# block 1

Fig. 1: block 1, clock wiring as the flow saved it
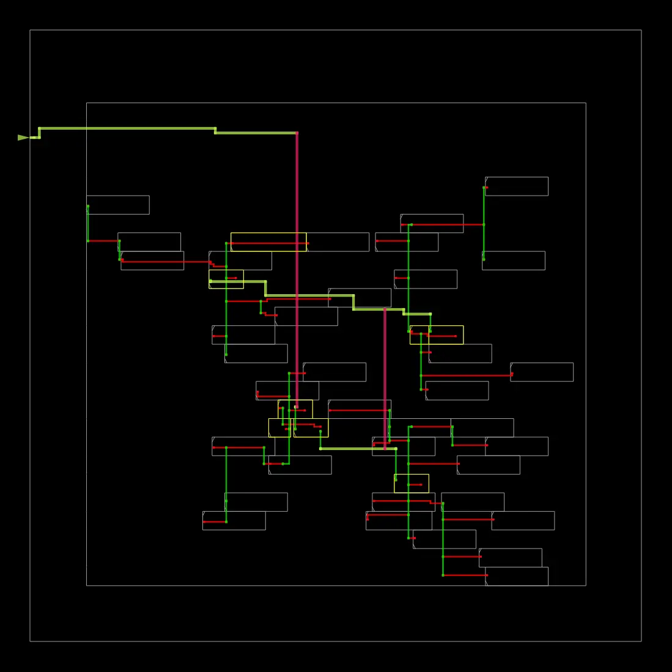

<file path="src/rtl/i2c_arb_pkg.sv">
// Shared definitions for the i2c_bus_arbiter slice: FSM states, rw encodings
// and the EEPROM device-address base.
package i2c_arb_pkg;

  typedef enum logic [2:0] {
    IDLE,
    GRANT,
    START,
    WAIT_BUSY,
    WAIT_DONE,
    COMPLETE
  } arb_state_t;

  localparam logic RW_WRITE = 1'b0;
  localparam logic RW_READ  = 1'b1;

  // Upper nibble of the 7-bit address used by the on-board EEPROMs.
  localparam logic [3:0] EEPROM_ADDR_BASE = 4'b1010;

endpackage

</file>
<file path="src/rtl/rr_pick.sv">
// Combinational round-robin picker: first set request at or after rr_ptr,
// wrapping modulo NUM_REQ. Returns the one-hot grant and its index.
module rr_pick #(
  parameter int unsigned NUM_REQ = 4,
  parameter int unsigned IW      = 2
) (
  input  logic [NUM_REQ-1:0] req,
  input  logic [IW-1:0]      rr_ptr,
  output logic [NUM_REQ-1:0] gnt,
  output logic [IW-1:0]      idx
);

  // Scan the requesters starting from rr_ptr; the first hit wins.
  always_comb begin
    logic          found;
    logic [IW-1:0] j;
    gnt   = '0;
    idx   = '0;
    found = 1'b0;
    j     = '0;
    for (int unsigned k = 0; k < NUM_REQ; k++) begin
      j = IW'((32'(rr_ptr) + k) % NUM_REQ);
      if (!found && req[j]) begin
        found  = 1'b1;
        gnt[j] = 1'b1;
        idx    = j;
      end
    end
  end

endmodule

</file>
<file path="src/rtl/i2c_bus_arbiter.sv">
// Round-robin arbiter sharing one i2c_controller among NUM_REQ clients.
// Each client posts a one-byte transaction; the arbiter drives the controller,
// follows its ready handshake and returns read data with a done pulse.
// Optional watchdog: define I2C_ARB_TIMEOUT_EN to abort stuck transactions
// after TIMEOUT_CYCLES (pulses err with done and resets the controller).
module i2c_bus_arbiter
  import i2c_arb_pkg::*;
#(
  parameter int unsigned NUM_REQ        = 4,
  parameter int unsigned TIMEOUT_CYCLES = 1_600_000
) (
  input  logic                 clk,
  input  logic                 rst,
  input  logic [NUM_REQ-1:0]   req,
  input  logic [NUM_REQ*7-1:0] req_addr,
  input  logic [NUM_REQ*8-1:0] req_data,
  input  logic [NUM_REQ-1:0]   req_rw,
  output logic [NUM_REQ-1:0]   gnt,
  output logic [NUM_REQ-1:0]   done,
  output logic [7:0]           rd_data,
  output logic [NUM_REQ-1:0]   err,
  output logic [6:0]           i2c_addr,
  output logic [7:0]           i2c_data_in,
  output logic                 i2c_rw,
  output logic                 i2c_enable,
  output logic                 i2c_rst,
  input  logic                 i2c_ready,
  input  logic [7:0]           i2c_data_out
);

  localparam int unsigned IW = $clog2(NUM_REQ);

  arb_state_t         state, state_n;
  logic [NUM_REQ-1:0] gnt_q, pick_gnt;
  logic [IW-1:0]      sel_q, pick_idx, rr_ptr;
  logic [6:0]         sel_addr;
  logic [7:0]         sel_data;
  logic               sel_rw;
  logic               tmo;

  rr_pick #(
    .NUM_REQ (NUM_REQ),
    .IW      (IW)
  ) u_pick (
    .req    (req),
    .rr_ptr (rr_ptr),
    .gnt    (pick_gnt),
    .idx    (pick_idx)
  );

  // State register.
  always_ff @(posedge clk or negedge rst) begin
    if (!rst) state <= IDLE;
    else      state <= state_n;
  end

  // Next-state logic; the watchdog (when built) overrides both wait states.
  always_comb begin
    state_n = state;
    case (state)
      IDLE:      if (|req && i2c_ready) state_n = GRANT;
      GRANT:     state_n = START;
      START:     state_n = WAIT_BUSY;
      WAIT_BUSY: if (tmo) state_n = COMPLETE;
                 else if (!i2c_ready) state_n = WAIT_DONE;
      WAIT_DONE: if (tmo || i2c_ready) state_n = COMPLETE;
      COMPLETE:  state_n = IDLE;
      default:   state_n = IDLE;
    endcase
  end

  // Bus-facing strobes decoded from the registered state.
  assign gnt        = (state != IDLE) ? gnt_q : '0;
  assign done       = (state == COMPLETE) ? gnt_q : '0;
  assign i2c_enable = (state == START);

  // Owner captured when arbitration resolves; pointer moves past it on retire.
  always_ff @(posedge clk or negedge rst) begin
    if (!rst) begin
      gnt_q  <= '0;
      sel_q  <= '0;
      rr_ptr <= '0;
    end else begin
      if (state == IDLE && state_n == GRANT) begin
        gnt_q <= pick_gnt;
        sel_q <= pick_idx;
      end
      if (state == COMPLETE)
        rr_ptr <= (sel_q == IW'(NUM_REQ - 1)) ? '0 : sel_q + IW'(1);
    end
  end

  // Mux the owning client's transaction fields.
  always_comb begin
    sel_addr = '0;
    sel_data = '0;
    sel_rw   = RW_WRITE;
    for (int unsigned i = 0; i < NUM_REQ; i++) begin
      if (gnt_q[i]) begin
        sel_addr = req_addr[i*7 +: 7];
        sel_data = req_data[i*8 +: 8];
        sel_rw   = req_rw[i];
      end
    end
  end

  // Controller operands latched once per transaction, stable until the next grant.
  always_ff @(posedge clk or negedge rst) begin
    if (!rst) begin
      i2c_addr    <= '0;
      i2c_data_in <= '0;
      i2c_rw      <= RW_WRITE;
    end else if (state == GRANT) begin
      i2c_addr    <= sel_addr;
      i2c_data_in <= sel_data;
      i2c_rw      <= sel_rw;
    end
  end

  // Read data captured only on a normally completing read.
  always_ff @(posedge clk or negedge rst) begin
    if (!rst)
      rd_data <= '0;
    else if (state == WAIT_DONE && i2c_ready && !tmo && i2c_rw == RW_READ)
      rd_data <= i2c_data_out;
  end

`ifdef I2C_ARB_TIMEOUT_EN
  localparam int unsigned CW = $clog2(TIMEOUT_CYCLES + 1);

  logic [CW-1:0] cnt;
  logic          timed_out;
  logic          rst_hold;

  // cnt holds cycles elapsed since START, so expiry lands TIMEOUT_CYCLES after it.
  assign tmo = (state == WAIT_BUSY || state == WAIT_DONE) &&
               (cnt >= CW'(TIMEOUT_CYCLES - 1));

  // Watchdog counter, restarted each START.
  always_ff @(posedge clk or negedge rst) begin
    if (!rst)                                              cnt <= '0;
    else if (state == START)                               cnt <= CW'(1);
    else if ((state == WAIT_BUSY || state == WAIT_DONE) && !tmo) cnt <= cnt + CW'(1);
  end

  // Remember that the retiring transaction was aborted.
  always_ff @(posedge clk or negedge rst) begin
    if (!rst)                   timed_out <= 1'b0;
    else if (tmo)               timed_out <= 1'b1;
    else if (state == COMPLETE) timed_out <= 1'b0;
  end

  // Controller reset: follows system reset, plus a two-cycle pulse on expiry.
  always_ff @(posedge clk or negedge rst) begin
    if (!rst) begin
      i2c_rst  <= 1'b1;
      rst_hold <= 1'b0;
    end else if (tmo) begin
      i2c_rst  <= 1'b1;
      rst_hold <= 1'b1;
    end else begin
      i2c_rst  <= rst_hold;
      rst_hold <= 1'b0;
    end
  end

  assign err = (state == COMPLETE && timed_out) ? gnt_q : '0;
`else
  assign tmo = 1'b0;
  assign err = '0;

  // Controller reset follows system reset, released on the first clock after it.
  always_ff @(posedge clk or negedge rst) begin
    if (!rst) i2c_rst <= 1'b1;
    else      i2c_rst <= 1'b0;
  end

  logic unused_timeout;
  assign unused_timeout = ^TIMEOUT_CYCLES;
`endif

endmodule

</file>
<file path="config.mk">
export PLATFORM = sky130hd
export DESIGN_NAME = i2c_bus_arbiter
export DESIGN_NICKNAME = d
export VERILOG_FILES = /design/src/rtl/i2c_arb_pkg.sv /design/src/rtl/rr_pick.sv /design/src/rtl/i2c_bus_arbiter.sv
export SDC_FILE = /design/constraint.sdc
export NUM_CORES = 1
export LEC_CHECK = 0
export CAP_MARGIN = 20
export CORE_MARGIN = 8
export CORE_UTILIZATION = 44
export CTS_CLUSTER_DIAMETER = 120
export DETAILED_ROUTE_END_ITERATION = 8
export PLACE_DENSITY = 0.82
export SKIP_LAST_GASP = 1
export SYNTH_ARGS = -nofsm -noshare
export SYNTH_HDL_FRONTEND = slang
export SYNTH_SLANG_ARGS = --single-unit
</file>
<file path="constraint.sdc">
create_clock -name clk -period 4.9 [get_ports clk]
set_input_delay 0.98 -clock clk [delete_from_list [all_inputs] [get_ports clk]]
set_output_delay 0.98 -clock clk [all_outputs]
set_load 0.05 [all_outputs]
</file>
# block 2

### config.mk
export PLATFORM = sky130hd
export DESIGN_NAME = uart_tx_flat
export DESIGN_NICKNAME = d
export VERILOG_FILES = /design/src/rtl/uart_pkg.sv /design/src/rtl/uart_tx_if.sv /design/src/rtl/uart_tx.sv /design/src/flat_wrapper.sv
export SDC_FILE = /design/constraint.sdc
export NUM_CORES = 1
export LEC_CHECK = 0
export CORE_MARGIN = 5
export CORE_UTILIZATION = 55
export CTS_CLUSTER_SIZE = 8
export DETAILED_ROUTE_END_ITERATION = 10
export GPL_ROUTABILITY_DRIVEN = 0
export PLACE_DENSITY = 0.78
export SETUP_SLACK_MARGIN = 0.15
export SLEW_MARGIN = 20
export SYNTH_ARGS = -nofsm -noshare
export SYNTH_HDL_FRONTEND = slang
export SYNTH_SLANG_ARGS = --single-unit
### constraint.sdc
create_clock -name clk -period 3.2 [get_ports clk]
set_input_delay 0.32 -clock clk [delete_from_list [all_inputs] [get_ports clk]]
set_output_delay 0.32 -clock clk [all_outputs]
set_load 0.005 [all_outputs]
### src/rtl/uart_pkg.sv
// uart_pkg
// Definitions shared by the UART transmitter and receiver.
//   - 3-bit state encodings for the serial frame FSMs, plus an enum that uses them
//   - default data width (NBIT_DATA_LEN) and oversampling factor (NUM_TICKS_DEF)
package uart_pkg;

  localparam logic [2:0] ST_IDLE   = 3'd0;
  localparam logic [2:0] ST_START  = 3'd1;
  localparam logic [2:0] ST_DATA   = 3'd2;
  localparam logic [2:0] ST_PARITY = 3'd3;
  localparam logic [2:0] ST_STOP   = 3'd4;

  localparam int NBIT_DATA_LEN = 8;
  localparam int NUM_TICKS_DEF = 16;

  typedef enum logic [2:0] {
    IDLE   = ST_IDLE,
    START  = ST_START,
    DATA   = ST_DATA,
    PARITY = ST_PARITY,
    STOP   = ST_STOP
  } state_t;

endpackage

### src/rtl/uart_tx_if.sv
// uart_tx_if
// Host-side request and serial-line bundle for the UART transmitter.
//   tx_start     : request to send data_in (strobe or level)
//   data_in      : word to transmit
//   tx           : serial line, idle high
//   tx_busy      : frame in progress
//   tx_done_tick : one-clk pulse at the end of the stop period
// Modports: master = host driving requests, slave = transmitter.
interface uart_tx_if #(
  parameter int NBIT_DATA = 8
);

  logic                 tx_start;
  logic [NBIT_DATA-1:0] data_in;
  logic                 tx;
  logic                 tx_busy;
  logic                 tx_done_tick;

  modport master (
    output tx_start,
    output data_in,
    input  tx,
    input  tx_busy,
    input  tx_done_tick
  );

  modport slave (
    input  tx_start,
    input  data_in,
    output tx,
    output tx_busy,
    output tx_done_tick
  );

endinterface

### src/rtl/uart_tx.sv
// uart_tx
// UART transmitter. Sends one NBIT_DATA-bit word per accepted request as
// start bit, data LSB first, optional parity bit, then stop period. Bit
// timing is NUM_TICKS baud ticks per bit; the stop period is SB_TICKS ticks.
// Ports:
//   clk   : system clock
//   reset : asynchronous, active-low reset
//   tick  : one-clk baud enable from the baud rate generator
//   bus   : uart_tx_if.slave (tx_start, data_in, tx, tx_busy, tx_done_tick)
// All outputs are registered.
module uart_tx
  import uart_pkg::*;
#(
  parameter int NBIT_DATA     = NBIT_DATA_LEN,
  parameter int NUM_TICKS     = NUM_TICKS_DEF,
  parameter int LEN_NUM_TICKS = 5,
  parameter int SB_TICKS      = 16,
  parameter int PARITY_EN     = 0,
  parameter int PARITY_ODD    = 0
) (
  input  logic      clk,
  input  logic      reset,
  input  logic      tick,
  uart_tx_if.slave  bus
);

  localparam int LEN_BIT = (NBIT_DATA > 1) ? $clog2(NBIT_DATA) : 1;

  localparam logic [LEN_NUM_TICKS-1:0] TICK_LAST = LEN_NUM_TICKS'(NUM_TICKS - 1);
  localparam logic [LEN_NUM_TICKS-1:0] SB_LAST   = LEN_NUM_TICKS'(SB_TICKS - 1);
  localparam logic [LEN_BIT-1:0]       BIT_LAST  = LEN_BIT'(NBIT_DATA - 1);

  state_t                   state_reg, state_next;
  logic [LEN_NUM_TICKS-1:0] tick_cnt_reg, tick_cnt_next;
  logic [LEN_BIT-1:0]       bit_cnt_reg, bit_cnt_next;
  logic [NBIT_DATA-1:0]     shift_reg, shift_next;
  // Untouched copy of the accepted word; parity is taken from this, since
  // the shift register has been emptied by the time the parity bit goes out.
  logic [NBIT_DATA-1:0]     word_reg, word_next;
  logic                     tx_reg, tx_next;
  logic                     busy_reg, busy_next;
  logic                     done_reg, done_next;
  logic                     parity_bit;

  assign parity_bit = (^word_next) ^ (PARITY_ODD != 0);

  always_ff @(posedge clk or negedge reset) begin
    if (!reset) begin
      state_reg    <= IDLE;
      tick_cnt_reg <= '0;
      bit_cnt_reg  <= '0;
      shift_reg    <= '0;
      word_reg     <= '0;
      tx_reg       <= 1'b1;
      busy_reg     <= 1'b0;
      done_reg     <= 1'b0;
    end else begin
      state_reg    <= state_next;
      tick_cnt_reg <= tick_cnt_next;
      bit_cnt_reg  <= bit_cnt_next;
      shift_reg    <= shift_next;
      word_reg     <= word_next;
      tx_reg       <= tx_next;
      busy_reg     <= busy_next;
      done_reg     <= done_next;
    end
  end

  always_comb begin
    state_next    = state_reg;
    tick_cnt_next = tick_cnt_reg;
    bit_cnt_next  = bit_cnt_reg;
    shift_next    = shift_reg;
    word_next     = word_reg;
    done_next     = 1'b0;

    case (state_reg)
      IDLE: begin
        // tick is deliberately ignored in the acceptance cycle.
        if (bus.tx_start) begin
          shift_next    = bus.data_in;
          word_next     = bus.data_in;
          tick_cnt_next = '0;
          state_next    = START;
        end
      end

      START: begin
        if (tick) begin
          if (tick_cnt_reg == TICK_LAST) begin
            tick_cnt_next = '0;
            bit_cnt_next  = '0;
            state_next    = DATA;
          end else begin
            tick_cnt_next = tick_cnt_reg + 1'b1;
          end
        end
      end

      DATA: begin
        if (tick) begin
          if (tick_cnt_reg == TICK_LAST) begin
            tick_cnt_next = '0;
            shift_next    = shift_reg >> 1;
            if (bit_cnt_reg == BIT_LAST) begin
              state_next = (PARITY_EN != 0) ? PARITY : STOP;
            end else begin
              bit_cnt_next = bit_cnt_reg + 1'b1;
            end
          end else begin
            tick_cnt_next = tick_cnt_reg + 1'b1;
          end
        end
      end

      PARITY: begin
        if (tick) begin
          if (tick_cnt_reg == TICK_LAST) begin
            tick_cnt_next = '0;
            state_next    = STOP;
          end else begin
            tick_cnt_next = tick_cnt_reg + 1'b1;
          end
        end
      end

      STOP: begin
        // The done pulse is issued while still in STOP, so a request that
        // coincides with it is ignored; IDLE follows on the next clk.
        if (done_reg) begin
          state_next = IDLE;
        end else if (tick) begin
          if (tick_cnt_reg == SB_LAST) begin
            tick_cnt_next = '0;
            done_next     = 1'b1;
          end else begin
            tick_cnt_next = tick_cnt_reg + 1'b1;
          end
        end
      end

      default: begin
        state_next    = IDLE;
        tick_cnt_next = '0;
        bit_cnt_next  = '0;
      end
    endcase

    // Line level is decoded from the next state so tx changes on the same
    // edge as the state register.
    case (state_next)
      START:   tx_next = 1'b0;
      DATA:    tx_next = shift_next[0];
      PARITY:  tx_next = parity_bit;
      default: tx_next = 1'b1;
    endcase

    busy_next = (state_next != IDLE);
  end

  assign bus.tx           = tx_reg;
  assign bus.tx_busy      = busy_reg;
  assign bus.tx_done_tick = done_reg;

endmodule
### src/flat_wrapper.sv
// flat-port wrapper written by rule: the top's interface ports become plain ports
module uart_tx_flat import uart_pkg::*;
#(
  parameter int NBIT_DATA     = NBIT_DATA_LEN,
  parameter int NUM_TICKS     = NUM_TICKS_DEF,
  parameter int LEN_NUM_TICKS = 5,
  parameter int SB_TICKS      = 16,
  parameter int PARITY_EN     = 0,
  parameter int PARITY_ODD    = 0
)
  (clk, reset, tick, bus_tx_start, bus_data_in, bus_tx, bus_tx_busy, bus_tx_done_tick);
  uart_tx_if #(.NBIT_DATA(NBIT_DATA)) bus_i ();
  input  logic clk;
  input  logic reset;
  input  logic tick;
  input wire logic [$bits(bus_i.tx_start)-1:0] bus_tx_start;
  input wire logic [$bits(bus_i.data_in)-1:0] bus_data_in;
  output wire logic [$bits(bus_i.tx)-1:0] bus_tx;
  output wire logic [$bits(bus_i.tx_busy)-1:0] bus_tx_busy;
  output wire logic [$bits(bus_i.tx_done_tick)-1:0] bus_tx_done_tick;
  assign bus_i.tx_start = bus_tx_start;
  assign bus_i.data_in = bus_data_in;
  assign bus_tx = bus_i.tx;
  assign bus_tx_busy = bus_i.tx_busy;
  assign bus_tx_done_tick = bus_i.tx_done_tick;
  uart_tx #(.NBIT_DATA(NBIT_DATA), .NUM_TICKS(NUM_TICKS), .LEN_NUM_TICKS(LEN_NUM_TICKS), .SB_TICKS(SB_TICKS), .PARITY_EN(PARITY_EN), .PARITY_ODD(PARITY_ODD)) u_core (.clk(clk), .reset(reset), .tick(tick), .bus(bus_i));
endmodule
# block 3

==> src/rtl/otter_pipe_pkg.sv <==
// Shared opcode constants and hazard FSM state encoding for the Otter pipeline.
// Latency: none (declarations only).
// Backpressure: not applicable.
package otter_pipe_pkg;

  localparam logic [6:0] OP_LOAD   = 7'b0000011;
  localparam logic [6:0] OP_STORE  = 7'b0100011;
  localparam logic [6:0] OP_BRANCH = 7'b1100011;
  localparam logic [6:0] OP_JAL    = 7'b1101111;
  localparam logic [6:0] OP_JALR   = 7'b1100111;
  localparam logic [6:0] OP_LUI    = 7'b0110111;
  localparam logic [6:0] OP_AUIPC  = 7'b0010111;
  localparam logic [6:0] OP_RTYPE  = 7'b0110011;

  typedef enum logic [1:0] {
    HZ_RUN      = 2'd0,
    HZ_REDIRECT = 2'd1,
    HZ_MEM_WAIT = 2'd2
  } hz_state_t;

endpackage

==> src/rtl/pipeline_hazard_controller_load_use_detect.sv <==
// Flags an ID-stage instruction that reads the destination of a load sitting in EX.
// Latency: purely combinational, same cycle.
// Backpressure: none; the caller decides whether the flag stalls anything.
module load_use_detect
  import otter_pipe_pkg::*;
(
  input  logic [31:0] IR_D,
  input  logic [31:0] IR_E,
  input  logic        valid_E,
  output logic        load_use
);

  logic [6:0] w_op_d;
  logic [6:0] w_op_e;
  logic [4:0] w_rd_e;
  logic [4:0] w_rs1_d;
  logic [4:0] w_rs2_d;
  logic       w_rs1_used;
  logic       w_rs2_used;
  logic       w_rs1_hit;
  logic       w_rs2_hit;
  logic       w_unused_ir;

  assign w_op_d  = IR_D[6:0];
  assign w_rs1_d = IR_D[19:15];
  assign w_rs2_d = IR_D[24:20];
  assign w_op_e  = IR_E[6:0];
  assign w_rd_e  = IR_E[11:7];

  // Immediate/funct bits never take part in the register compare.
  assign w_unused_ir = ^{IR_D[31:25], IR_D[14:7], IR_E[31:12]};

  // U-type and JAL carry immediate bits where rs1 would be.
  assign w_rs1_used = (w_op_d != OP_LUI) && (w_op_d != OP_AUIPC) && (w_op_d != OP_JAL);
  // Only R-type, store and branch actually read rs2; elsewhere those bits are immediate.
  assign w_rs2_used = (w_op_d == OP_RTYPE) || (w_op_d == OP_STORE) || (w_op_d == OP_BRANCH);

  assign w_rs1_hit = w_rs1_used && (w_rs1_d == w_rd_e);
  assign w_rs2_hit = w_rs2_used && (w_rs2_d == w_rd_e);

  // x0 is never a real dependency, so a load into x0 cannot cause a stall.
  assign load_use = valid_E && (w_op_e == OP_LOAD) && (w_rd_e != 5'd0) && (w_rs1_hit || w_rs2_hit);

endmodule

==> src/rtl/pipeline_hazard_controller.sv <==
// Stall/flush sequencer for the 5-stage Otter: PC/IF-ID enables, flushes, EX-MEM hold, redirect select, event counters.
// Latency: control outputs are Mealy (same cycle as cause); state, flush_left and counters update on CLK rise.
// Backpressure: a pending data-memory access (dmem_req & !dmem_ack) freezes the pipe and defers redirect/load-use.
module pipeline_hazard_controller
  import otter_pipe_pkg::*;
#(
  parameter int FLUSH_CYCLES = 1,
  parameter int CNT_W        = 32
) (
  input  logic             CLK,
  input  logic             RST_N,
  input  logic [31:0]      IR_D,
  input  logic [31:0]      IR_E,
  input  logic             valid_E,
  input  logic             take_branch,
  input  logic             dmem_req,
  input  logic             dmem_ack,
  output logic             pc_write,
  output logic             if_id_write,
  output logic             if_id_flush,
  output logic             id_ex_flush,
  output logic             ex_mem_hold,
  output logic             pc_redirect,
  output logic [CNT_W-1:0] stall_count,
  output logic [CNT_W-1:0] flush_count,
  output logic [1:0]       state
);

  // Squash cycles still owed after the redirect cycle itself.
  localparam logic [2:0] LP_FLUSH_RELOAD = 3'(FLUSH_CYCLES - 1);

  hz_state_t        r_state;
  logic [2:0]       r_flush_left;
  logic [CNT_W-1:0] r_stall_count;
  logic [CNT_W-1:0] r_flush_count;

  hz_state_t        w_state_nxt;
  logic [2:0]       w_flush_left_nxt;
  logic [6:0]       w_op_e;
  logic             w_mem_stall;
  logic             w_redirect;
  logic             w_load_use;
  logic             w_redirect_evt;

  assign w_op_e      = IR_E[6:0];
  assign w_mem_stall = dmem_req && !dmem_ack;
  assign w_redirect  = valid_E && ((w_op_e == OP_JAL) || (w_op_e == OP_JALR) ||
                                   ((w_op_e == OP_BRANCH) && take_branch));
  // A redirect only takes effect when EX is not frozen by memory.
  assign w_redirect_evt = w_redirect && !w_mem_stall;

  load_use_detect u_load_use_detect (
    .IR_D     (IR_D),
    .IR_E     (IR_E),
    .valid_E  (valid_E),
    .load_use (w_load_use)
  );

  // State register: FSM state and remaining squash count.
  always_ff @(posedge CLK or negedge RST_N) begin
    if (!RST_N) begin
      r_state      <= HZ_RUN;
      r_flush_left <= 3'd0;
    end else begin
      r_state      <= w_state_nxt;
      r_flush_left <= w_flush_left_nxt;
    end
  end

  // Next state: memory stall wins, then a new redirect, then the per-state default.
  always_comb begin
    w_state_nxt      = r_state;
    w_flush_left_nxt = r_flush_left;
    if (w_mem_stall) begin
      // flush_left is frozen so an interrupted squash resumes after the ack.
      w_state_nxt = HZ_MEM_WAIT;
    end else if (w_redirect) begin
      w_flush_left_nxt = LP_FLUSH_RELOAD;
      w_state_nxt      = (LP_FLUSH_RELOAD != 3'd0) ? HZ_REDIRECT : HZ_RUN;
    end else begin
      case (r_state)
        HZ_REDIRECT: begin
          if (r_flush_left > 3'd1) begin
            w_flush_left_nxt = r_flush_left - 3'd1;
            w_state_nxt      = HZ_REDIRECT;
          end else begin
            w_flush_left_nxt = 3'd0;
            w_state_nxt      = HZ_RUN;
          end
        end
        HZ_MEM_WAIT: w_state_nxt = (r_flush_left != 3'd0) ? HZ_REDIRECT : HZ_RUN;
        default:     w_state_nxt = HZ_RUN;
      endcase
    end
  end

  // Outputs: reset forces a bubble, then memory stall > redirect > REDIRECT squash / load-use.
  always_comb begin
    pc_write    = 1'b1;
    if_id_write = 1'b1;
    if_id_flush = 1'b0;
    id_ex_flush = 1'b0;
    ex_mem_hold = 1'b0;
    pc_redirect = 1'b0;
    if (!RST_N) begin
      pc_write    = 1'b0;
      if_id_write = 1'b0;
      if_id_flush = 1'b1;
      id_ex_flush = 1'b1;
    end else if (w_mem_stall) begin
      pc_write    = 1'b0;
      if_id_write = 1'b0;
      ex_mem_hold = 1'b1;
    end else if (w_redirect) begin
      pc_redirect = 1'b1;
      if_id_flush = 1'b1;
      id_ex_flush = 1'b1;
    end else begin
      // A MEM_WAIT ack cycle behaves as RUN; owed squashes resume next cycle.
      if (r_state == HZ_REDIRECT) begin
        if_id_flush = 1'b1;
      end
      // Load-use: hold PC and IF/ID one cycle, inject a bubble into ID/EX.
      if (w_load_use) begin
        pc_write    = 1'b0;
        if_id_write = 1'b0;
        id_ex_flush = 1'b1;
      end
    end
  end

  // Saturating event counters: stalled cycles and accepted redirects.
  always_ff @(posedge CLK or negedge RST_N) begin
    if (!RST_N) begin
      r_stall_count <= '0;
      r_flush_count <= '0;
    end else begin
      if (!pc_write && (r_stall_count != '1)) begin
        r_stall_count <= r_stall_count + CNT_W'(1);
      end
      if (w_redirect_evt && (r_flush_count != '1)) begin
        r_flush_count <= r_flush_count + CNT_W'(1);
      end
    end
  end

  assign stall_count = r_stall_count;
  assign flush_count = r_flush_count;
  assign state       = r_state;

endmodule
==> config.mk <==
export PLATFORM = sky130hd
export DESIGN_NAME = pipeline_hazard_controller
export DESIGN_NICKNAME = d
export VERILOG_FILES = /design/src/rtl/otter_pipe_pkg.sv /design/src/rtl/pipeline_hazard_controller_load_use_detect.sv /design/src/rtl/pipeline_hazard_controller.sv
export SDC_FILE = /design/constraint.sdc
export NUM_CORES = 1
export LEC_CHECK = 0
export CAP_MARGIN = 20
export CORE_MARGIN = 4
export CORE_UTILIZATION = 40
export DETAILED_ROUTE_END_ITERATION = 7
export PLACE_DENSITY_LB_ADDON = 0.08
export SKIP_CTS_REPAIR_TIMING = 1
export SLEW_MARGIN = 15
export SYNTH_ARGS = -nofsm -noshare
export SYNTH_HDL_FRONTEND = slang
export SYNTH_SLANG_ARGS = --single-unit
==> constraint.sdc <==
create_clock -name CLK -period 4.2 [get_ports CLK]
set_input_delay 0.84 -clock CLK [delete_from_list [all_inputs] [get_ports CLK]]
set_output_delay 0.84 -clock CLK [all_outputs]
set_load 0.05 [all_outputs]
# block 4

**src/rtl/hazard_pkg.sv**
```systemverilog
// Shared types and constants for the pipeline hazard controller:
// FSM state encoding, stall lengths and the source-register match helper.
package hazard_pkg;

   typedef enum logic [1:0] {
      INIT     = 2'd0,
      RUN      = 2'd1,
      STALL    = 2'd2,
      MEM_WAIT = 2'd3
   } state_e;

   localparam logic [1:0] LU_STALL = 2'd1;
   localparam logic [1:0] LB_STALL = 2'd2;
   localparam logic [4:0] REG_ZERO = 5'd0;

   // $zero is hardwired, so a write to it never creates a dependency
   function automatic logic src_match(input logic [4:0] rs,
                                      input logic [4:0] rt,
                                      input logic       uses_rt,
                                      input logic [4:0] wreg);
      return (wreg != REG_ZERO) && ((rs == wreg) || (uses_rt && (rt == wreg)));
   endfunction

endpackage

```
**src/rtl/hazard_detect.sv**
```systemverilog
// Combinational hazard detection: matches the ID sources against the EX/MEM
// destinations and reports the stall length required (0, 1 or 2 cycles).
module hazard_detect
   import hazard_pkg::*;
(
   input  logic [4:0] id_rs,
   input  logic [4:0] id_rt,
   input  logic       id_uses_rt,
   input  logic       id_branch,
   input  logic       ex_memread,
   input  logic       ex_regwrite,
   input  logic [4:0] ex_wreg,
   input  logic       mem_memread,
   input  logic [4:0] mem_wreg,
   output logic [1:0] stall_len
);

   logic ex_match;
   logic mem_match;

   assign ex_match  = src_match(id_rs, id_rt, id_uses_rt, ex_wreg);
   assign mem_match = src_match(id_rs, id_rt, id_uses_rt, mem_wreg);

   // Branches compare in ID, so they need operands one stage earlier than ALU ops
   always_comb begin
      stall_len = '0;
      if (ex_memread && ex_match) begin
         stall_len = id_branch ? LB_STALL : LU_STALL;
      end else if (id_branch && ((ex_regwrite && ex_match) || (mem_memread && mem_match))) begin
         stall_len = LU_STALL;
      end
   end

endmodule

```
**config.mk**
```make
export PLATFORM = sky130hd
export DESIGN_NAME = hazard_detect
export DESIGN_NICKNAME = d
export VERILOG_FILES = /design/src/rtl/hazard_pkg.sv /design/src/rtl/hazard_detect.sv
export SDC_FILE = /design/constraint.sdc
export NUM_CORES = 1
export LEC_CHECK = 0
export ABC_AREA = 1
export CORE_AREA = 10 10 47 49
export DETAILED_ROUTE_END_ITERATION = 10
export DIE_AREA = 0 0 57 59
export PLACE_DENSITY_LB_ADDON = 0.25
export REMOVE_ABC_BUFFERS = 1
export SLEW_MARGIN = 10
export SYNTH_ARGS = -nofsm -noshare
export SYNTH_HDL_FRONTEND = slang
export SYNTH_SLANG_ARGS = --single-unit
```
**constraint.sdc**
```tcl
create_clock -name vclk -period 1.2
set_input_delay 0.24 -clock vclk [all_inputs]
set_output_delay 0.24 -clock vclk [all_outputs]
set_load 0.1 [all_outputs]
```
Fig. 2: block 3, port wiring
Bar = 20 um.
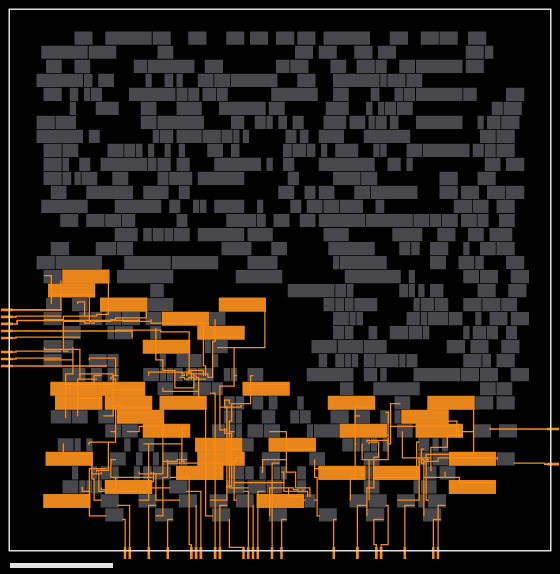
- orange: flush_count (direction output; edge 22 bottom, 8 left, 2 right; end cells 32; wire 1360 um)
port buffer count: 106
number of ports placed on the die boundary: 142

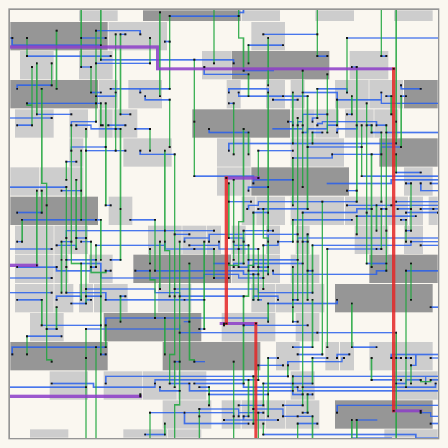
Fig. 3. A small window of the routed layout (block 3).
Window x 6 to 46, y 59 to 99 um. Cells in gray, sequential cells in the stronger gray; small squares are vias.
- purple: met3
- red: met4
- blue: met1
- green: met2
- sequential cells in the window: 14
- netlist names of flops here include: stall_count (14)
- cells with their middle in the window: 92
- most frequent: dfrtp_1 (14), xor2_1 (9)

==> impl_results.rst, block 3 <==
Metrics
=======

.. list-table::
   :header-rows: 1

   * - Metric
     - Value
   * - DRT antenna net count
     - 0
   * - Nonclk inv count
     - 20
   * - Routed via count
     - 3225
   * - Run status
     - completed
   * - Leakage power summed over all cells
     - 0.002194 uW
   * - Core region area
     - 0.009196 mm2
   * - Chain of cells forming the critical path
     - clkdlybuf4s50_1 -> nand4b_1 -> a2111o_1 -> nand3_1 -> clkdlybuf4s50_1
   * - Top routing layer in use
     - met4
   * - Final Critical Period
     - 3747 ps
   * - Core occupancy in the finished layout
     - 56.57%
   * - Clock network power
     - 691 uW
   * - Detail Route met2 WL
     - 4272 um
   * - Dominant kind of combinational cell
     - simple AND/OR/NAND/NOR gates
   * - Sequential cell count of the final layout
     - 69
   * - Async S/R FF share, synth
     - 100.0%
   * - Register area
     - 0.001727 mm2
   * - Switching fraction of total power
     - 32.89%
## block 3: sequential cells by signal (all words and copies together), names as in the netlist
name          count
flush_count      32
state             2
r_flush_left      3
stall_count      32
## block 3: path summary, 6_finish.rpt
check | startpoint | endpoint | slack [ps]
max | valid_E | if_id_flush | 450
min | r_flush_left[0] | r_flush_left[0] | 490
max reg2reg | stall_count[4] | stall_count[28] | 1750
min reg2reg | r_flush_left[0] | r_flush_left[0] | 490
max in group asynchronous | RST_N | stall_count[17] | 3200
min in group asynchronous | RST_N | flush_count[29] | 580
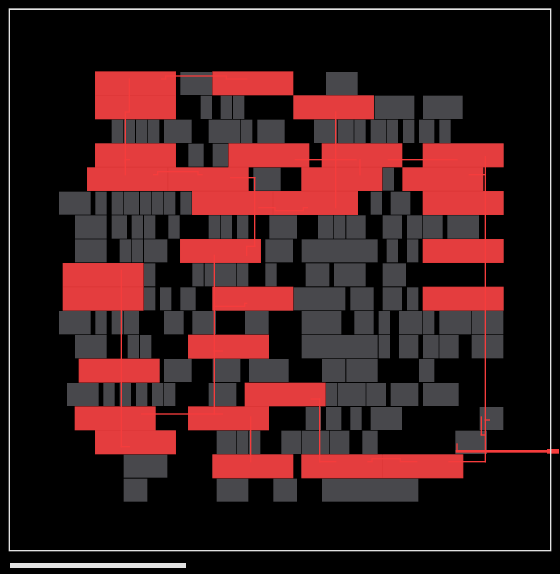
Fig. 4. Port wiring (block 2).
Bar = 20 um.
- red: reset (direction input; edge right; end cells 30; wire 204 um)
port buffer count: 14
number of ports placed on the die boundary: 15

==> impl_results.rst, block 2 <==
Metrics
=======

.. list-table::
   :header-rows: 1

   * - Metric
     - Value
   * - Run status
     - completed
   * - Area of the mapped netlist
     - 0.001453 mm2
   * - Cts bufs inserted
     - 5
   * - Antenna fix cells
     - 0
   * - Post-detailed-placement cell area
     - 0.001614 mm2
   * - Most common cell after layout, fill and taps aside
     - sky130_fd_sc_hd__nand2_1
   * - Portion of the layout cell area used by non-clock buffers
     - 8.689%
   * - Final total negative setup slack
     - 0 ps
   * - XOR-XNOR Cells, Area Fraction
     - 4.823%
   * - Half-perimeter wire length of the detailed placement result
     - 1889 um
   * - Drt first pass iters
     - 4
   * - Flop share of the area
     - 44.26%
   * - Post-synth top area share
     - 49.96%
   * - Register area
     - 752.0 um2
   * - Worst path setup slack after routing
     - 1278 ps
   * - Simple-Gate Area Share
     - 26.70%
   * - CP Class
     - register to register
   * - RSZ-0062 raised after global routing
     - false
   * - Multi-input combinational area share
     - 38.51%
   * - Post-Place Cells
     - 187
   * - Met1 WL
     - 1197 um
   * - Power of the sequential group
     - 633 uW
   * - Mapped Nets
     - 160
   * - Detail Route met2 WL
     - 1288 um
   * - Final critical-path share of the clock period
     - 60.05%
   * - Number of core rows
     - 18
   * - Post CTS Setup Buffer Count
     - 0
   * - Data arrival time of the critical path
     - 2170 ps
   * - Clock network power
     - 314 uW
   * - Length in cells of the worst reg-to-reg path
     - 5
## block 2: worst max-delay path, delay by kind of cell (launching register included)
kind	cells	cell delay, ps
AND-OR/OR-AND	3	540
AND/OR/NAND/NOR	2	750
flip-flops	1	550
## block 2: synthesized netlist by cell type (all sizes together) (2+ instances only)
cell and number:
nor4b 2, a21oi 3, ha 3, dfrtp 29, xnor2 8, o31ai 3, nor2b 2, buf 3
inv 6, nand3 9, o21ai 5, nand2 42, nor2 6, nand2b 4
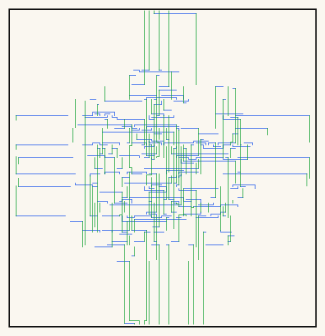
Fig. 5. Wiring by layer (block 4).
Two of the layers only.
- blue: met1 (wire length 637 um)
- green: met2 (wire length 791 um)
routed via count: 621
WL final: 1481 um

==> impl_results.rst, block 4 <==
Metrics
=======

.. list-table::
   :header-rows: 1

   * - Metric
     - Value
   * - Violated checks
     - setup timing
   * - Seq share, synth
     - 0%
   * - Met1 WL
     - 636 um
   * - Well-Tap Cells
     - 16
   * - Fmax
     - 683.9 MHz
   * - Number of ports placed on the die boundary
     - 27
   * - Post-placement setup slack
     - -770.1 ps
   * - Antenna fix cells
     - 0
   * - Portion of the layout cell area used by non-clock buffers
     - 39.90%
   * - Port buffer count
     - 27
   * - Worst hold slack
     - 1105 ps
   * - Worst relative slew slack
     - 88.32%
   * - Cells after Synth
     - 92
   * - Area leader, netlist
     - sky130_fd_sc_hd__nand2_1
   * - Detailed-route DRC error count
     - 0
   * - Multi-input combinational area share
     - 48.86%
   * - Maximum Capacitance Violations
     - 0
   * - Drt first pass iters
     - 3
   * - Most common cell after layout, fill and taps aside
     - sky130_fd_sc_hd__nand2_1
   * - Element type at the critical path start
     - input pin
   * - Wire length per cell
     - 10.65 um
   * - Worst path setup slack after routing
     - -262.2 ps
   * - Run status
     - complete, but fails checks
   * - Flop share of the area
     - 0%
   * - Top cells by area
     - sky130_fd_sc_hd__nand2_1 (35%), sky130_fd_sc_hd__nor2_1 (12%), sky130_fd_sc_hd__inv_1 (11%)
   * - Setup-failing EPs final
     - 2
   * - Half-perimeter wire length of the detailed placement result
     - 1271 um
   * - Initial detailed-routing violation count
     - 4
   * - Detail Route met2 WL
     - 790 um
   * - CP Class
     - input pin to output pin
   * - Summed area of non-filler cells in the final layout
     - 768.2 um2
   * - Core region area
     - 0.001401 mm2
   * - Final critical-path share of the clock period
     - 121.8%
   * - First-pass GRT wire length
     - 2518 um
[block 4: path summary, 6_finish.rpt]
kind,from,to,cells past startpoint
min,ex_wreg[4],stall_len[1],7
max,mem_wreg[2],stall_len[0],10
[block 4: repair_timing]
| item | CTS | global route |
|---|---|---|
| endpoints found under the setup margin | 2 | 2 |
| pin swaps | 22 | 16 |
| gates resized | 109 | 15 |
| cloned | 0 | 0 |
[block 4: metal layers]
layer / up-vias / track usage (%)
li1: 342 / -
met5: - / 0
met4: 0 / 0
met1: 266 / 10.11
met2: 13 / 16.28
met3: 0 / 0.8584
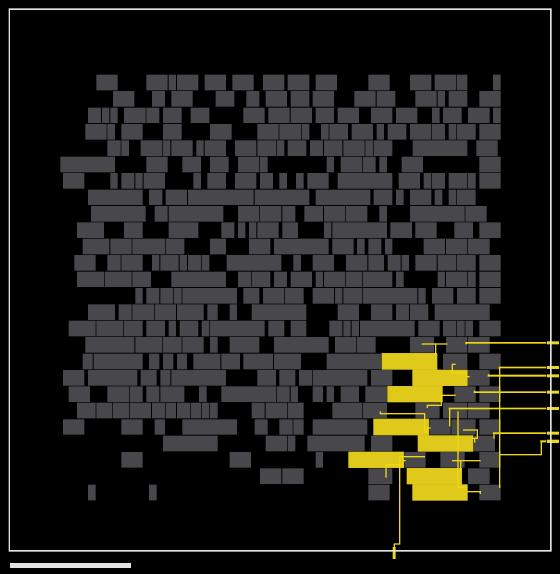
Fig. 6. Port wiring (block 1).
Bar = 20 um.
- yellow: rd_data (direction output; edge 7 right, 1 bottom; end cells 8; wire 185 um)
number of ports placed on the die boundary: 117
port buffer count: 112

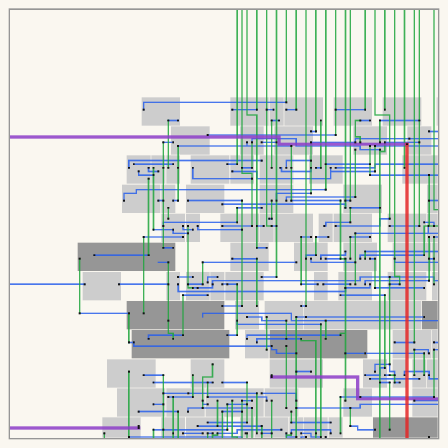
Fig. 7. A small window of the routed layout (block 1).
Window x 2 to 42, y 47 to 87 um. Cells in gray, sequential cells in the stronger gray; small squares are vias.
- green: met2
- red: met4
- purple: met3
- blue: met1
- most frequent: clkdlybuf4s50_1 (25), nor2_1 (6)
- cells with their middle in the window: 74
- sequential cells in the window: 5
- netlist names of flops here include: i2c_addr (3)

Notes on Fig. 1 above:
sequential cell count of the final layout: 36
number of clock buffer instances in the layout: 5
clock network power: 266 uW

==> impl_results.rst, block 1 <==
Metrics
=======

.. list-table::
   :header-rows: 1

   * - Metric
     - Value
   * - Number of core rows
     - 26
   * - Data required, critical path
     - 3920 ps
   * - Cell Type Count
     - 46
   * - DRT antenna net count
     - 0
   * - WL final
     - 7428 um
   * - RSZ-0062 raised after global routing
     - false
   * - Summed area of non-filler cells in the final layout
     - 0.003620 mm2
   * - Net switching power
     - 1181 uW
   * - Leading cell kind
     - multi-input combinational cells
   * - Met1 WL
     - 3023 um
   * - Data arrival time of the critical path
     - 2160 ps
   * - Clock-pin transition on the worst setup and hold timing paths
     - 80 ps
   * - Nature of the critical path endpoint
     - output pin
   * - Via count of the first global-routing pass
     - 2199
   * - CP Class
     - register to output pin
   * - Detailed-route DRC error count
     - 0
   * - Multi-input combinational area share
     - 35.95%
   * - Count of plain and timing-repair buffers in the layout
     - 116
   * - Slew @ Worst Pin
     - 801.1 ps
   * - Largest net degree at the start of global routing
     - 37
   * - Minimum setup slack among reg-to-reg paths
     - 2290 ps
   * - Detail Route met3 WL
     - 592 um
   * - Antenna fix cells
     - 0
   * - Final Instance Count excl. Fillers
     - 426
   * - Multi-input combinational cell area
     - 0.001301 mm2
   * - Sum of internal, switching and leakage power
     - 2357 uW
   * - Post-detailed-placement cell area
     - 0.003497 mm2
   * - DIE HEIGHT
     - 89.55 um
   * - Run status
     - completed
   * - Register area
     - 902.1 um2
   * - Worst path setup slack after routing
     - 1762 ps
## block 1: registers in the layout, indices dropped and copies added (netlist names)
signal / count
rd_data: 8
i2c_rw: 1
i2c_rst: 1
state: 3
gnt_q: 4
sel_q: 2
i2c_addr: 7
rr_ptr: 2
i2c_data_in: 8
## block 1: kinds of logic (layout without fill, tap and decap cells)
logic type / after synthesis / in the layout / share of synthesized area (%)
fa+ha+maj: 9 / 9 / 4.732
other cells: 1 / 5 / 0.1576
simple gates: 77 / 77 / 17.30
buf+inv: 42 / 142 / 8.254
compound gates: 73 / 73 / 23.76
flops: 36 / 36 / 37.91
mux: 14 / 14 / 7.886

# block 5

Fig. 8: block 5, a small window of the routed layout
Window x 1 to 41, y 42 to 82 um. Cells in gray, sequential cells in the stronger gray; small squares are vias.
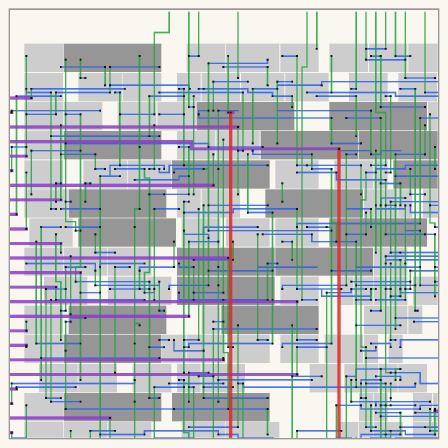

--- config.mk ---
export PLATFORM = sky130hd
export DESIGN_NAME = fetch_sequencer_flat
export DESIGN_NICKNAME = d
export VERILOG_FILES = /design/src/rtl/fetch_sequencer_if.sv /design/src/rtl/fetch_sequencer.sv /design/src/flat_wrapper.sv
export SDC_FILE = /design/constraint.sdc
export NUM_CORES = 1
export LEC_CHECK = 0
export CORE_MARGIN = 2
export CORE_UTILIZATION = 50
export CTS_BUF_LIST = sky130_fd_sc_hd__clkbuf_8
export DETAILED_ROUTE_END_ITERATION = 8
export PLACE_DENSITY = 0.88
export SLEW_MARGIN = 20
export SYNTH_ARGS = -nofsm -noshare
export SYNTH_HDL_FRONTEND = slang
export SYNTH_SLANG_ARGS = --single-unit
export TNS_END_PERCENT = 10
--- constraint.sdc ---
create_clock -name clk -period 4.85 [get_ports clk]
set_clock_uncertainty 0.15 [all_clocks]
set_input_delay 1.2125 -clock clk [delete_from_list [all_inputs] [get_ports clk]]
set_output_delay 1.2125 -clock clk [all_outputs]
set_load 0.05 [all_outputs]
--- src/rtl/fetch_sequencer_if.sv ---
// Fetch-sequencer signal bundle: control, instruction-memory read port and decode handshake.
// The sequencer connects through the master modport, its environment through the slave modport.
interface fetch_sequencer_if #(
  parameter int ADDR_W = 6,
  parameter int DATA_W = 32
);
  logic              start;
  logic              imem_en;
  logic [ADDR_W-1:0] imem_addr;
  logic [DATA_W-1:0] imem_rdata;
  logic              redirect_valid;
  logic [ADDR_W-1:0] redirect_pc;
  logic              instr_valid;
  logic              instr_ready;
  logic [DATA_W-1:0] instr;
  logic [ADDR_W-1:0] instr_pc;
  logic              busy;
  logic              halted;
  logic [15:0]       fetch_count;

  modport master (
    input  start, imem_rdata, redirect_valid, redirect_pc, instr_ready,
    output imem_en, imem_addr, instr_valid, instr, instr_pc, busy, halted, fetch_count
  );

  modport slave (
    output start, imem_rdata, redirect_valid, redirect_pc, instr_ready,
    input  imem_en, imem_addr, instr_valid, instr, instr_pc, busy, halted, fetch_count
  );
endinterface

--- src/rtl/fetch_sequencer.sv ---
// Instruction-fetch controller: owns the pc, reads one word per instruction after a fixed
// memory latency, and hands it to decode over valid/ready with redirect and halt support.
//   state   | meaning
//   IDLE    | waiting for start after reset
//   FETCH   | imem_en pulse for the current pc
//   WAIT    | counting down the memory latency, capture on the last cycle
//   VALID   | instruction presented to decode until accepted
//   HALTED  | halt word accepted, waiting for start
module fetch_sequencer #(
  parameter int                ADDR_W    = 6,
  parameter int                DATA_W    = 32,
  parameter int                MEM_LAT   = 1,
  parameter logic [ADDR_W-1:0] START_PC  = '0,
  parameter logic [DATA_W-1:0] HALT_WORD = 32'hFFFF_FFFF
) (
  input  logic               clk,
  input  logic               rst,
  fetch_sequencer_if.master  bus
);
  localparam int CNT_W = $clog2(MEM_LAT + 1);

  typedef enum logic [2:0] {
    S_IDLE, S_FETCH, S_WAIT, S_VALID, S_HALTED
  } state_t;

  state_t            state_q, state_d;
  logic [ADDR_W-1:0] pc_q, pc_d;
  logic [CNT_W-1:0]  cnt_q, cnt_d;
  logic [DATA_W-1:0] instr_q, instr_d;
  logic [ADDR_W-1:0] instr_pc_q, instr_pc_d;
  logic [15:0]       count_q, count_d;
  logic              accept;
  logic              active;

  assign accept = (state_q == S_VALID) && bus.instr_ready;
  assign active = (state_q == S_FETCH) || (state_q == S_WAIT) || (state_q == S_VALID);

  always_ff @(posedge clk or posedge rst) begin
    if (rst) begin
      state_q    <= S_IDLE;
      pc_q       <= START_PC;
      cnt_q      <= '0;
      instr_q    <= '0;
      instr_pc_q <= '0;
      count_q    <= '0;
    end else begin
      state_q    <= state_d;
      pc_q       <= pc_d;
      cnt_q      <= cnt_d;
      instr_q    <= instr_d;
      instr_pc_q <= instr_pc_d;
      count_q    <= count_d;
    end
  end

  always_comb begin
    state_d    = state_q;
    pc_d       = pc_q;
    cnt_d      = cnt_q;
    instr_d    = instr_q;
    instr_pc_d = instr_pc_q;
    count_d    = count_q;

    unique case (state_q)
      S_IDLE, S_HALTED: begin
        if (bus.start) begin
          pc_d    = START_PC;
          count_d = '0;
          state_d = S_FETCH;
        end
      end
      S_FETCH: begin
        cnt_d   = CNT_W'(MEM_LAT);
        state_d = S_WAIT;
      end
      S_WAIT: begin
        cnt_d = cnt_q - 1'b1;
        if (cnt_q == CNT_W'(1)) begin
          instr_d    = bus.imem_rdata;
          instr_pc_d = pc_q;
          state_d    = S_VALID;
        end
      end
      S_VALID: begin
        if (accept) begin
          if (count_q != 16'hFFFF) count_d = count_q + 16'd1;
          if (instr_q == HALT_WORD) begin
            state_d = S_HALTED;
          end else begin
            pc_d    = pc_q + 1'b1;
            state_d = S_FETCH;
          end
        end
      end
      default: state_d = S_IDLE;
    endcase

    // A redirect overrides halt and discards any read in flight, including one landing now.
    if (bus.redirect_valid && active) begin
      pc_d       = bus.redirect_pc;
      state_d    = S_FETCH;
      instr_d    = instr_q;
      instr_pc_d = instr_pc_q;
    end
  end

  assign bus.imem_en     = (state_q == S_FETCH);
  assign bus.imem_addr   = pc_q;
  assign bus.instr_valid = (state_q == S_VALID);
  assign bus.instr       = instr_q;
  assign bus.instr_pc    = instr_pc_q;
  assign bus.busy        = active;
  assign bus.halted      = (state_q == S_HALTED);
  assign bus.fetch_count = count_q;
endmodule

--- src/flat_wrapper.sv ---
// flat-port wrapper written by rule: the top's interface ports become plain ports
module fetch_sequencer_flat 
#(
  parameter int                ADDR_W    = 6,
  parameter int                DATA_W    = 32,
  parameter int                MEM_LAT   = 1,
  parameter logic [ADDR_W-1:0] START_PC  = '0,
  parameter logic [DATA_W-1:0] HALT_WORD = 32'hFFFF_FFFF
)
  (clk, rst, bus_start, bus_imem_rdata, bus_redirect_valid, bus_redirect_pc, bus_instr_ready, bus_imem_en, bus_imem_addr, bus_instr_valid, bus_instr, bus_instr_pc, bus_busy, bus_halted, bus_fetch_count);
  fetch_sequencer_if #(.ADDR_W(ADDR_W), .DATA_W(DATA_W)) bus_i ();
  input  logic clk;
  input  logic rst;
  input wire logic [$bits(bus_i.start)-1:0] bus_start;
  input wire logic [$bits(bus_i.imem_rdata)-1:0] bus_imem_rdata;
  input wire logic [$bits(bus_i.redirect_valid)-1:0] bus_redirect_valid;
  input wire logic [$bits(bus_i.redirect_pc)-1:0] bus_redirect_pc;
  input wire logic [$bits(bus_i.instr_ready)-1:0] bus_instr_ready;
  output wire logic [$bits(bus_i.imem_en)-1:0] bus_imem_en;
  output wire logic [$bits(bus_i.imem_addr)-1:0] bus_imem_addr;
  output wire logic [$bits(bus_i.instr_valid)-1:0] bus_instr_valid;
  output wire logic [$bits(bus_i.instr)-1:0] bus_instr;
  output wire logic [$bits(bus_i.instr_pc)-1:0] bus_instr_pc;
  output wire logic [$bits(bus_i.busy)-1:0] bus_busy;
  output wire logic [$bits(bus_i.halted)-1:0] bus_halted;
  output wire logic [$bits(bus_i.fetch_count)-1:0] bus_fetch_count;
  assign bus_i.start = bus_start;
  assign bus_i.imem_rdata = bus_imem_rdata;
  assign bus_i.redirect_valid = bus_redirect_valid;
  assign bus_i.redirect_pc = bus_redirect_pc;
  assign bus_i.instr_ready = bus_instr_ready;
  assign bus_imem_en = bus_i.imem_en;
  assign bus_imem_addr = bus_i.imem_addr;
  assign bus_instr_valid = bus_i.instr_valid;
  assign bus_instr = bus_i.instr;
  assign bus_instr_pc = bus_i.instr_pc;
  assign bus_busy = bus_i.busy;
  assign bus_halted = bus_i.halted;
  assign bus_fetch_count = bus_i.fetch_count;
  fetch_sequencer #(.ADDR_W(ADDR_W), .DATA_W(DATA_W), .MEM_LAT(MEM_LAT), .START_PC(START_PC), .HALT_WORD(HALT_WORD)) u_core (.clk(clk), .rst(rst), .bus(bus_i));
endmodule
# block 6

==> config.mk <==
export PLATFORM = sky130hd
export DESIGN_NAME = fp16_fma_arbiter
export DESIGN_NICKNAME = d
export VERILOG_FILES = /design/src/rtl/fp16_fma_arbiter.sv
export SDC_FILE = /design/constraint.sdc
export NUM_CORES = 1
export LEC_CHECK = 0
export ABC_AREA = 1
export CAP_MARGIN = 10
export CORE_ASPECT_RATIO = 0.75
export CORE_UTILIZATION = 40
export CTS_CLUSTER_DIAMETER = 40
export DETAILED_ROUTE_END_ITERATION = 8
export PLACE_DENSITY = 0.9
export SETUP_SLACK_MARGIN = 0.02
export SYNTH_ARGS = -nofsm -noshare
export SYNTH_HDL_FRONTEND = slang
export SYNTH_SLANG_ARGS = --single-unit
==> constraint.sdc <==
create_clock -name clk -period 3.49 [get_ports clk]
set_clock_uncertainty 0.2 [all_clocks]
set_input_delay 0.698 -clock clk [delete_from_list [all_inputs] [get_ports clk]]
set_output_delay 0.698 -clock clk [all_outputs]
set_load 0.1 [all_outputs]
==> src/rtl/fp16_fma_arbiter.sv <==
// fp16_fma_arbiter: round-robin sharing of one fixed-latency fp16 FMA among N requesters.
// Each issued beat carries its requester ID down a shadow pipeline so that the FMA result
// can be flagged back to the requester that issued it.
// Optional feature: define FMA_ARB_LOCK_EN to add req_lock[N-1:0], which lets one requester
// hold the arbiter for a multi-beat locked sequence.
module fp16_fma_arbiter #(
   parameter int unsigned N       = 4,
   parameter int unsigned FMA_LAT = 4
) (
   input  logic              clk,
   input  logic              rst,
   input  logic [N-1:0]      req_valid,
   output logic [N-1:0]      req_ready,
   input  logic [N*16-1:0]   req_a,
   input  logic [N*16-1:0]   req_b,
   input  logic [N*16-1:0]   req_c,
`ifdef FMA_ARB_LOCK_EN
   input  logic [N-1:0]      req_lock,
`endif
   output logic [15:0]       fma_a,
   output logic [15:0]       fma_b,
   output logic [15:0]       fma_c,
   input  logic [15:0]       fma_result,
   output logic [N-1:0]      rsp_valid,
   output logic [15:0]       rsp_data,
   output logic              busy
);

   localparam int unsigned ID_W = (N > 1) ? $clog2(N) : 1;
   localparam int unsigned DW   = 16;

   localparam logic [0:0] ST_OPEN   = 1'b0;
   localparam logic [0:0] ST_LOCKED = 1'b1;

   logic [0:0]      lock_state, lock_state_nxt;
   logic [ID_W-1:0] lock_owner, lock_owner_nxt;
   logic [ID_W-1:0] rr_ptr, rr_ptr_nxt;
   logic            gnt_found;
   logic [ID_W-1:0] gnt_id;
   logic [ID_W-1:0] cand;
   logic            accept;

   logic [FMA_LAT:0] tag_v;
   logic [ID_W-1:0]  tag_id [0:FMA_LAT];

   // Wrap-around successor of a requester index.
   function automatic logic [ID_W-1:0] next_id(input logic [ID_W-1:0] id);
      return ID_W'((32'(id) + 32'd1) % N);
   endfunction

   // Winner selection: lock owner only while locked, otherwise first valid from rr_ptr upward.
   always_comb begin
      gnt_found = 1'b0;
      gnt_id    = '0;
      cand      = '0;
      if (lock_state == ST_LOCKED) begin
         gnt_found = req_valid[lock_owner];
         gnt_id    = lock_owner;
      end else begin
         for (int k = 0; k < int'(N); k++) begin
            cand = ID_W'((32'(rr_ptr) + unsigned'(k)) % N);
            if (!gnt_found && req_valid[cand]) begin
               gnt_found = 1'b1;
               gnt_id    = cand;
            end
         end
      end
   end

   // One-hot grant, suppressed while reset is asserted.
   always_comb begin
      req_ready = '0;
      accept    = gnt_found & ~rst;
      if (accept) req_ready[gnt_id] = 1'b1;
   end

   // Next pointer and lock state; pointer only moves on an accept outside a lock.
   always_comb begin
      lock_state_nxt = lock_state;
      lock_owner_nxt = lock_owner;
      rr_ptr_nxt     = rr_ptr;
      if (accept) begin
`ifdef FMA_ARB_LOCK_EN
         if (req_lock[gnt_id]) begin
            lock_state_nxt = ST_LOCKED;
            lock_owner_nxt = gnt_id;
         end else begin
            lock_state_nxt = ST_OPEN;
            rr_ptr_nxt     = next_id(gnt_id);
         end
`else
         rr_ptr_nxt = next_id(gnt_id);
`endif
      end
   end

   // Arbitration state register.
   always_ff @(posedge clk) begin
      if (rst) begin
         lock_state <= ST_OPEN;
         lock_owner <= '0;
         rr_ptr     <= '0;
      end else begin
         lock_state <= lock_state_nxt;
         lock_owner <= lock_owner_nxt;
         rr_ptr     <= rr_ptr_nxt;
      end
   end

   // Operand stage: winner's triple, or zeros when idle to keep the FMA inputs quiet.
   always_ff @(posedge clk) begin
      if (rst) begin
         fma_a <= '0;
         fma_b <= '0;
         fma_c <= '0;
      end else if (accept) begin
         fma_a <= req_a[32'(gnt_id) * DW +: DW];
         fma_b <= req_b[32'(gnt_id) * DW +: DW];
         fma_c <= req_c[32'(gnt_id) * DW +: DW];
      end else begin
         fma_a <= '0;
         fma_b <= '0;
         fma_c <= '0;
      end
   end

   // Shadow tag pipeline: operand stage plus FMA_LAT stages, never stalls.
   always_ff @(posedge clk) begin
      if (rst) begin
         tag_v <= '0;
         for (int s = 0; s <= int'(FMA_LAT); s++) tag_id[s] <= '0;
      end else begin
         tag_v     <= {tag_v[FMA_LAT-1:0], accept};
         tag_id[0] <= gnt_id;
         for (int s = 1; s <= int'(FMA_LAT); s++) tag_id[s] <= tag_id[s-1];
      end
   end

   // Response routing from the last tag stage; nothing is flagged while in reset.
   always_comb begin
      rsp_valid = '0;
      if (tag_v[FMA_LAT] && !rst) rsp_valid[tag_id[FMA_LAT]] = 1'b1;
   end

   assign rsp_data = fma_result;
   assign busy     = (|tag_v) & ~rst;

endmodule

# block 7

--- config.mk ---
export PLATFORM = sky130hd
export DESIGN_NAME = xor_decrypt_rx
export DESIGN_NICKNAME = d
export VERILOG_FILES = /design/src/rtl/xor_decrypt_rx.sv
export SDC_FILE = /design/constraint.sdc
export NUM_CORES = 1
export LEC_CHECK = 0
export CAP_MARGIN = 5
export CORE_ASPECT_RATIO = 0.8
export CORE_MARGIN = 2
export CORE_UTILIZATION = 39
export DETAILED_ROUTE_END_ITERATION = 6
export PLACE_DENSITY = 0.57
export SLEW_MARGIN = 20
export SYNTH_ARGS = -nofsm -noshare
export SYNTH_HDL_FRONTEND = slang
export SYNTH_SLANG_ARGS = --single-unit
--- constraint.sdc ---
create_clock -name clk -period 4.5 [get_ports clk]
set_clock_uncertainty 0.05 [all_clocks]
set_input_delay 0.45 -clock clk [delete_from_list [all_inputs] [get_ports clk]]
set_output_delay 0.45 -clock clk [all_outputs]
set_load 0.01 [all_outputs]
--- src/rtl/xor_decrypt_rx.sv ---
// ---------------------------------------------------------------------------
// xor_decrypt_rx
// Receive end of the ciphertext link. Deserializes a 1-bit ciphertext stream
// (MSB first, framed by iData_flag), XORs the frame with a repeating
// KEY_SIZE-bit key and presents the MSG_SIZE-bit plaintext with a valid/ack
// handshake.
//
// Parameters
//   MSG_SIZE      frame length in bits (multiple of KEY_SIZE, >= 2)
//   KEY_SIZE      key length in bits; the key repeats across the frame
//
// Ports
//   clk           clock
//   rst_n         asynchronous active-low reset
//   ena           clock enable; low freezes all state
//   iData_in      serial ciphertext bit
//   iData_flag    high while frame bits are on iData_in
//   iKey          decryption key
//   iKey_load     capture iKey into the key register
//   iAck          consumer accepts oPlaintext
//   oPlaintext    decrypted frame
//   oValid        oPlaintext valid, held until iAck
//   oBusy         frame reception in progress (RECV/DECRYPT)
//   oFrame_err    1-cycle pulse on frame abort or overrun
//   oBit_counter  bits received in the current frame (saturates at MSG_SIZE)
// ---------------------------------------------------------------------------
module xor_decrypt_rx #(
  parameter int MSG_SIZE = 64,
  parameter int KEY_SIZE = 8
) (
  input  logic                        clk,
  input  logic                        rst_n,
  input  logic                        ena,
  input  logic                        iData_in,
  input  logic                        iData_flag,
  input  logic [KEY_SIZE-1:0]         iKey,
  input  logic                        iKey_load,
  input  logic                        iAck,
  output logic [MSG_SIZE-1:0]         oPlaintext,
  output logic                        oValid,
  output logic                        oBusy,
  output logic                        oFrame_err,
  output logic [$clog2(MSG_SIZE):0]   oBit_counter
);

  localparam int CNT_W = $clog2(MSG_SIZE) + 1;
  localparam logic [CNT_W-1:0] LAST_BIT = CNT_W'(MSG_SIZE - 1);

  typedef enum logic [1:0] {
    IDLE      = 2'd0,
    RECV      = 2'd1,
    DECRYPT   = 2'd2,
    WAIT_FLAG = 2'd3
  } state_t;

  state_t                state_q;
  logic [KEY_SIZE-1:0]   key_q;
  logic [KEY_SIZE-1:0]   key_snap_q;
  logic [MSG_SIZE-1:0]   shift_q;
  logic [MSG_SIZE-1:0]   plaintext_q;
  logic [MSG_SIZE-1:0]   plaintext_d;
  logic                  valid_q;
  logic                  busy_q;
  logic                  err_q;
  logic [CNT_W-1:0]      cnt_q;

  // Bit i of the frame is decrypted with key bit (i mod KEY_SIZE); the key
  // snapshot is frozen for the whole frame.
  generate
    for (genvar gi = 0; gi < MSG_SIZE; gi++) begin : g_xor
      assign plaintext_d[gi] = shift_q[gi] ^ key_snap_q[gi % KEY_SIZE];
    end
  endgenerate

  always_ff @(posedge clk or negedge rst_n) begin
    if (!rst_n) begin
      state_q     <= IDLE;
      key_q       <= '0;
      key_snap_q  <= '0;
      shift_q     <= '0;
      plaintext_q <= '0;
      valid_q     <= 1'b0;
      busy_q      <= 1'b0;
      err_q       <= 1'b0;
      cnt_q       <= '0;
    end else if (ena) begin
      err_q <= 1'b0;

      if (iKey_load) begin
        key_q <= iKey;
      end

      // Acknowledge; a DECRYPT in the same cycle overrides this below.
      if (iAck) begin
        valid_q <= 1'b0;
      end

      case (state_q)
        IDLE: begin
          // The first flag-high cycle already carries bit 0.
          if (iData_flag) begin
            shift_q    <= {{(MSG_SIZE-1){1'b0}}, iData_in};
            key_snap_q <= key_q;
            cnt_q      <= CNT_W'(1);
            busy_q     <= 1'b1;
            state_q    <= RECV;
          end
        end

        RECV: begin
          if (iData_flag) begin
            shift_q <= {shift_q[MSG_SIZE-2:0], iData_in};
            cnt_q   <= cnt_q + CNT_W'(1);
            if (cnt_q == LAST_BIT) begin
              state_q <= DECRYPT;
            end
          end else begin
            // Short frame: drop it, leave the last good plaintext alone.
            err_q   <= 1'b1;
            cnt_q   <= '0;
            busy_q  <= 1'b0;
            state_q <= IDLE;
          end
        end

        DECRYPT: begin
          plaintext_q <= plaintext_d;
          valid_q     <= 1'b1;
          busy_q      <= 1'b0;
          // Previous result never consumed: it is overwritten and flagged.
          if (valid_q && !iAck) begin
            err_q <= 1'b1;
          end
          // A flag-low cycle here already counts as the inter-frame gap, so
          // a frame may follow after a single low cycle.
          if (iData_flag) begin
            state_q <= WAIT_FLAG;
          end else begin
            cnt_q   <= '0;
            state_q <= IDLE;
          end
        end

        WAIT_FLAG: begin
          // Surplus bits beyond MSG_SIZE are ignored until the flag drops.
          if (!iData_flag) begin
            cnt_q   <= '0;
            state_q <= IDLE;
          end
        end

        default: begin
          state_q <= IDLE;
        end
      endcase
    end
  end

  assign oPlaintext   = plaintext_q;
  assign oValid       = valid_q;
  assign oBusy        = busy_q;
  assign oFrame_err   = err_q;
  assign oBit_counter = cnt_q;

endmodule
Fig. 9: block 7, wiring by layer
Two of the layers only.
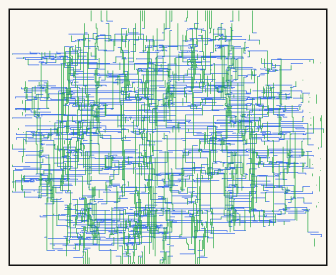
- green: met2 (wire length 6440 um)
- blue: met1 (wire length 7270 um)
aggregate global-route resource usage: 17.28%
routed via count: 4238
wire length per cell: 17.24 um
WL final: 14480 um

==> impl_results.rst, block 7 <==
Metrics
=======

.. list-table::
   :header-rows: 1

   * - Metric
     - Value
   * - Run status
     - completed
   * - RSZ-0062 raised after global routing
     - false
   * - Mux frac, synth
     - 3.440%
   * - Data arrival time of the critical path
     - 2800 ps
   * - Count of plain and timing-repair buffers in the layout
     - 94
   * - Cell Type Count
     - 41
   * - Maximum Capacitance Violations
     - 0
   * - Multi-input combinational cell area
     - 0.002326 mm2
   * - Maximum fanout encountered on the critical timing path
     - 43
   * - Largest net degree at the start of global routing
     - 130
   * - Yosys cell count
     - 538
   * - Setup-failing EPs final
     - 0
   * - Portion of the layout cell area used by non-clock buffers
     - 11.85%
   * - Final hold violation count
     - 0
   * - Max incr delay on CP
     - 680 ps
   * - Core region area
     - 0.01595 mm2
   * - Class of the tightest hold or removal check
     - register to register
   * - Chain of cells forming the critical path
     - clkdlybuf4s50_1 -> and3_2 -> a31oi_4 -> buf_4 -> a22o_1
   * - Hold path startpoint
     - key_q[0]
   * - XOR-XNOR Cells, Area Fraction
     - 9.114%
   * - Number of flip-flops and latches in the synthesized netlist
     - 156
   * - Worst relative slew slack
     - 51.61%
   * - Aoi/oai-family share of the synthesized area
     - 16.25%
   * - Destination of the critical timing path
     - shift_q[45]
   * - Layout area overhead
     - 26.47%
   * - Most common cell after layout, fill and taps aside
     - sky130_fd_sc_hd__dfrtp_1
   * - Maximum vdd ir drop
     - 325.5 uV
   * - Mapped Nets
     - 558
   * - Chip area from the yosys synthesis statistics
     - 0.006439 mm2
   * - Die outline area
     - 0.01756 mm2
   * - Multi-input combinational area share
     - 28.56%
   * - Clk pwr share
     - 27.5%
   * - Clock tree from TritonCTS
     - done
   * - Area leader, netlist
     - sky130_fd_sc_hd__dfrtp_1
   * - Power density relative to cell area
     - 700.2 mW/mm2
   * - H-tree depth
     - 4
   * - Top cells by area
     - sky130_fd_sc_hd__dfrtp_1 (61%), sky130_fd_sc_hd__xnor2_1 (8.8%), sky130_fd_sc_hd__a22o_1 (8.6%)
   * - Initial detailed-routing violation count
     - 318
   * - Internal power
     - 3837 uW
   * - Clock network power
     - 1570 uW
   * - Slew @ Worst Pin
     - 725.8 ps
   * - Sequential cell count of the final layout
     - 156
   * - Clock tree root driver cell
     - sky130_fd_sc_hd__clkbuf_16
-- block 7: per-layer routing --
| layer | wire, um | up-vias | track usage, % |
|---|---|---|---|
| met1 | 7268 | 2124 | 26.63 |
| met2 | 6437 | 88 | 23.84 |
| met4 | 104 | 0 | 4.387 |
| met5 | 0 | - | 0 |
| li1 | - | 2020 | - |
| met3 | 669 | 6 | 4.789 |
-- block 7: what timing repair did --
item	4_1_cts	5_1_grt
hold endpoints to repair	0	49
hold buffers	0	1
resized	0	0
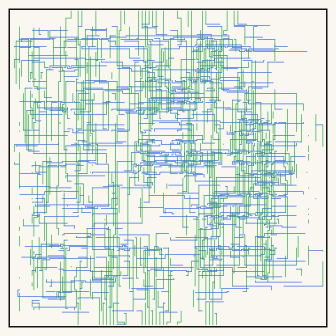
Fig. 10. Wiring by layer (block 5).
Two of the layers only.
- blue: met1 (wire length 3140 um)
- green: met2 (wire length 3740 um)
routed via count: 2633
WL final: 7697 um

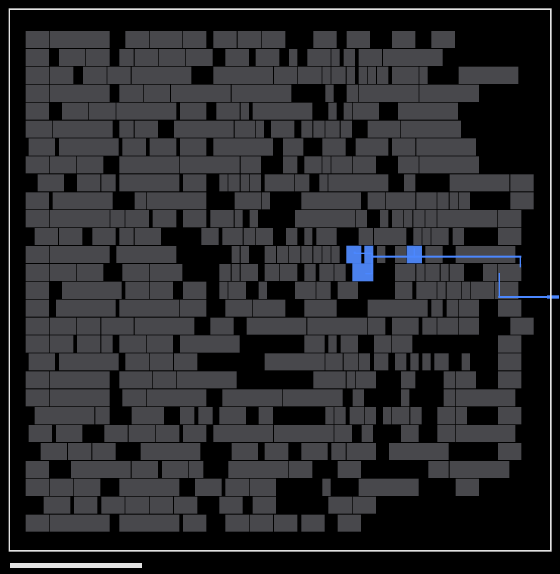
Fig. 11. Port wiring (block 5).
Bar = 20 um.
- blue: bus_instr_ready (direction input; edge right; end cells 4; wire 42.9 um)
port buffer count: 106
number of ports placed on the die boundary: 107

## Picture notes: Fig. 8
- blue: met1
- purple: met3
- green: met2
- red: met4
- most frequent: clkdlybuf4s50_1 (35), mux2_2 (19), dfrtp_1 (19)
- cells with their middle in the window: 104
- sequential cells in the window: 19
- netlist names of flops here include: u_core.bus.instr (13), u_core.bus.instr_pc (4), u_core.bus.imem_addr (2)

==> impl_results.rst, block 5 <==
Metrics
=======

.. list-table::
   :header-rows: 1

   * - Metric
     - Value
   * - Slowest stage cell, crit path
     - sky130_fd_sc_hd__clkdlybuf4s50_1
   * - Antenna fix cells
     - 0
   * - Cts bufs inserted
     - 9
   * - Clock network share of area
     - 4.222%
   * - Post-placement setup slack
     - 1394 ps
   * - Slew @ Worst Pin
     - 879.9 ps
   * - Critical Path Source
     - u_core.state_q[0]
   * - Commonest cells after routing, fill and taps aside
     - sky130_fd_sc_hd__clkdlybuf4s50_1 (106), sky130_fd_sc_hd__dfrtp_1 (64), sky130_fd_sc_hd__mux2_2 (38), sky130_fd_sc_hd__nand2_1 (28), sky130_fd_sc_hd__o21ai_0 (19)
   * - Register area
     - 0.001602 mm2
   * - Hold-critical path depth
     - 1
   * - Drt first pass iters
     - 4
   * - Via count of the first global-routing pass
     - 2556
   * - Class of the tightest hold or removal check
     - register to register
   * - Layout cell share with drive strength beyond 1
     - 16.06%
   * - DRT antenna net count
     - 0
   * - Met1 GRT Util
     - 29.11%
   * - Destination of the critical timing path
     - bus_instr_valid
   * - Data required, critical path
     - 3490 ps
   * - Run status
     - completed
   * - Mux frac, synth
     - 14.06%
   * - Seq share, synth
     - 52.63%
   * - RD Place Congestion
     - 0.8771
   * - Post-synth EDFFs
     - 0
   * - Portion of the layout cell area used by non-clock buffers
     - 24.87%
   * - Maximum fanout encountered on the critical timing path
     - 15
   * - Nature of the critical path endpoint
     - output pin
   * - Die x size
     - 82.01 um
   * - Final Instance Count excl. Fillers
     - 461
   * - Routed via count divided by cell count
     - 5.711
   * - Chain of cells forming the critical path
     - nand3_1 -> inv_1 -> clkdlybuf4s50_1
   * - # hold bufs at CTS
     - 0
   * - Clock-pin transition on the worst setup and hold timing paths
     - 70 ps
   * - Final hold violation count
     - 0
   * - Most used routing layer
     - met2
   * - Clock insertion delay at the later pin of the skew report
     - 330 ps
   * - Aggregate global-route resource usage
     - 24.01%
   * - Dominant kind of combinational cell
     - simple AND/OR/NAND/NOR gates
block 5: worst reg2reg max path: stages (launching register included):
cell                      delay, ps
sky130_fd_sc_hd__dfrtp_1        420
sky130_fd_sc_hd__ha_1           220
sky130_fd_sc_hd__nand3_1        250
sky130_fd_sc_hd__or3_1          470
sky130_fd_sc_hd__o21ai_2        570
sky130_fd_sc_hd__o21ai_0        200
sky130_fd_sc_hd__o41ai_1        110
block 5: power breakdown:
part           switching [uW]  total [uW]  internal, uW
clock                     200         411           211
sequential                199         927           728
combinational             958        1500           542
total                    1360        2840          1480
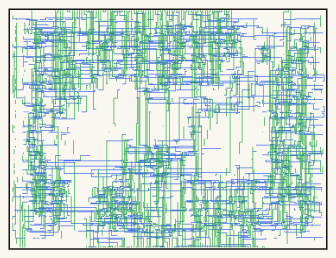
Fig. 12. Wiring by layer (block 6).
Two of the layers only.
- green: met2 (wire length 7540 um)
- blue: met1 (wire length 6030 um)
WL final: 15280 um
wire length per cell: 14.19 um
routed via count: 5430

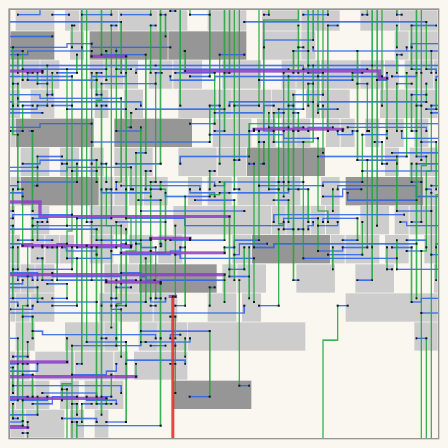
Fig. 13. A small window of the routed layout (block 6).
Window x 11 to 51, y 49 to 89 um. Cells in gray, sequential cells in the stronger gray; small squares are vias.
- purple: met3
- blue: met1
- green: met2
- red: met4
- sequential cells in the window: 11
- most frequent: nand2_1 (48), clkdlybuf4s50_1 (30), nand4_1 (17)
- netlist names of flops here include: fma_c (6), fma_b (5)
- cells with their middle in the window: 144

==> impl_results.rst, block 6 <==
Metrics
=======

.. list-table::
   :header-rows: 1

   * - Metric
     - Value
   * - XOR-XNOR Cells, Area Fraction
     - 0%
   * - Data arrival time of the critical path
     - 2420 ps
   * - Sequential cell count of the final layout
     - 65
   * - Multi-input combinational cell area
     - 0.002206 mm2
   * - Multi-input combinational cell count
     - 464
   * - Dominant kind of combinational cell
     - simple AND/OR/NAND/NOR gates
   * - Via count of the first global-routing pass
     - 4988
   * - Post-Place Cells
     - 1061
   * - Multi-input combinational area share
     - 30.95%
   * - Number of core rows
     - 32
   * - Power of the sequential group
     - 1090 uW
   * - WP depth
     - 11
   * - Post CTS Setup Buffer Count
     - 0
   * - Detail Route met3 WL
     - 1463 um
   * - Clock-pin transition on the worst setup and hold timing paths
     - 50 ps
   * - Layout cell share with drive strength beyond 1
     - 11.05%
   * - Count of nets after finishing
     - 1150
   * - Starting density of the core
     - 41.64%
   * - Final hold violation count
     - 0
   * - Summed area of non-filler cells in the final layout
     - 0.007127 mm2
   * - Antenna fix cells
     - 0
   * - Kind of cell adding the most delay to the critical path
     - simple AND/OR/NAND/NOR gates
   * - Proportion of power drawn by combinational gates
     - 72.7%
   * - Top routing layer in use
     - met4
   * - Hold path startpoint
     - tag_id[0][1]
   * - Destination of the critical timing path
     - req_ready[3]
   * - Run status
     - completed
   * - Yosys synthesis warning count
     - 0
   * - Global-route met2 utilization
     - 46.86%
   * - Initial detailed-routing violation count
     - 246
==> block 6: sequential cells by signal, indices dropped and copies added, names as in the netlist <==
name / flops
fma_c: 16
tag_v: 5
rr_ptr: 2
fma_a: 16
fma_b: 16
tag_id: 10
==> block 6: per-stage QoR <==
step	utilization (%)	setup WS, ps
2_1_floorplan	-	-488.9
3_3_place_gp	65.00	226.8
3_5_place_dp	65.00	134.4
4_1_cts	68.15	134.3
5_1_grt	68.20	27.48
6_report	68.20	173.5

==> screenshots <==
Clock wiring as the flow saved it.
image #1
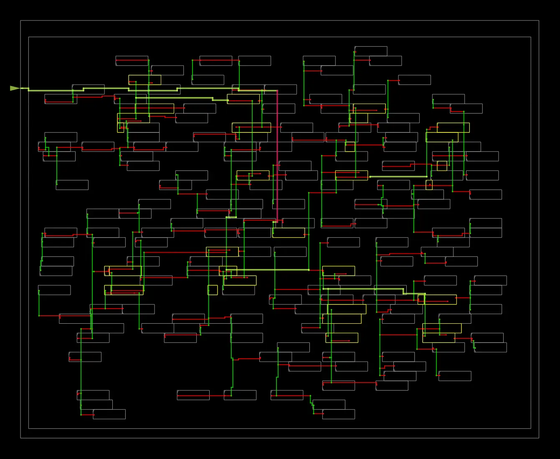
image #2
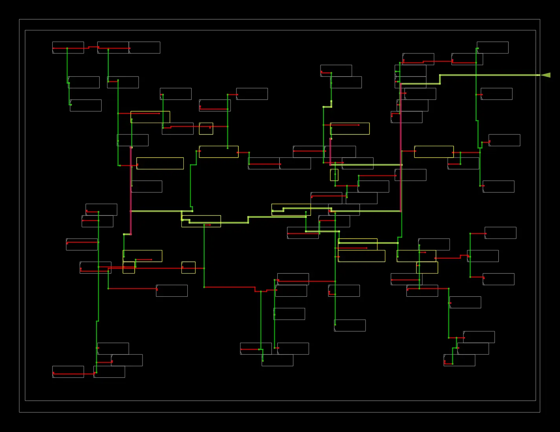
image #3
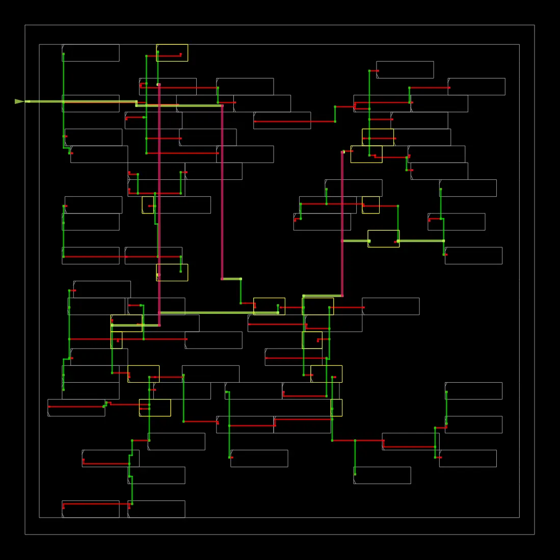
Image #3 is block 5.
Image #2 is block 6.
Image #1 is block 7.


# block 8

Fig. 14: block 8, wiring by layer
Two of the layers only.
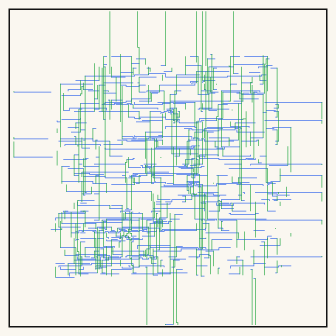

**config.mk**
```make
export PLATFORM = sky130hd
export DESIGN_NAME = seven_seg_scan_driver_flat
export DESIGN_NICKNAME = d
export VERILOG_FILES = /design/src/rtl/seven_seg_scan_driver_if.sv /design/src/rtl/seven_seg_scan_driver.sv /design/src/flat_wrapper.sv
export SDC_FILE = /design/constraint.sdc
export NUM_CORES = 1
export LEC_CHECK = 0
export CELL_PAD_IN_SITES_DETAIL_PLACEMENT = 0
export CELL_PAD_IN_SITES_GLOBAL_PLACEMENT = 1
export CORE_MARGIN = 10
export CORE_UTILIZATION = 44
export DETAILED_ROUTE_END_ITERATION = 7
export PLACE_DENSITY_LB_ADDON = 0.1
export RECOVER_POWER = 25
export SLEW_MARGIN = 0
export SYNTH_ARGS = -nofsm -noshare
export SYNTH_HDL_FRONTEND = slang
export SYNTH_SLANG_ARGS = --single-unit
```
**constraint.sdc**
```tcl
create_clock -name clk -period 2.3 [get_ports clk]
set_input_delay 0.23 -clock clk [delete_from_list [all_inputs] [get_ports clk]]
set_output_delay 0.23 -clock clk [all_outputs]
set_load 0.01 [all_outputs]
```
**src/rtl/seven_seg_scan_driver_if.sv**
```systemverilog
// ============================================================================
//  Module      : seven_seg_scan_driver_if
//  Description : Bundle of the BCD data, display controls and decoder/digit
//                pins shared between a BCD producer and the scan driver.
//  Revision    : 1.0 - initial release
// ============================================================================
`default_nettype none

interface seven_seg_scan_driver_if #(
    parameter int NUM_DIGITS = 4
);
    // Producer side: value to show and display controls
    logic [4*NUM_DIGITS-1:0] bcd_in;
    logic                    load;
    logic                    lamp_test;
    logic                    blank;
    logic                    zero_blank_en;

    // Display side: shared decoder inputs and per-digit common enables
    logic [3:0]              bcd_out;
    logic                    lt_n;
    logic                    bi_n;
    logic                    rbi_n;
    logic [NUM_DIGITS-1:0]   digit_en_n;
    logic                    frame_done;

    modport master (
        output bcd_in, load, lamp_test, blank, zero_blank_en,
        input  bcd_out, lt_n, bi_n, rbi_n, digit_en_n, frame_done
    );

    modport slave (
        input  bcd_in, load, lamp_test, blank, zero_blank_en,
        output bcd_out, lt_n, bi_n, rbi_n, digit_en_n, frame_done
    );
endinterface

`default_nettype wire

```
**src/rtl/seven_seg_scan_driver.sv**
```systemverilog
// ============================================================================
//  Module      : seven_seg_scan_driver
//  Description : Time-multiplexed scanner for a multi-digit display behind one
//                shared active-low BCD-to-7-segment decoder. Scans MSD to LSD,
//                inserts anti-ghost guard blanking at each slot start, double-
//                buffers the value per frame and suppresses leading zeros.
//  Revision    : 1.0 - initial release
// ============================================================================
`default_nettype none

module seven_seg_scan_driver #(
    parameter int NUM_DIGITS   = 4,
    parameter int SCAN_DIV     = 1000,
    parameter int GUARD_CYCLES = 2
) (
    input  wire                       clk,
    input  wire                       rst,
    seven_seg_scan_driver_if.slave    bus
);

    localparam int IDX_W   = $clog2(NUM_DIGITS);
    localparam int CNT_W   = $clog2(SCAN_DIV);
    localparam int DATA_W  = 4 * NUM_DIGITS;

    localparam logic [CNT_W-1:0] PRESC_LAST = CNT_W'(SCAN_DIV - 1);
    localparam logic [CNT_W-1:0] GUARD_END  = CNT_W'(GUARD_CYCLES);
    localparam logic [IDX_W-1:0] IDX_MSD    = IDX_W'(NUM_DIGITS - 1);

    // Scan state
    logic [CNT_W-1:0]      presc_q,  presc_d;
    logic [IDX_W-1:0]      idx_q,    idx_d;
    logic [DATA_W-1:0]     shadow_q, shadow_d;
    logic [DATA_W-1:0]     disp_q,   disp_d;
    logic                  lz_q,     lz_d;

    // Registered pin drivers
    logic [3:0]            bcd_out_q,    bcd_out_d;
    logic                  lt_n_q,       lt_n_d;
    logic                  bi_n_q,       bi_n_d;
    logic                  rbi_n_q,      rbi_n_d;
    logic [NUM_DIGITS-1:0] digit_en_n_q, digit_en_n_d;
    logic                  frame_done_q, frame_done_d;

    // Helpers
    logic [3:0]            cur_nib;
    logic                  slot_end;
    logic                  frame_end;
    logic                  in_guard;

    // Next-state and next-pin computation from the current slot state
    always_comb begin
        presc_d      = presc_q + 1'b1;
        idx_d        = idx_q;
        shadow_d     = bus.load ? bus.bcd_in : shadow_q;
        disp_d       = disp_q;
        lz_d         = lz_q;

        cur_nib      = 4'h0;
        for (int i = 0; i < NUM_DIGITS; i++) begin
            if (idx_q == IDX_W'(i)) begin
                cur_nib = disp_q[4*i +: 4];
            end
        end

        slot_end     = (presc_q == PRESC_LAST);
        frame_end    = slot_end && (idx_q == '0);
        in_guard     = (presc_q < GUARD_END);

        if (slot_end) begin
            presc_d = '0;
            // Any nonzero nibble, including 10..15, ends the leading-zero run
            lz_d    = lz_q & (cur_nib == 4'h0);
            if (frame_end) begin
                idx_d  = IDX_MSD;
                // A load landing on the boundary cycle goes straight to display
                disp_d = bus.load ? bus.bcd_in : shadow_q;
                lz_d   = 1'b1;
            end else begin
                idx_d  = idx_q - 1'b1;
            end
        end

        bcd_out_d    = cur_nib;
        lt_n_d       = ~bus.lamp_test;
        // Blank takes priority over lamp test at the decoder
        bi_n_d       = ~(in_guard | bus.blank);
        // The LSD never gets ripple-blanking so a zero value still shows "0"
        rbi_n_d      = bus.lamp_test | ~(bus.zero_blank_en & lz_q & (idx_q != '0));
        frame_done_d = frame_end;

        digit_en_n_d = '1;
        if (!in_guard) begin
            for (int i = 0; i < NUM_DIGITS; i++) begin
                if (idx_q == IDX_W'(i)) begin
                    digit_en_n_d[i] = 1'b0;
                end
            end
        end
    end

    // State and pin registers; reset leaves the display dark at the MSD slot
    always_ff @(posedge clk or posedge rst) begin
        if (rst) begin
            presc_q      <= '0;
            idx_q        <= IDX_MSD;
            shadow_q     <= '0;
            disp_q       <= '0;
            lz_q         <= 1'b1;
            bcd_out_q    <= 4'h0;
            lt_n_q       <= 1'b1;
            bi_n_q       <= 1'b0;
            rbi_n_q      <= 1'b1;
            digit_en_n_q <= '1;
            frame_done_q <= 1'b0;
        end else begin
            presc_q      <= presc_d;
            idx_q        <= idx_d;
            shadow_q     <= shadow_d;
            disp_q       <= disp_d;
            lz_q         <= lz_d;
            bcd_out_q    <= bcd_out_d;
            lt_n_q       <= lt_n_d;
            bi_n_q       <= bi_n_d;
            rbi_n_q      <= rbi_n_d;
            digit_en_n_q <= digit_en_n_d;
            frame_done_q <= frame_done_d;
        end
    end

    assign bus.bcd_out    = bcd_out_q;
    assign bus.lt_n       = lt_n_q;
    assign bus.bi_n       = bi_n_q;
    assign bus.rbi_n      = rbi_n_q;
    assign bus.digit_en_n = digit_en_n_q;
    assign bus.frame_done = frame_done_q;

endmodule

`default_nettype wire
```
**src/flat_wrapper.sv**
```systemverilog
// flat-port wrapper written by rule: the top's interface ports become plain ports
module seven_seg_scan_driver_flat 
#(
    parameter int NUM_DIGITS   = 4,
    parameter int SCAN_DIV     = 1000,
    parameter int GUARD_CYCLES = 2
)
  (clk, rst, bus_bcd_in, bus_load, bus_lamp_test, bus_blank, bus_zero_blank_en, bus_bcd_out, bus_lt_n, bus_bi_n, bus_rbi_n, bus_digit_en_n, bus_frame_done);
  seven_seg_scan_driver_if #(.NUM_DIGITS(NUM_DIGITS)) bus_i ();
  input  wire clk;
  input  wire rst;
  input wire logic [$bits(bus_i.bcd_in)-1:0] bus_bcd_in;
  input wire logic [$bits(bus_i.load)-1:0] bus_load;
  input wire logic [$bits(bus_i.lamp_test)-1:0] bus_lamp_test;
  input wire logic [$bits(bus_i.blank)-1:0] bus_blank;
  input wire logic [$bits(bus_i.zero_blank_en)-1:0] bus_zero_blank_en;
  output wire logic [$bits(bus_i.bcd_out)-1:0] bus_bcd_out;
  output wire logic [$bits(bus_i.lt_n)-1:0] bus_lt_n;
  output wire logic [$bits(bus_i.bi_n)-1:0] bus_bi_n;
  output wire logic [$bits(bus_i.rbi_n)-1:0] bus_rbi_n;
  output wire logic [$bits(bus_i.digit_en_n)-1:0] bus_digit_en_n;
  output wire logic [$bits(bus_i.frame_done)-1:0] bus_frame_done;
  assign bus_i.bcd_in = bus_bcd_in;
  assign bus_i.load = bus_load;
  assign bus_i.lamp_test = bus_lamp_test;
  assign bus_i.blank = bus_blank;
  assign bus_i.zero_blank_en = bus_zero_blank_en;
  assign bus_bcd_out = bus_i.bcd_out;
  assign bus_lt_n = bus_i.lt_n;
  assign bus_bi_n = bus_i.bi_n;
  assign bus_rbi_n = bus_i.rbi_n;
  assign bus_digit_en_n = bus_i.digit_en_n;
  assign bus_frame_done = bus_i.frame_done;
  seven_seg_scan_driver #(.NUM_DIGITS(NUM_DIGITS), .SCAN_DIV(SCAN_DIV), .GUARD_CYCLES(GUARD_CYCLES)) u_core (.clk(clk), .rst(rst), .bus(bus_i));
endmodule
```
# block 9

**src/rtl/coherence_bus_arbiter_pkg.sv**
```systemverilog
// Shared cache-coherence bus types: request message layout, bus transaction
// encodings and the arbiter state enumeration.
package cache_types;

    localparam int NUM_CACHE = 8;
    localparam int SRC_W     = $clog2(NUM_CACHE) + 1;
    localparam int ADDR_W    = 32;

    typedef enum logic [1:0] {
        GETS = 2'd0,
        GETM = 2'd1,
        PUTM = 2'd2,
        NONE = 2'd3
    } bus_tx_t;

    typedef struct packed {
        logic              valid;
        logic [SRC_W-1:0]  source;
        logic [ADDR_W-1:0] addr;
        bus_tx_t           bus_tx;
    } req_msg_t;

    typedef enum logic [1:0] {
        ARB_IDLE  = 2'd0,
        ARB_BCAST = 2'd1,
        ARB_WAIT  = 2'd2
    } arb_state_t;

    // A valid message that carries no bus transaction must never win the bus.
    function automatic logic is_eligible(input req_msg_t r);
        return r.valid && (r.bus_tx != NONE);
    endfunction

endpackage

```
**src/rtl/coherence_bus_arbiter_rr.sv**
```systemverilog
// Combinational round-robin picker: first eligible requester after the last winner.
module rr_arbiter #(
    parameter int N     = 8,
    parameter int IDX_W = (N > 1) ? $clog2(N) : 1
) (
    input  logic [N-1:0]     eligible_i,
    input  logic [IDX_W-1:0] last_winner_i,
    output logic             any_o,
    output logic [IDX_W-1:0] winner_o
);

    logic [IDX_W-1:0] idx;

    // Walk from last_winner+1 around to last_winner itself so it ends up lowest priority.
    always_comb begin
        any_o    = 1'b0;
        winner_o = '0;
        idx      = '0;
        for (int i = 1; i <= N; i++) begin
            idx = IDX_W'((int'(last_winner_i) + i) % N);
            if (!any_o && eligible_i[idx]) begin
                any_o    = 1'b1;
                winner_o = idx;
            end
        end
    end

endmodule

```
**src/rtl/coherence_bus_arbiter.sv**
```systemverilog
// Atomic coherence request bus arbiter: grants one cache at a time round-robin,
// broadcasts its request for one cycle, then waits for completion or timeout.
module coherence_bus_arbiter
    import cache_types::*;
#(
    parameter int NUM_REQ        = NUM_CACHE,
    parameter int TIMEOUT_CYCLES = 255
) (
    input  logic                   clk,
    input  logic                   rst_n,
    input  req_msg_t [NUM_REQ-1:0] req_i,
    input  logic                   resp_done_i,
    output logic [NUM_REQ-1:0]     gnt_o,
    output req_msg_t               bus_req_o,
    output logic                   busy_o,
    output logic                   timeout_o
);

    localparam int         IDX_W       = (NUM_REQ > 1) ? $clog2(NUM_REQ) : 1;
    localparam logic [7:0] TIMEOUT_VAL = 8'(TIMEOUT_CYCLES);

    arb_state_t         state_q, state_d;
    logic [IDX_W-1:0]   last_winner_q, last_winner_d;
    logic [7:0]         wait_cnt_q, wait_cnt_d;
    logic [NUM_REQ-1:0] gnt_q, gnt_d;
    req_msg_t           bus_req_q, bus_req_d;
    logic               busy_q, busy_d;
    logic               timeout_q, timeout_d;

    logic [NUM_REQ-1:0] eligible;
    logic               any_eligible;
    logic [IDX_W-1:0]   winner;

    always_comb begin
        eligible = '0;
        for (int k = 0; k < NUM_REQ; k++) begin
            eligible[k] = is_eligible(req_i[k]);
        end
    end

    rr_arbiter #(
        .N     (NUM_REQ),
        .IDX_W (IDX_W)
    ) u_rr (
        .eligible_i    (eligible),
        .last_winner_i (last_winner_q),
        .any_o         (any_eligible),
        .winner_o      (winner)
    );

    // Address/command stay on the bus after the broadcast so snoopers can refer back to it.
    always_comb begin
        state_d           = state_q;
        last_winner_d     = last_winner_q;
        wait_cnt_d        = wait_cnt_q;
        gnt_d             = '0;
        bus_req_d         = bus_req_q;
        bus_req_d.valid   = 1'b0;
        timeout_d         = 1'b0;

        case (state_q)
            ARB_IDLE: begin
                if (any_eligible) begin
                    state_d          = ARB_BCAST;
                    last_winner_d    = winner;
                    gnt_d[winner]    = 1'b1;
                    bus_req_d        = req_i[winner];
                    bus_req_d.source = SRC_W'(winner);
                    bus_req_d.valid  = 1'b1;
                end
            end
            ARB_BCAST: begin
                wait_cnt_d = '0;
                state_d    = resp_done_i ? ARB_IDLE : ARB_WAIT;
            end
            ARB_WAIT: begin
                if (resp_done_i) begin
                    state_d = ARB_IDLE;
                end else begin
                    wait_cnt_d = wait_cnt_q + 8'd1;
                    if (wait_cnt_d == TIMEOUT_VAL) begin
                        timeout_d = 1'b1;
                        state_d   = ARB_IDLE;
                    end
                end
            end
            default: state_d = ARB_IDLE;
        endcase

        busy_d = (state_d != ARB_IDLE);
    end

    always_ff @(posedge clk) begin
        if (!rst_n) begin
            state_q       <= ARB_IDLE;
            last_winner_q <= IDX_W'(NUM_REQ - 1);
            wait_cnt_q    <= '0;
            gnt_q         <= '0;
            bus_req_q     <= '0;
            busy_q        <= 1'b0;
            timeout_q     <= 1'b0;
        end else begin
            state_q       <= state_d;
            last_winner_q <= last_winner_d;
            wait_cnt_q    <= wait_cnt_d;
            gnt_q         <= gnt_d;
            bus_req_q     <= bus_req_d;
            busy_q        <= busy_d;
            timeout_q     <= timeout_d;
        end
    end

    assign gnt_o     = gnt_q;
    assign bus_req_o = bus_req_q;
    assign busy_o    = busy_q;
    assign timeout_o = timeout_q;

endmodule

```
**config.mk**
```make
export PLATFORM = sky130hd
export DESIGN_NAME = coherence_bus_arbiter
export DESIGN_NICKNAME = d
export VERILOG_FILES = /design/src/rtl/coherence_bus_arbiter_pkg.sv /design/src/rtl/coherence_bus_arbiter_rr.sv /design/src/rtl/coherence_bus_arbiter.sv
export SDC_FILE = /design/constraint.sdc
export NUM_CORES = 1
export LEC_CHECK = 0
export ABC_CLOCK_PERIOD_IN_PS = 13700
export CORE_ASPECT_RATIO = 1.1
export CORE_MARGIN = 2
export CORE_UTILIZATION = 26
export DETAILED_ROUTE_END_ITERATION = 8
export PLACE_DENSITY_LB_ADDON = 0.2
export SYNTH_ARGS = -nofsm -noshare
export SYNTH_HDL_FRONTEND = slang
export SYNTH_HIERARCHICAL = 1
export SYNTH_SLANG_ARGS = --single-unit
```
**constraint.sdc**
```tcl
create_clock -name clk -period 13.7 [get_ports clk]
set_input_delay 2.74 -clock clk [delete_from_list [all_inputs] [get_ports clk]]
set_output_delay 2.74 -clock clk [all_outputs]
set_load 0.02 [all_outputs]
```
# block 10

**src/rtl/intercal_pkg.sv**
```systemverilog
// -----------------------------------------------------------------------------
// intercal_pkg
// Shared types and constants for the INTERCAL postfix expression sequencer.
//   tok_kind_t : token kinds carried on tok_kind
//   OP_*       : opcode map of the downstream INTERCAL ALU
//   state_t    : sequencer FSM states
//   is_unary_op / is_binary_op : opcode class helpers
// -----------------------------------------------------------------------------
package intercal_pkg;

    typedef enum logic [1:0] {
        TOK_PUSH   = 2'd0,
        TOK_UNARY  = 2'd1,
        TOK_BINARY = 2'd2,
        TOK_END    = 2'd3
    } tok_kind_t;

    localparam logic [3:0] OP_PASS_A    = 4'd0;
    localparam logic [3:0] OP_PASS_B    = 4'd1;
    localparam logic [3:0] OP_UNAND16   = 4'd2;
    localparam logic [3:0] OP_UNAND32   = 4'd3;
    localparam logic [3:0] OP_UNOR16    = 4'd4;
    localparam logic [3:0] OP_UNOR32    = 4'd5;
    localparam logic [3:0] OP_UNXOR16   = 4'd6;
    localparam logic [3:0] OP_UNXOR32   = 4'd7;
    localparam logic [3:0] OP_MINGLE_LO = 4'd8;
    localparam logic [3:0] OP_MINGLE_HI = 4'd9;
    localparam logic [3:0] OP_SELECT16  = 4'd10;
    localparam logic [3:0] OP_SELECT32  = 4'd11;

    typedef enum logic [1:0] {
        ST_IDLE = 2'd0,
        ST_EXEC = 2'd1,
        ST_OUT  = 2'd2
    } state_t;

    function automatic logic is_unary_op(input logic [3:0] op);
        return op inside {OP_UNAND16, OP_UNAND32, OP_UNOR16,
                          OP_UNOR32, OP_UNXOR16, OP_UNXOR32};
    endfunction

    function automatic logic is_binary_op(input logic [3:0] op);
        return op inside {OP_MINGLE_LO, OP_MINGLE_HI, OP_SELECT16, OP_SELECT32};
    endfunction

    // Pass-through codes are legal for the ALU but not meaningful as
    // expression operators; kept here so the full map lives in one place.
    function automatic logic is_pass_op(input logic [3:0] op);
        return op inside {OP_PASS_A, OP_PASS_B};
    endfunction

endpackage

```
**src/rtl/intercal_opstack.sv**
```systemverilog
// -----------------------------------------------------------------------------
// intercal_opstack
// DEPTH x 32 operand stack for the expression sequencer.
// Ports:
//   clk, rst_n          : clock, synchronous active-low reset (clears sp)
//   clear               : empty the stack (sp := 0), wins over other requests
//   push, push_data     : write push_data at stack[sp], sp+1 (ignored when full)
//   pop2_replace        : stack[sp-2] := wr_data, sp-1 (ignored if sp<2)
//   replace_top         : stack[sp-1] := wr_data (ignored if empty)
//   wr_data             : ALU result for the two replace requests
//   sp, top, next       : stack pointer, stack[sp-1], stack[sp-2]
//   can_push/can_unary/can_binary : overflow / underflow qualification
// -----------------------------------------------------------------------------
module intercal_opstack
    import intercal_pkg::*;
#(
    parameter  int DEPTH = 8,
    localparam int SPW   = $clog2(DEPTH + 1)
) (
    input  logic           clk,
    input  logic           rst_n,
    input  logic           clear,
    input  logic           push,
    input  logic [31:0]    push_data,
    input  logic           pop2_replace,
    input  logic           replace_top,
    input  logic [31:0]    wr_data,
    output logic [SPW-1:0] sp,
    output logic [31:0]    top,
    output logic [31:0]    next,
    output logic           can_push,
    output logic           can_unary,
    output logic           can_binary
);

    localparam int IDXW = (DEPTH > 1) ? $clog2(DEPTH) : 1;

    logic [31:0]     mem [DEPTH];
    logic [IDXW-1:0] push_idx;
    logic [IDXW-1:0] top_idx;
    logic [IDXW-1:0] next_idx;
    logic            do_push;
    logic            do_pop2;
    logic            do_rep;

    assign can_push   = (sp < SPW'(DEPTH));
    assign can_unary  = (sp != '0);
    assign can_binary = (sp >= SPW'(2));

    assign do_push = push         && can_push;
    assign do_pop2 = pop2_replace && can_binary;
    assign do_rep  = replace_top  && can_unary;

    // Index arithmetic wraps when sp is too small; the can_* gates make
    // sure a wrapped index is never used for a write or a meaningful read.
    assign push_idx = IDXW'(sp);
    assign top_idx  = IDXW'(sp - SPW'(1));
    assign next_idx = IDXW'(sp - SPW'(2));

    assign top  = mem[top_idx];
    assign next = mem[next_idx];

    // Storage: data only, no reset.
    always_ff @(posedge clk) begin
        if (do_push) begin
            mem[push_idx] <= push_data;
        end else if (do_pop2) begin
            mem[next_idx] <= wr_data;
        end else if (do_rep) begin
            mem[top_idx] <= wr_data;
        end
    end

    always_ff @(posedge clk) begin
        if (!rst_n || clear) begin
            sp <= '0;
        end else if (do_push) begin
            sp <= sp + SPW'(1);
        end else if (do_pop2) begin
            sp <= sp - SPW'(1);
        end
    end

endmodule

```
**src/rtl/intercal_expr_eval.sv**
```systemverilog
// -----------------------------------------------------------------------------
// intercal_expr_eval
// Postfix expression sequencer sitting in front of the combinational INTERCAL
// ALU. Tokens (PUSH/UNARY/BINARY/END) build and reduce an operand stack; each
// UNARY/BINARY token issues one ALU operation whose result is written back one
// cycle later. END returns the single remaining value or an error flag.
// Ports:
//   clk, rst_n                         : clock, synchronous active-low reset
//   tok_valid/tok_ready                : token handshake (ready only in IDLE)
//   tok_kind, tok_op, tok_data         : token kind, ALU opcode, constant
//   alu_s, alu_a, alu_b                : registered ALU opcode and operands
//   alu_f                              : ALU result (combinational from s/a/b)
//   res_valid/res_ready                : result handshake
//   res_data, res_err                  : final value (0 on error), error flag
// Build option:
//   INTERCAL_EXPR_OPCHECK_EN : when defined, UNARY must carry opcode 2..7 and
//   BINARY opcode 8..11; any other opcode faults the expression.
// -----------------------------------------------------------------------------
module intercal_expr_eval
    import intercal_pkg::*;
#(
    parameter  int DEPTH = 8,
    localparam int SPW   = $clog2(DEPTH + 1)
) (
    input  logic        clk,
    input  logic        rst_n,
    input  logic        tok_valid,
    output logic        tok_ready,
    input  logic [1:0]  tok_kind,
    input  logic [3:0]  tok_op,
    input  logic [31:0] tok_data,
    output logic [3:0]  alu_s,
    output logic [31:0] alu_a,
    output logic [31:0] alu_b,
    input  logic [31:0] alu_f,
    output logic        res_valid,
    input  logic        res_ready,
    output logic [31:0] res_data,
    output logic        res_err
);

    state_t          state;
    tok_kind_t       kind;
    logic            err;
    logic            is_bin;
    logic            tok_accept;
    logic            live;
    logic            do_push;
    logic            issue_unary;
    logic            issue_binary;
    logic            stk_clear;
    logic            end_ok;
    logic            unary_op_ok;
    logic            binary_op_ok;
    logic [SPW-1:0]  sp;
    logic [31:0]     top;
    logic [31:0]     next;
    logic            can_push;
    logic            can_unary;
    logic            can_binary;

    assign kind = tok_kind_t'(tok_kind);

`ifdef INTERCAL_EXPR_OPCHECK_EN
    assign unary_op_ok  = is_unary_op(tok_op);
    assign binary_op_ok = is_binary_op(tok_op);
`else
    assign unary_op_ok  = 1'b1;
    assign binary_op_ok = 1'b1;
`endif

    // Gating with rst_n keeps ready low for the whole reset cycle even if the
    // FSM was already sitting in IDLE.
    assign tok_ready  = rst_n && (state == ST_IDLE);
    assign res_valid  = (state == ST_OUT);
    assign tok_accept = tok_valid && tok_ready;
    // Once faulted, operand tokens are swallowed without touching the stack.
    assign live       = tok_accept && !err;

    assign do_push      = live && (kind == TOK_PUSH)   && can_push;
    assign issue_unary  = live && (kind == TOK_UNARY)  && can_unary  && unary_op_ok;
    assign issue_binary = live && (kind == TOK_BINARY) && can_binary && binary_op_ok;
    assign stk_clear    = tok_accept && (kind == TOK_END);
    assign end_ok       = !err && (sp == SPW'(1));

    intercal_opstack #(
        .DEPTH (DEPTH)
    ) u_stack (
        .clk          (clk),
        .rst_n        (rst_n),
        .clear        (stk_clear),
        .push         (do_push),
        .push_data    (tok_data),
        .pop2_replace ((state == ST_EXEC) && is_bin),
        .replace_top  ((state == ST_EXEC) && !is_bin),
        .wr_data      (alu_f),
        .sp           (sp),
        .top          (top),
        .next         (next),
        .can_push     (can_push),
        .can_unary    (can_unary),
        .can_binary   (can_binary)
    );

    always_ff @(posedge clk) begin
        if (!rst_n) begin
            state    <= ST_IDLE;
            err      <= 1'b0;
            is_bin   <= 1'b0;
            alu_s    <= '0;
            alu_a    <= '0;
            alu_b    <= '0;
            res_data <= '0;
            res_err  <= 1'b0;
        end else begin
            case (state)
                // Issue stage: operands and opcode registered toward the ALU.
                ST_IDLE: begin
                    if (tok_accept) begin
                        if (kind == TOK_END) begin
                            state    <= ST_OUT;
                            err      <= 1'b0;
                            res_data <= end_ok ? top : '0;
                            res_err  <= !end_ok;
                        end else if (!err) begin
                            if (issue_unary) begin
                                alu_s  <= tok_op;
                                alu_a  <= top;
                                alu_b  <= '0;
                                is_bin <= 1'b0;
                                state  <= ST_EXEC;
                            end else if (issue_binary) begin
                                alu_s  <= tok_op;
                                alu_a  <= next;
                                alu_b  <= top;
                                is_bin <= 1'b1;
                                state  <= ST_EXEC;
                            end else if (!do_push) begin
                                err <= 1'b1;
                            end
                        end
                    end
                end
                // Writeback stage: alu_f lands in the stack this cycle.
                ST_EXEC: state <= ST_IDLE;
                ST_OUT: begin
                    if (res_ready) begin
                        state <= ST_IDLE;
                    end
                end
                default: state <= ST_IDLE;
            endcase
        end
    end

endmodule

```
**config.mk**
```make
export PLATFORM = sky130hd
export DESIGN_NAME = intercal_expr_eval
export DESIGN_NICKNAME = d
export VERILOG_FILES = /design/src/rtl/intercal_pkg.sv /design/src/rtl/intercal_opstack.sv /design/src/rtl/intercal_expr_eval.sv
export SDC_FILE = /design/constraint.sdc
export NUM_CORES = 1
export LEC_CHECK = 0
export CAP_MARGIN = 30
export CORE_ASPECT_RATIO = 0.7
export CORE_MARGIN = 5
export CORE_UTILIZATION = 35
export CTS_BUF_LIST = sky130_fd_sc_hd__clkbuf_4
export DETAILED_ROUTE_END_ITERATION = 6
export HOLD_SLACK_MARGIN = 0.08
export PLACE_DENSITY_LB_ADDON = 0.1
export REMOVE_ABC_BUFFERS = 1
export SKIP_CTS_REPAIR_TIMING = 1
export SYNTH_ARGS = -nofsm -noshare
export SYNTH_HDL_FRONTEND = slang
export SYNTH_SLANG_ARGS = --single-unit
```
**constraint.sdc**
```tcl
create_clock -name clk -period 12.6 [get_ports clk]
set_input_delay 1.89 -clock clk [delete_from_list [all_inputs] [get_ports clk]]
set_output_delay 1.89 -clock clk [all_outputs]
set_load 0.05 [all_outputs]
```
Fig. 15: block 8, port wiring
Bar = 20 um.
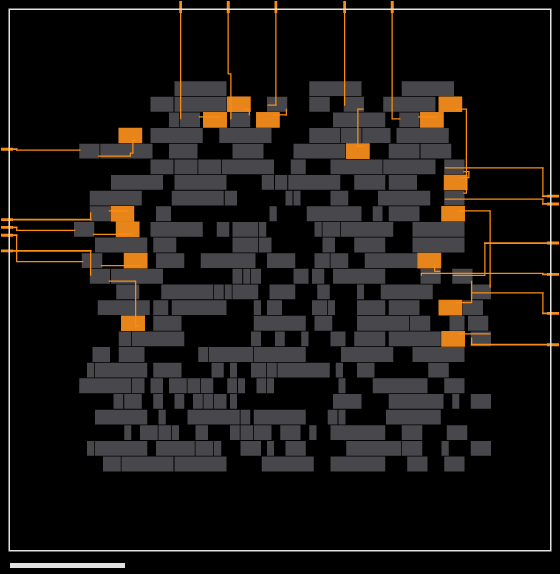
- orange: bus_bcd_in (direction input; edge 6 right, 5 left, 5 top; end cells 16; wire 393 um)
port buffer count: 33
number of ports placed on the die boundary: 34

Notes on Fig. 14 above:
- blue: met1 (wire length 2300 um)
- green: met2 (wire length 2030 um)
wire length per cell: 15.86 um
aggregate global-route resource usage: 11.36%
routed via count: 1463

==> impl_results.rst, block 8 <==
Metrics
=======

.. list-table::
   :header-rows: 1

   * - Metric
     - Value
   * - Run status
     - completed
   * - Detail Route met2 WL
     - 2033 um
   * - Fill cell total of the finished layout
     - 441
   * - Biggest power consumer among the groups
     - registers
   * - Cts bufs inserted
     - 9
   * - Commonest cells after routing, fill and taps aside
     - sky130_fd_sc_hd__dfrtp_1 (48), sky130_fd_sc_hd__clkdlybuf4s50_1 (31), sky130_fd_sc_hd__mux2_2 (22), sky130_fd_sc_hd__nand2_1 (10)
   * - Buffers and inverters on the worst path
     - 1
   * - Die x size
     - 93.91 um
   * - Clock tree root driver cell
     - sky130_fd_sc_hd__clkbuf_8
   * - Most common cell after layout, fill and taps aside
     - sky130_fd_sc_hd__dfrtp_1
   * - WP depth
     - 6
   * - Fmax
     - 483.5 MHz
   * - Clock network power
     - 761 uW
   * - GRT Residual Overflow
     - 0
   * - Number of buffers on the longest clock path
     - 2
   * - Destination of the critical timing path
     - u_core.lz_q
   * - Hold path startpoint
     - bus_blank
   * - WL final
     - 4662 um
   * - Power of the sequential group
     - 1070 uW
   * - Length in cells of the worst reg-to-reg path
     - 6
   * - Seq share, synth
     - 59.81%
-- block 8: area by class of cell --
type,count,area (um2),area share (%)
well taps,70,87.58,2.961
clock inverters,6,35.03,1.184
flip-flops and latches,57,1438,48.60
multi-input cells,108,894.6,30.25
inverters,6,22.52,0.7614
clock buffers,10,127.6,4.315
repair buffers,37,352.8,11.93
-- block 8: logic make-up (layout without fill, tap and decap cells) --
family,count (synthesis),in the layout,share of synthesized area [%]
flops,57,57,59.81
simple gates,45,45,10.67
mux,31,31,15.93
compound gates,21,21,5.830
buf+inv,14,59,2.967
xor+xnor,6,6,2.186
fa+ha+maj,5,5,2.603
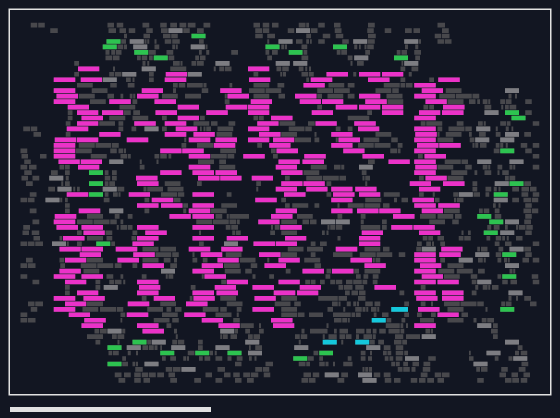
Fig. 16. Register map, names as in the netlist (block 10).
Bar = 100 um. Other sequential cells in the stronger gray, the rest of the logic in the fainter gray.
- green: alu_b (placed flops 32; where widely spread)
- cyan: u_stack.sp (placed flops 4)
- magenta: u_stack.mem (placed flops 256)
- not colored: 73
register area: 0.009873 mm2
core occupancy in the finished layout: 43.55%
power of the sequential group: 1290 uW
flop share of the area: 48.85%

==> impl_results.rst, block 10 <==
Metrics
=======

.. list-table::
   :header-rows: 1

   * - Metric
     - Value
   * - Top routing layer in use
     - met4
   * - End of the worst register-to-register path
     - u_stack.mem[3][5]
   * - Met1 GRT Util
     - 24.35%
   * - DRT antenna net count
     - 0
   * - Number of sinks handled by clock tree synthesis
     - 365
   * - Core region area
     - 0.04641 mm2
   * - Mean instance size in the synthesized netlist
     - 16.17 um2
   * - Wire length per cell
     - 22.94 um
   * - Run status
     - completed
   * - Most frequently used cell type in the post-synthesis netlist
     - sky130_fd_sc_hd__edfxtp_1
   * - Count of nets after finishing
     - 1316
   * - RSZ-0062 raised after global routing
     - false
   * - Post-synth top area share
     - 46.87%
   * - Chip area from the yosys synthesis statistics
     - 0.01640 mm2
   * - Multi-input combinational cell count
     - 565
   * - Aoi/oai-family share of the synthesized area
     - 6.935%
   * - Worst clock skew on the final layout
     - 54.52 ps
   * - Routed via count
     - 9960
   * - Number of ports placed on the die boundary
     - 177
   * - Final Critical Period
     - 5583 ps
   * - Initial antenna violation count
     - 1
   * - Length in cells of the worst reg-to-reg path
     - 8
   * - Drt first pass iters
     - 5
   * - Cells after Synth
     - 1014
   * - Number of core rows
     - 66
   * - Data required, critical path
     - 10710 ps
   * - Number of clock buffer instances in the layout
     - 139
   * - Area leader, netlist
     - sky130_fd_sc_hd__edfxtp_1
   * - Leakage power summed over all cells
     - 0.007125 uW
   * - Cell Type Count
     - 46
   * - Fill cell total of the finished layout
     - 4194
   * - Largest net degree at the start of global routing
     - 77
   * - Routed via count divided by cell count
     - 5.153
   * - WHS Endpoint
     - res_data[11]
   * - Adder-cell share of the synthesized area
     - 0.5340%
   * - DIE HEIGHT
     - 191.1 um
[block 10: how the worst max path moves through the flow]
stage | start | endpoint | slack [ps]
global placement | rst_n | tok_ready | 6980
floorplan | u_stack.sp[0] | u_stack.mem[4][0] | 1850
finish | rst_n | tok_ready | 7020
detailed placement | rst_n | tok_ready | 7000
CTS | rst_n | tok_ready | 7010
global route | rst_n | tok_ready | 6900
[block 10: power breakdown]
group          switching (uW)  internal (uW)
registers                2.78           1280
logic                    61.0           58.2
clock network             504            533
total                     568           1880
[block 10: critical path: cells and delay by family]
family,cells,cell delay [ps]
and+or+nand+nor,1,260
buffers and inverters,2,1500
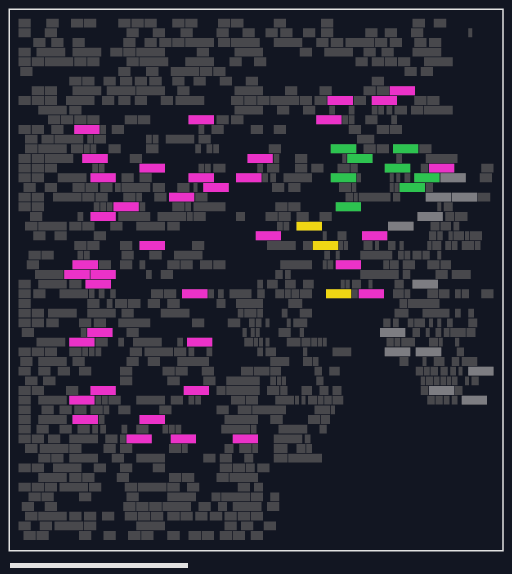
Fig. 17. Register map, names as in the netlist (block 9).
Bar = 50 um. Other sequential cells in the stronger gray, the rest of the logic in the fainter gray.
- green: gnt_o (placed flops 8)
- yellow: last_winner_q (placed flops 3)
- magenta: bus_req_o (placed flops 38)
- not colored: 12
flop share of the area: 13.70%
power of the sequential group: 295 uW

==> impl_results.rst, block 9 <==
Metrics
=======

.. list-table::
   :header-rows: 1

   * - Metric
     - Value
   * - Number of clock buffer instances in the layout
     - 11
   * - Relative contribution of sequential cells to total power
     - 11.0%
   * - Net switching power
     - 1167 uW
   * - Final critical-path share of the clock period
     - 54.21%
   * - Proportion of power drawn by combinational gates
     - 80.7%
   * - Drt first pass iters
     - 4
   * - Yosys cell count
     - 487
   * - Mux frac, synth
     - 43.30%
   * - Area of the mapped netlist
     - 0.005172 mm2
   * - Minimum setup slack among reg-to-reg paths
     - 8020 ps
   * - Detail Route met2 WL
     - 12240 um
   * - Well-Tap Cells
     - 252
   * - WL final
     - 23290 um
   * - Run status
     - completed
   * - Slew @ Worst Pin
     - 997.8 ps
   * - Detail Route met3 WL
     - 2106 um
   * - DIE HEIGHT
     - 151.9 um
   * - Hold path startpoint
     - bus_req_o[34]
   * - Worst relative slew slack
     - 33.48%
   * - Post-detailed-placement cell area
     - 0.008603 mm2
   * - Clock network share of area
     - 3.284%
   * - Data arrival time of the critical path
     - 7610 ps
   * - Met1 WL
     - 8597 um
   * - Critical Path Source
     - req_i[40]
   * - Nonclk inv count
     - 7
## block 9: worst max-delay path: cells and delay by family
kind | cells | cell delay [ps]
AND-OR/OR-AND | 4 | 990
buffers and inverters | 2 | 1330
multiplexers | 4 | 1850
AND/OR/NAND/NOR | 1 | 650
## block 9: registers in the layout, indices dropped and copies added, names as in the netlist
| signal | flops |
|---|---|
| timeout_o | 1 |
| gnt_o | 8 |
| busy_o | 1 |
| last_winner_q | 3 |
| wait_cnt_q | 8 |
| state_q | 2 |
| bus_req_o | 38 |

==> notes/layouts.md <==
Pictures saved along the way, in no particular order.

A small window of the routed layout.
shot_01.png
Window x 3 to 43, y 50 to 90 um. Cells in gray, sequential cells in the stronger gray; small squares are vias.
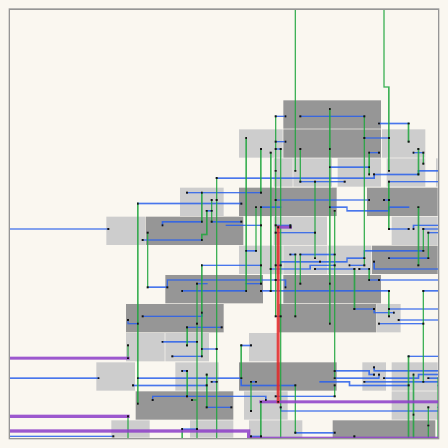
shot_02.png
Window x 47 to 87, y 123 to 163 um. Cells in gray, sequential cells in the stronger gray; small squares are vias.
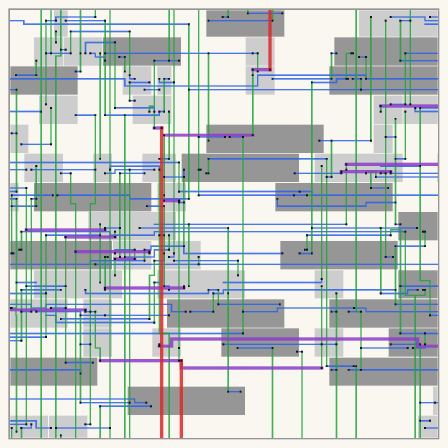
shot_03.png
Window x 15 to 55, y 94 to 134 um. Cells in gray, sequential cells in the stronger gray; small squares are vias.
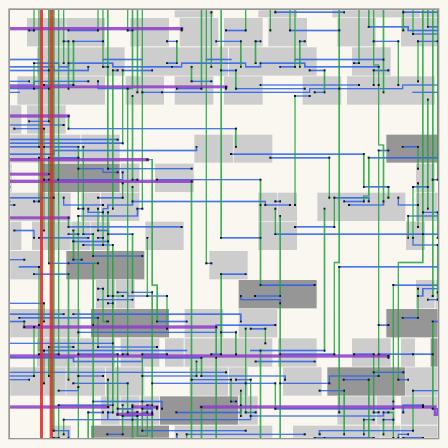
block 9: shot_03.png
block 10: shot_02.png
block 8: shot_01.png


# block 11

Fig. 18: block 11, clock wiring as the flow saved it
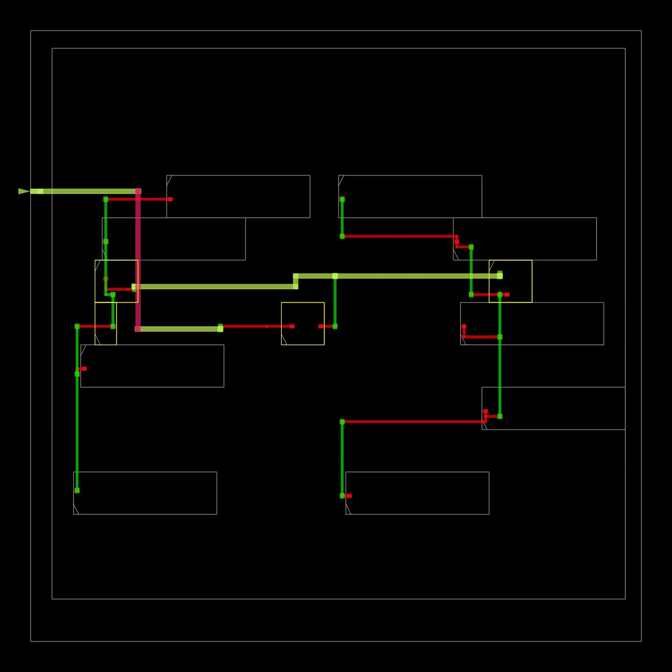
$ cat config.mk
export PLATFORM = sky130hd
export DESIGN_NAME = contador_microprograma
export DESIGN_NICKNAME = d
export VERILOG_FILES = /design/src/rtl/contador_microprograma.sv
export SDC_FILE = /design/constraint.sdc
export NUM_CORES = 1
export LEC_CHECK = 0
export CORE_UTILIZATION = 41
export CTS_CLUSTER_SIZE = 30
export DETAILED_ROUTE_END_ITERATION = 7
export DONT_BUFFER_PORTS = 1
export GPL_ROUTABILITY_DRIVEN = 0
export PLACE_DENSITY = 0.61
export REMOVE_ABC_BUFFERS = 1
export SYNTH_ARGS = -nofsm -noshare
export SYNTH_HDL_FRONTEND = slang
export SYNTH_SLANG_ARGS = --single-unit
$ cat constraint.sdc
create_clock -name clk -period 1.5 [get_ports clk]
set_input_delay 0.375 -clock clk [delete_from_list [all_inputs] [get_ports clk]]
set_output_delay 0.375 -clock clk [all_outputs]
set_load 0.02 [all_outputs]
$ cat src/rtl/contador_microprograma.sv
// contador_microprograma
//   Microprogram address counter for the control ROM. Each enabled cycle it
//   either loads a branch target from the condition mux (carga) or advances by
//   one. An optional return stack supports nested subroutine calls.
//
//   Optional feature macro: SUBR_STACK_EN
//     defined   -> return stack, llamada/retorno handling, sticky error_pila
//     undefined -> no stack; llamada/retorno ignored; error_pila tied to 0
//
// Parameters
//   AW         address width of direccion / dir_salto
//   RESET_ADDR address forced while reset is high
//   PILA_PROF  return stack depth (2..16), only used with SUBR_STACK_EN
//
// Ports
//   clk        rising-edge clock
//   reset      asynchronous active-high reset
//   hab        count enable; 0 holds all state and clears desborde
//   carga      load request (mux output)
//   dir_salto  branch / call target
//   llamada    with carga: push return address (direccion + 1)
//   retorno    pop return address into direccion (highest priority)
//   direccion  registered microinstruction address
//   desborde   one-cycle pulse when an increment wraps to 0
//   error_pila sticky stack overflow / underflow flag

module contador_microprograma #(
  parameter int unsigned    AW         = 8,
  parameter logic [AW-1:0]  RESET_ADDR = '0,
  parameter int unsigned    PILA_PROF  = 4
) (
  input  logic          clk,
  input  logic          reset,
  input  logic          hab,
  input  logic          carga,
  input  logic [AW-1:0] dir_salto,
  input  logic          llamada,
  input  logic          retorno,
  output logic [AW-1:0] direccion,
  output logic          desborde,
  output logic          error_pila
);

  logic [AW-1:0] direccion_q, direccion_d;
  logic          desborde_q, desborde_d;

  // Carry out of the increment is exactly the wrap condition.
  logic [AW:0]   incremento;
  assign incremento = {1'b0, direccion_q} + {{AW{1'b0}}, 1'b1};

`ifdef SUBR_STACK_EN

  localparam int unsigned SpW = $clog2(PILA_PROF + 1);

  logic [SpW-1:0] sp_q, sp_d;
  logic           error_q, error_d;
  logic           push;
  logic [AW-1:0]  pila_q [PILA_PROF];
  logic [AW-1:0]  tope;
  logic           pila_vacia, pila_llena;

  assign pila_vacia = (sp_q == '0);
  assign pila_llena = (sp_q == SpW'(PILA_PROF));

  // Entry below the stack pointer; mux form keeps the index in range.
  always_comb begin
    tope = '0;
    for (int i = 0; i < int'(PILA_PROF); i++) begin
      if (sp_q == SpW'(i + 1)) begin
        tope = pila_q[i];
      end
    end
  end

  always_comb begin
    direccion_d = direccion_q;
    desborde_d  = 1'b0;
    sp_d        = sp_q;
    error_d     = error_q;
    push        = 1'b0;
    if (hab) begin
      if (retorno && !pila_vacia) begin
        direccion_d = tope;
        sp_d        = sp_q - SpW'(1);
      end else if (retorno) begin
        // Underflow: behave like a plain increment, including wrap.
        error_d                   = 1'b1;
        {desborde_d, direccion_d} = incremento;
      end else if (carga) begin
        direccion_d = dir_salto;
        if (llamada) begin
          if (pila_llena) begin
            // Overflow: jump still taken, return address dropped.
            error_d = 1'b1;
          end else begin
            push = 1'b1;
            sp_d = sp_q + SpW'(1);
          end
        end
      end else begin
        {desborde_d, direccion_d} = incremento;
      end
    end
  end

  always_ff @(posedge clk or posedge reset) begin
    if (reset) begin
      sp_q    <= '0;
      error_q <= 1'b0;
    end else begin
      sp_q    <= sp_d;
      error_q <= error_d;
    end
  end

  // Stack contents need no reset; sp alone defines what is valid.
  always_ff @(posedge clk) begin
    for (int i = 0; i < int'(PILA_PROF); i++) begin
      if (push && (sp_q == SpW'(i))) begin
        pila_q[i] <= incremento[AW-1:0];
      end
    end
  end

  assign error_pila = error_q;

`else

  always_comb begin
    direccion_d = direccion_q;
    desborde_d  = 1'b0;
    if (hab) begin
      if (carga) begin
        direccion_d = dir_salto;
      end else begin
        {desborde_d, direccion_d} = incremento;
      end
    end
  end

  // Call/return inputs stay on the port list but have no effect here.
  logic unused_subr;
  assign unused_subr = llamada ^ retorno;

  assign error_pila = 1'b0;

`endif

  always_ff @(posedge clk or posedge reset) begin
    if (reset) begin
      direccion_q <= RESET_ADDR;
      desborde_q  <= 1'b0;
    end else begin
      direccion_q <= direccion_d;
      desborde_q  <= desborde_d;
    end
  end

  assign direccion = direccion_q;
  assign desborde  = desborde_q;

endmodule

==> impl_results.rst <==
Metrics
=======

.. list-table::
   :header-rows: 1

   * - Metric
     - Value
   * - Clock network share of area
     - 4.102%
   * - Layout cell share with drive strength beyond 1
     - 18.31%
   * - Chain of cells forming the critical path
     - buf_4
   * - Aggregate global-route resource usage
     - 17.87%
   * - Half-perimeter wire length of the detailed placement result
     - 822.5 um
   * - Starting density of the core
     - 43.65%
   * - WHS Endpoint
     - desborde
   * - Data arrival time of the critical path
     - 900 ps
   * - Port buffer count
     - 0
   * - CP Class
     - register to output pin
   * - Clock network power
     - 187 uW
   * - Wire length per cell
     - 13.34 um
   * - Run status
     - completed
   * - Hold path startpoint
     - carga
   * - Portion of the layout cell area used by non-clock buffers
     - 8.594%
   * - Summed area of non-filler cells in the final layout
     - 640.6 um2
   * - Worst hold slack
     - 185.9 ps
   * - Worst clock skew on the final layout
     - 9.458 ps
   * - Leading cell kind
     - multi-input combinational cells
   * - # hold bufs at CTS
     - 1
   * - Biggest power consumer among the groups
     - registers
## Picture notes: Fig. 18
number of sinks handled by clock tree synthesis: 9
cts bufs inserted: 3

-- metal layers --
layer / track usage [%] / wire (um) / up-vias
met1: 22.81 / 581 / 222
met4: 7.759 / 8 / 0
li1: - / - / 252
met2: 23.33 / 477 / 15
met5: 0 / 0 / -
met3: 10.98 / 80 / 2
-- cells by family after synthesis --
| logic type | after synthesis | synth area share (%) |
|---|---|---|
| and+or+nand+nor | 28 | 28.19 |
| AOI/OAI and AO/OA | 18 | 21.37 |
| DFF | 9 | 39.65 |
| buffers and inverters | 7 | 6.169 |
| muxes | 1 | 1.762 |
| adders and majority gates | 1 | 2.202 |
| other | 1 | 0.6602 |


==> notes/layouts.md <==
Pictures saved along the way, in no particular order.

Wiring by layer.
Two of the layers only.
picture 1
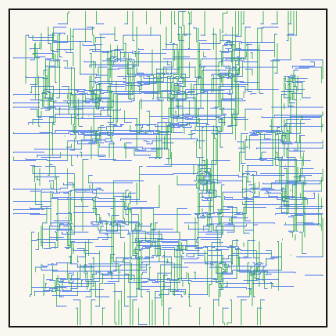
picture 2
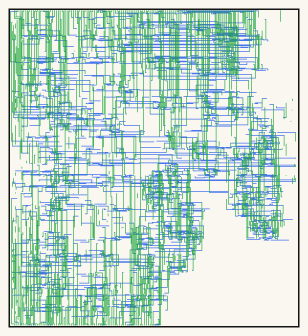
picture 3
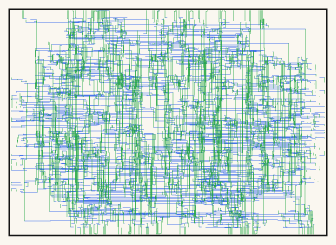
picture 4
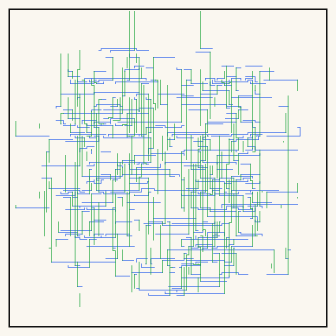
picture 5
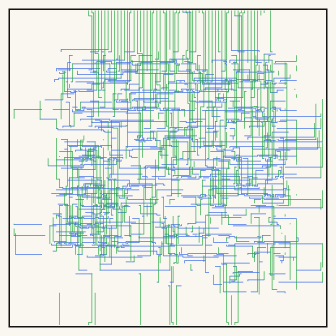
picture 6
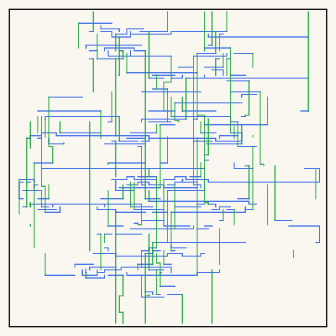
block 2 -> picture 4
block 10 -> picture 3
block 9 -> picture 2
block 3 -> picture 1
block 11 -> picture 6
block 1 -> picture 5
The one with the most wire is picture 3.
The one with the least wire is picture 6.

Key to picture 2:
- green: met2 (wire length 12200 um)
- blue: met1 (wire length 8600 um)


==> notes/layouts.md <==
Pictures saved along the way, in no particular order.

Register map, names as in the netlist.
panel A
Bar = 20 um. Other sequential cells in the stronger gray, the rest of the logic in the fainter gray.
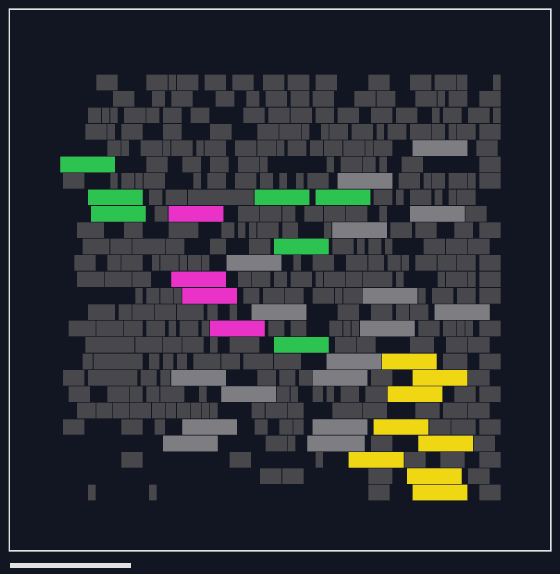
panel B
Bar = 50 um. Other sequential cells in the stronger gray, the rest of the logic in the fainter gray.
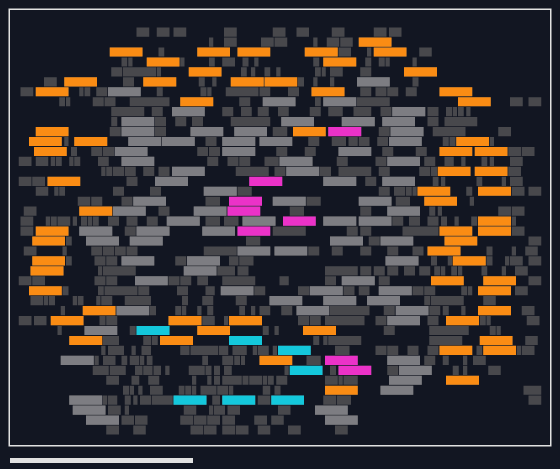
panel C
Bar = 20 um. Other sequential cells in the stronger gray, the rest of the logic in the fainter gray.
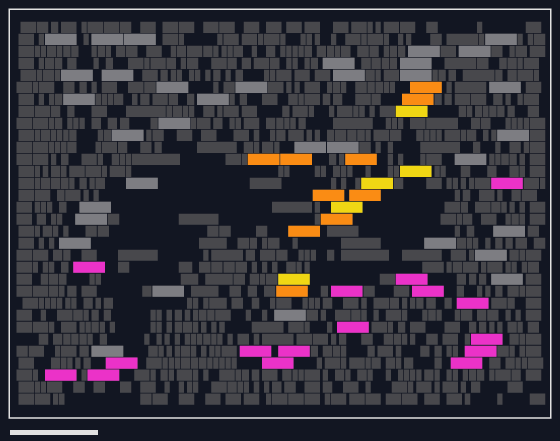
panel D
Bar = 20 um. Other sequential cells in the stronger gray, the rest of the logic in the fainter gray.
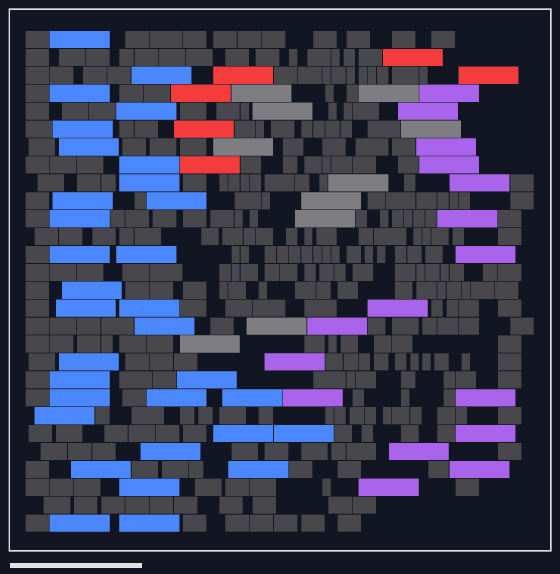
panel E
Bar = 20 um. Other sequential cells in the stronger gray, the rest of the logic in the fainter gray.
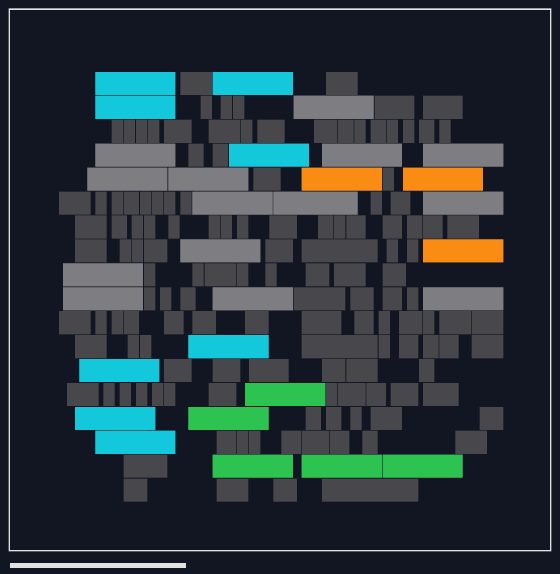
panel F
Bar = 20 um. Other sequential cells in the stronger gray, the rest of the logic in the fainter gray.
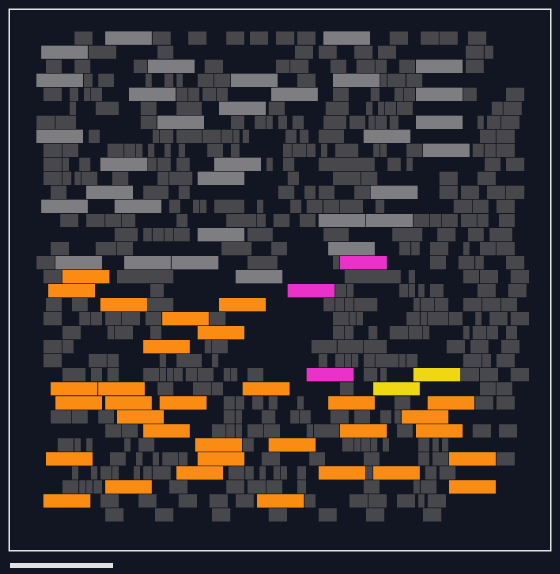
- block 6 = panel C
- block 5 = panel D
- block 1 = panel A
- block 2 = panel E
- block 7 = panel B
- block 3 = panel F
Of these, smallest die: panel E
Of these, fewest cells: panel E

Key to panel A:
- magenta: gnt_q (placed flops 4)
- yellow: rd_data (placed flops 8; where lower right)
- green: i2c_addr (placed flops 7)

No activity file was given, so power comes from the tool's default toggle rates.
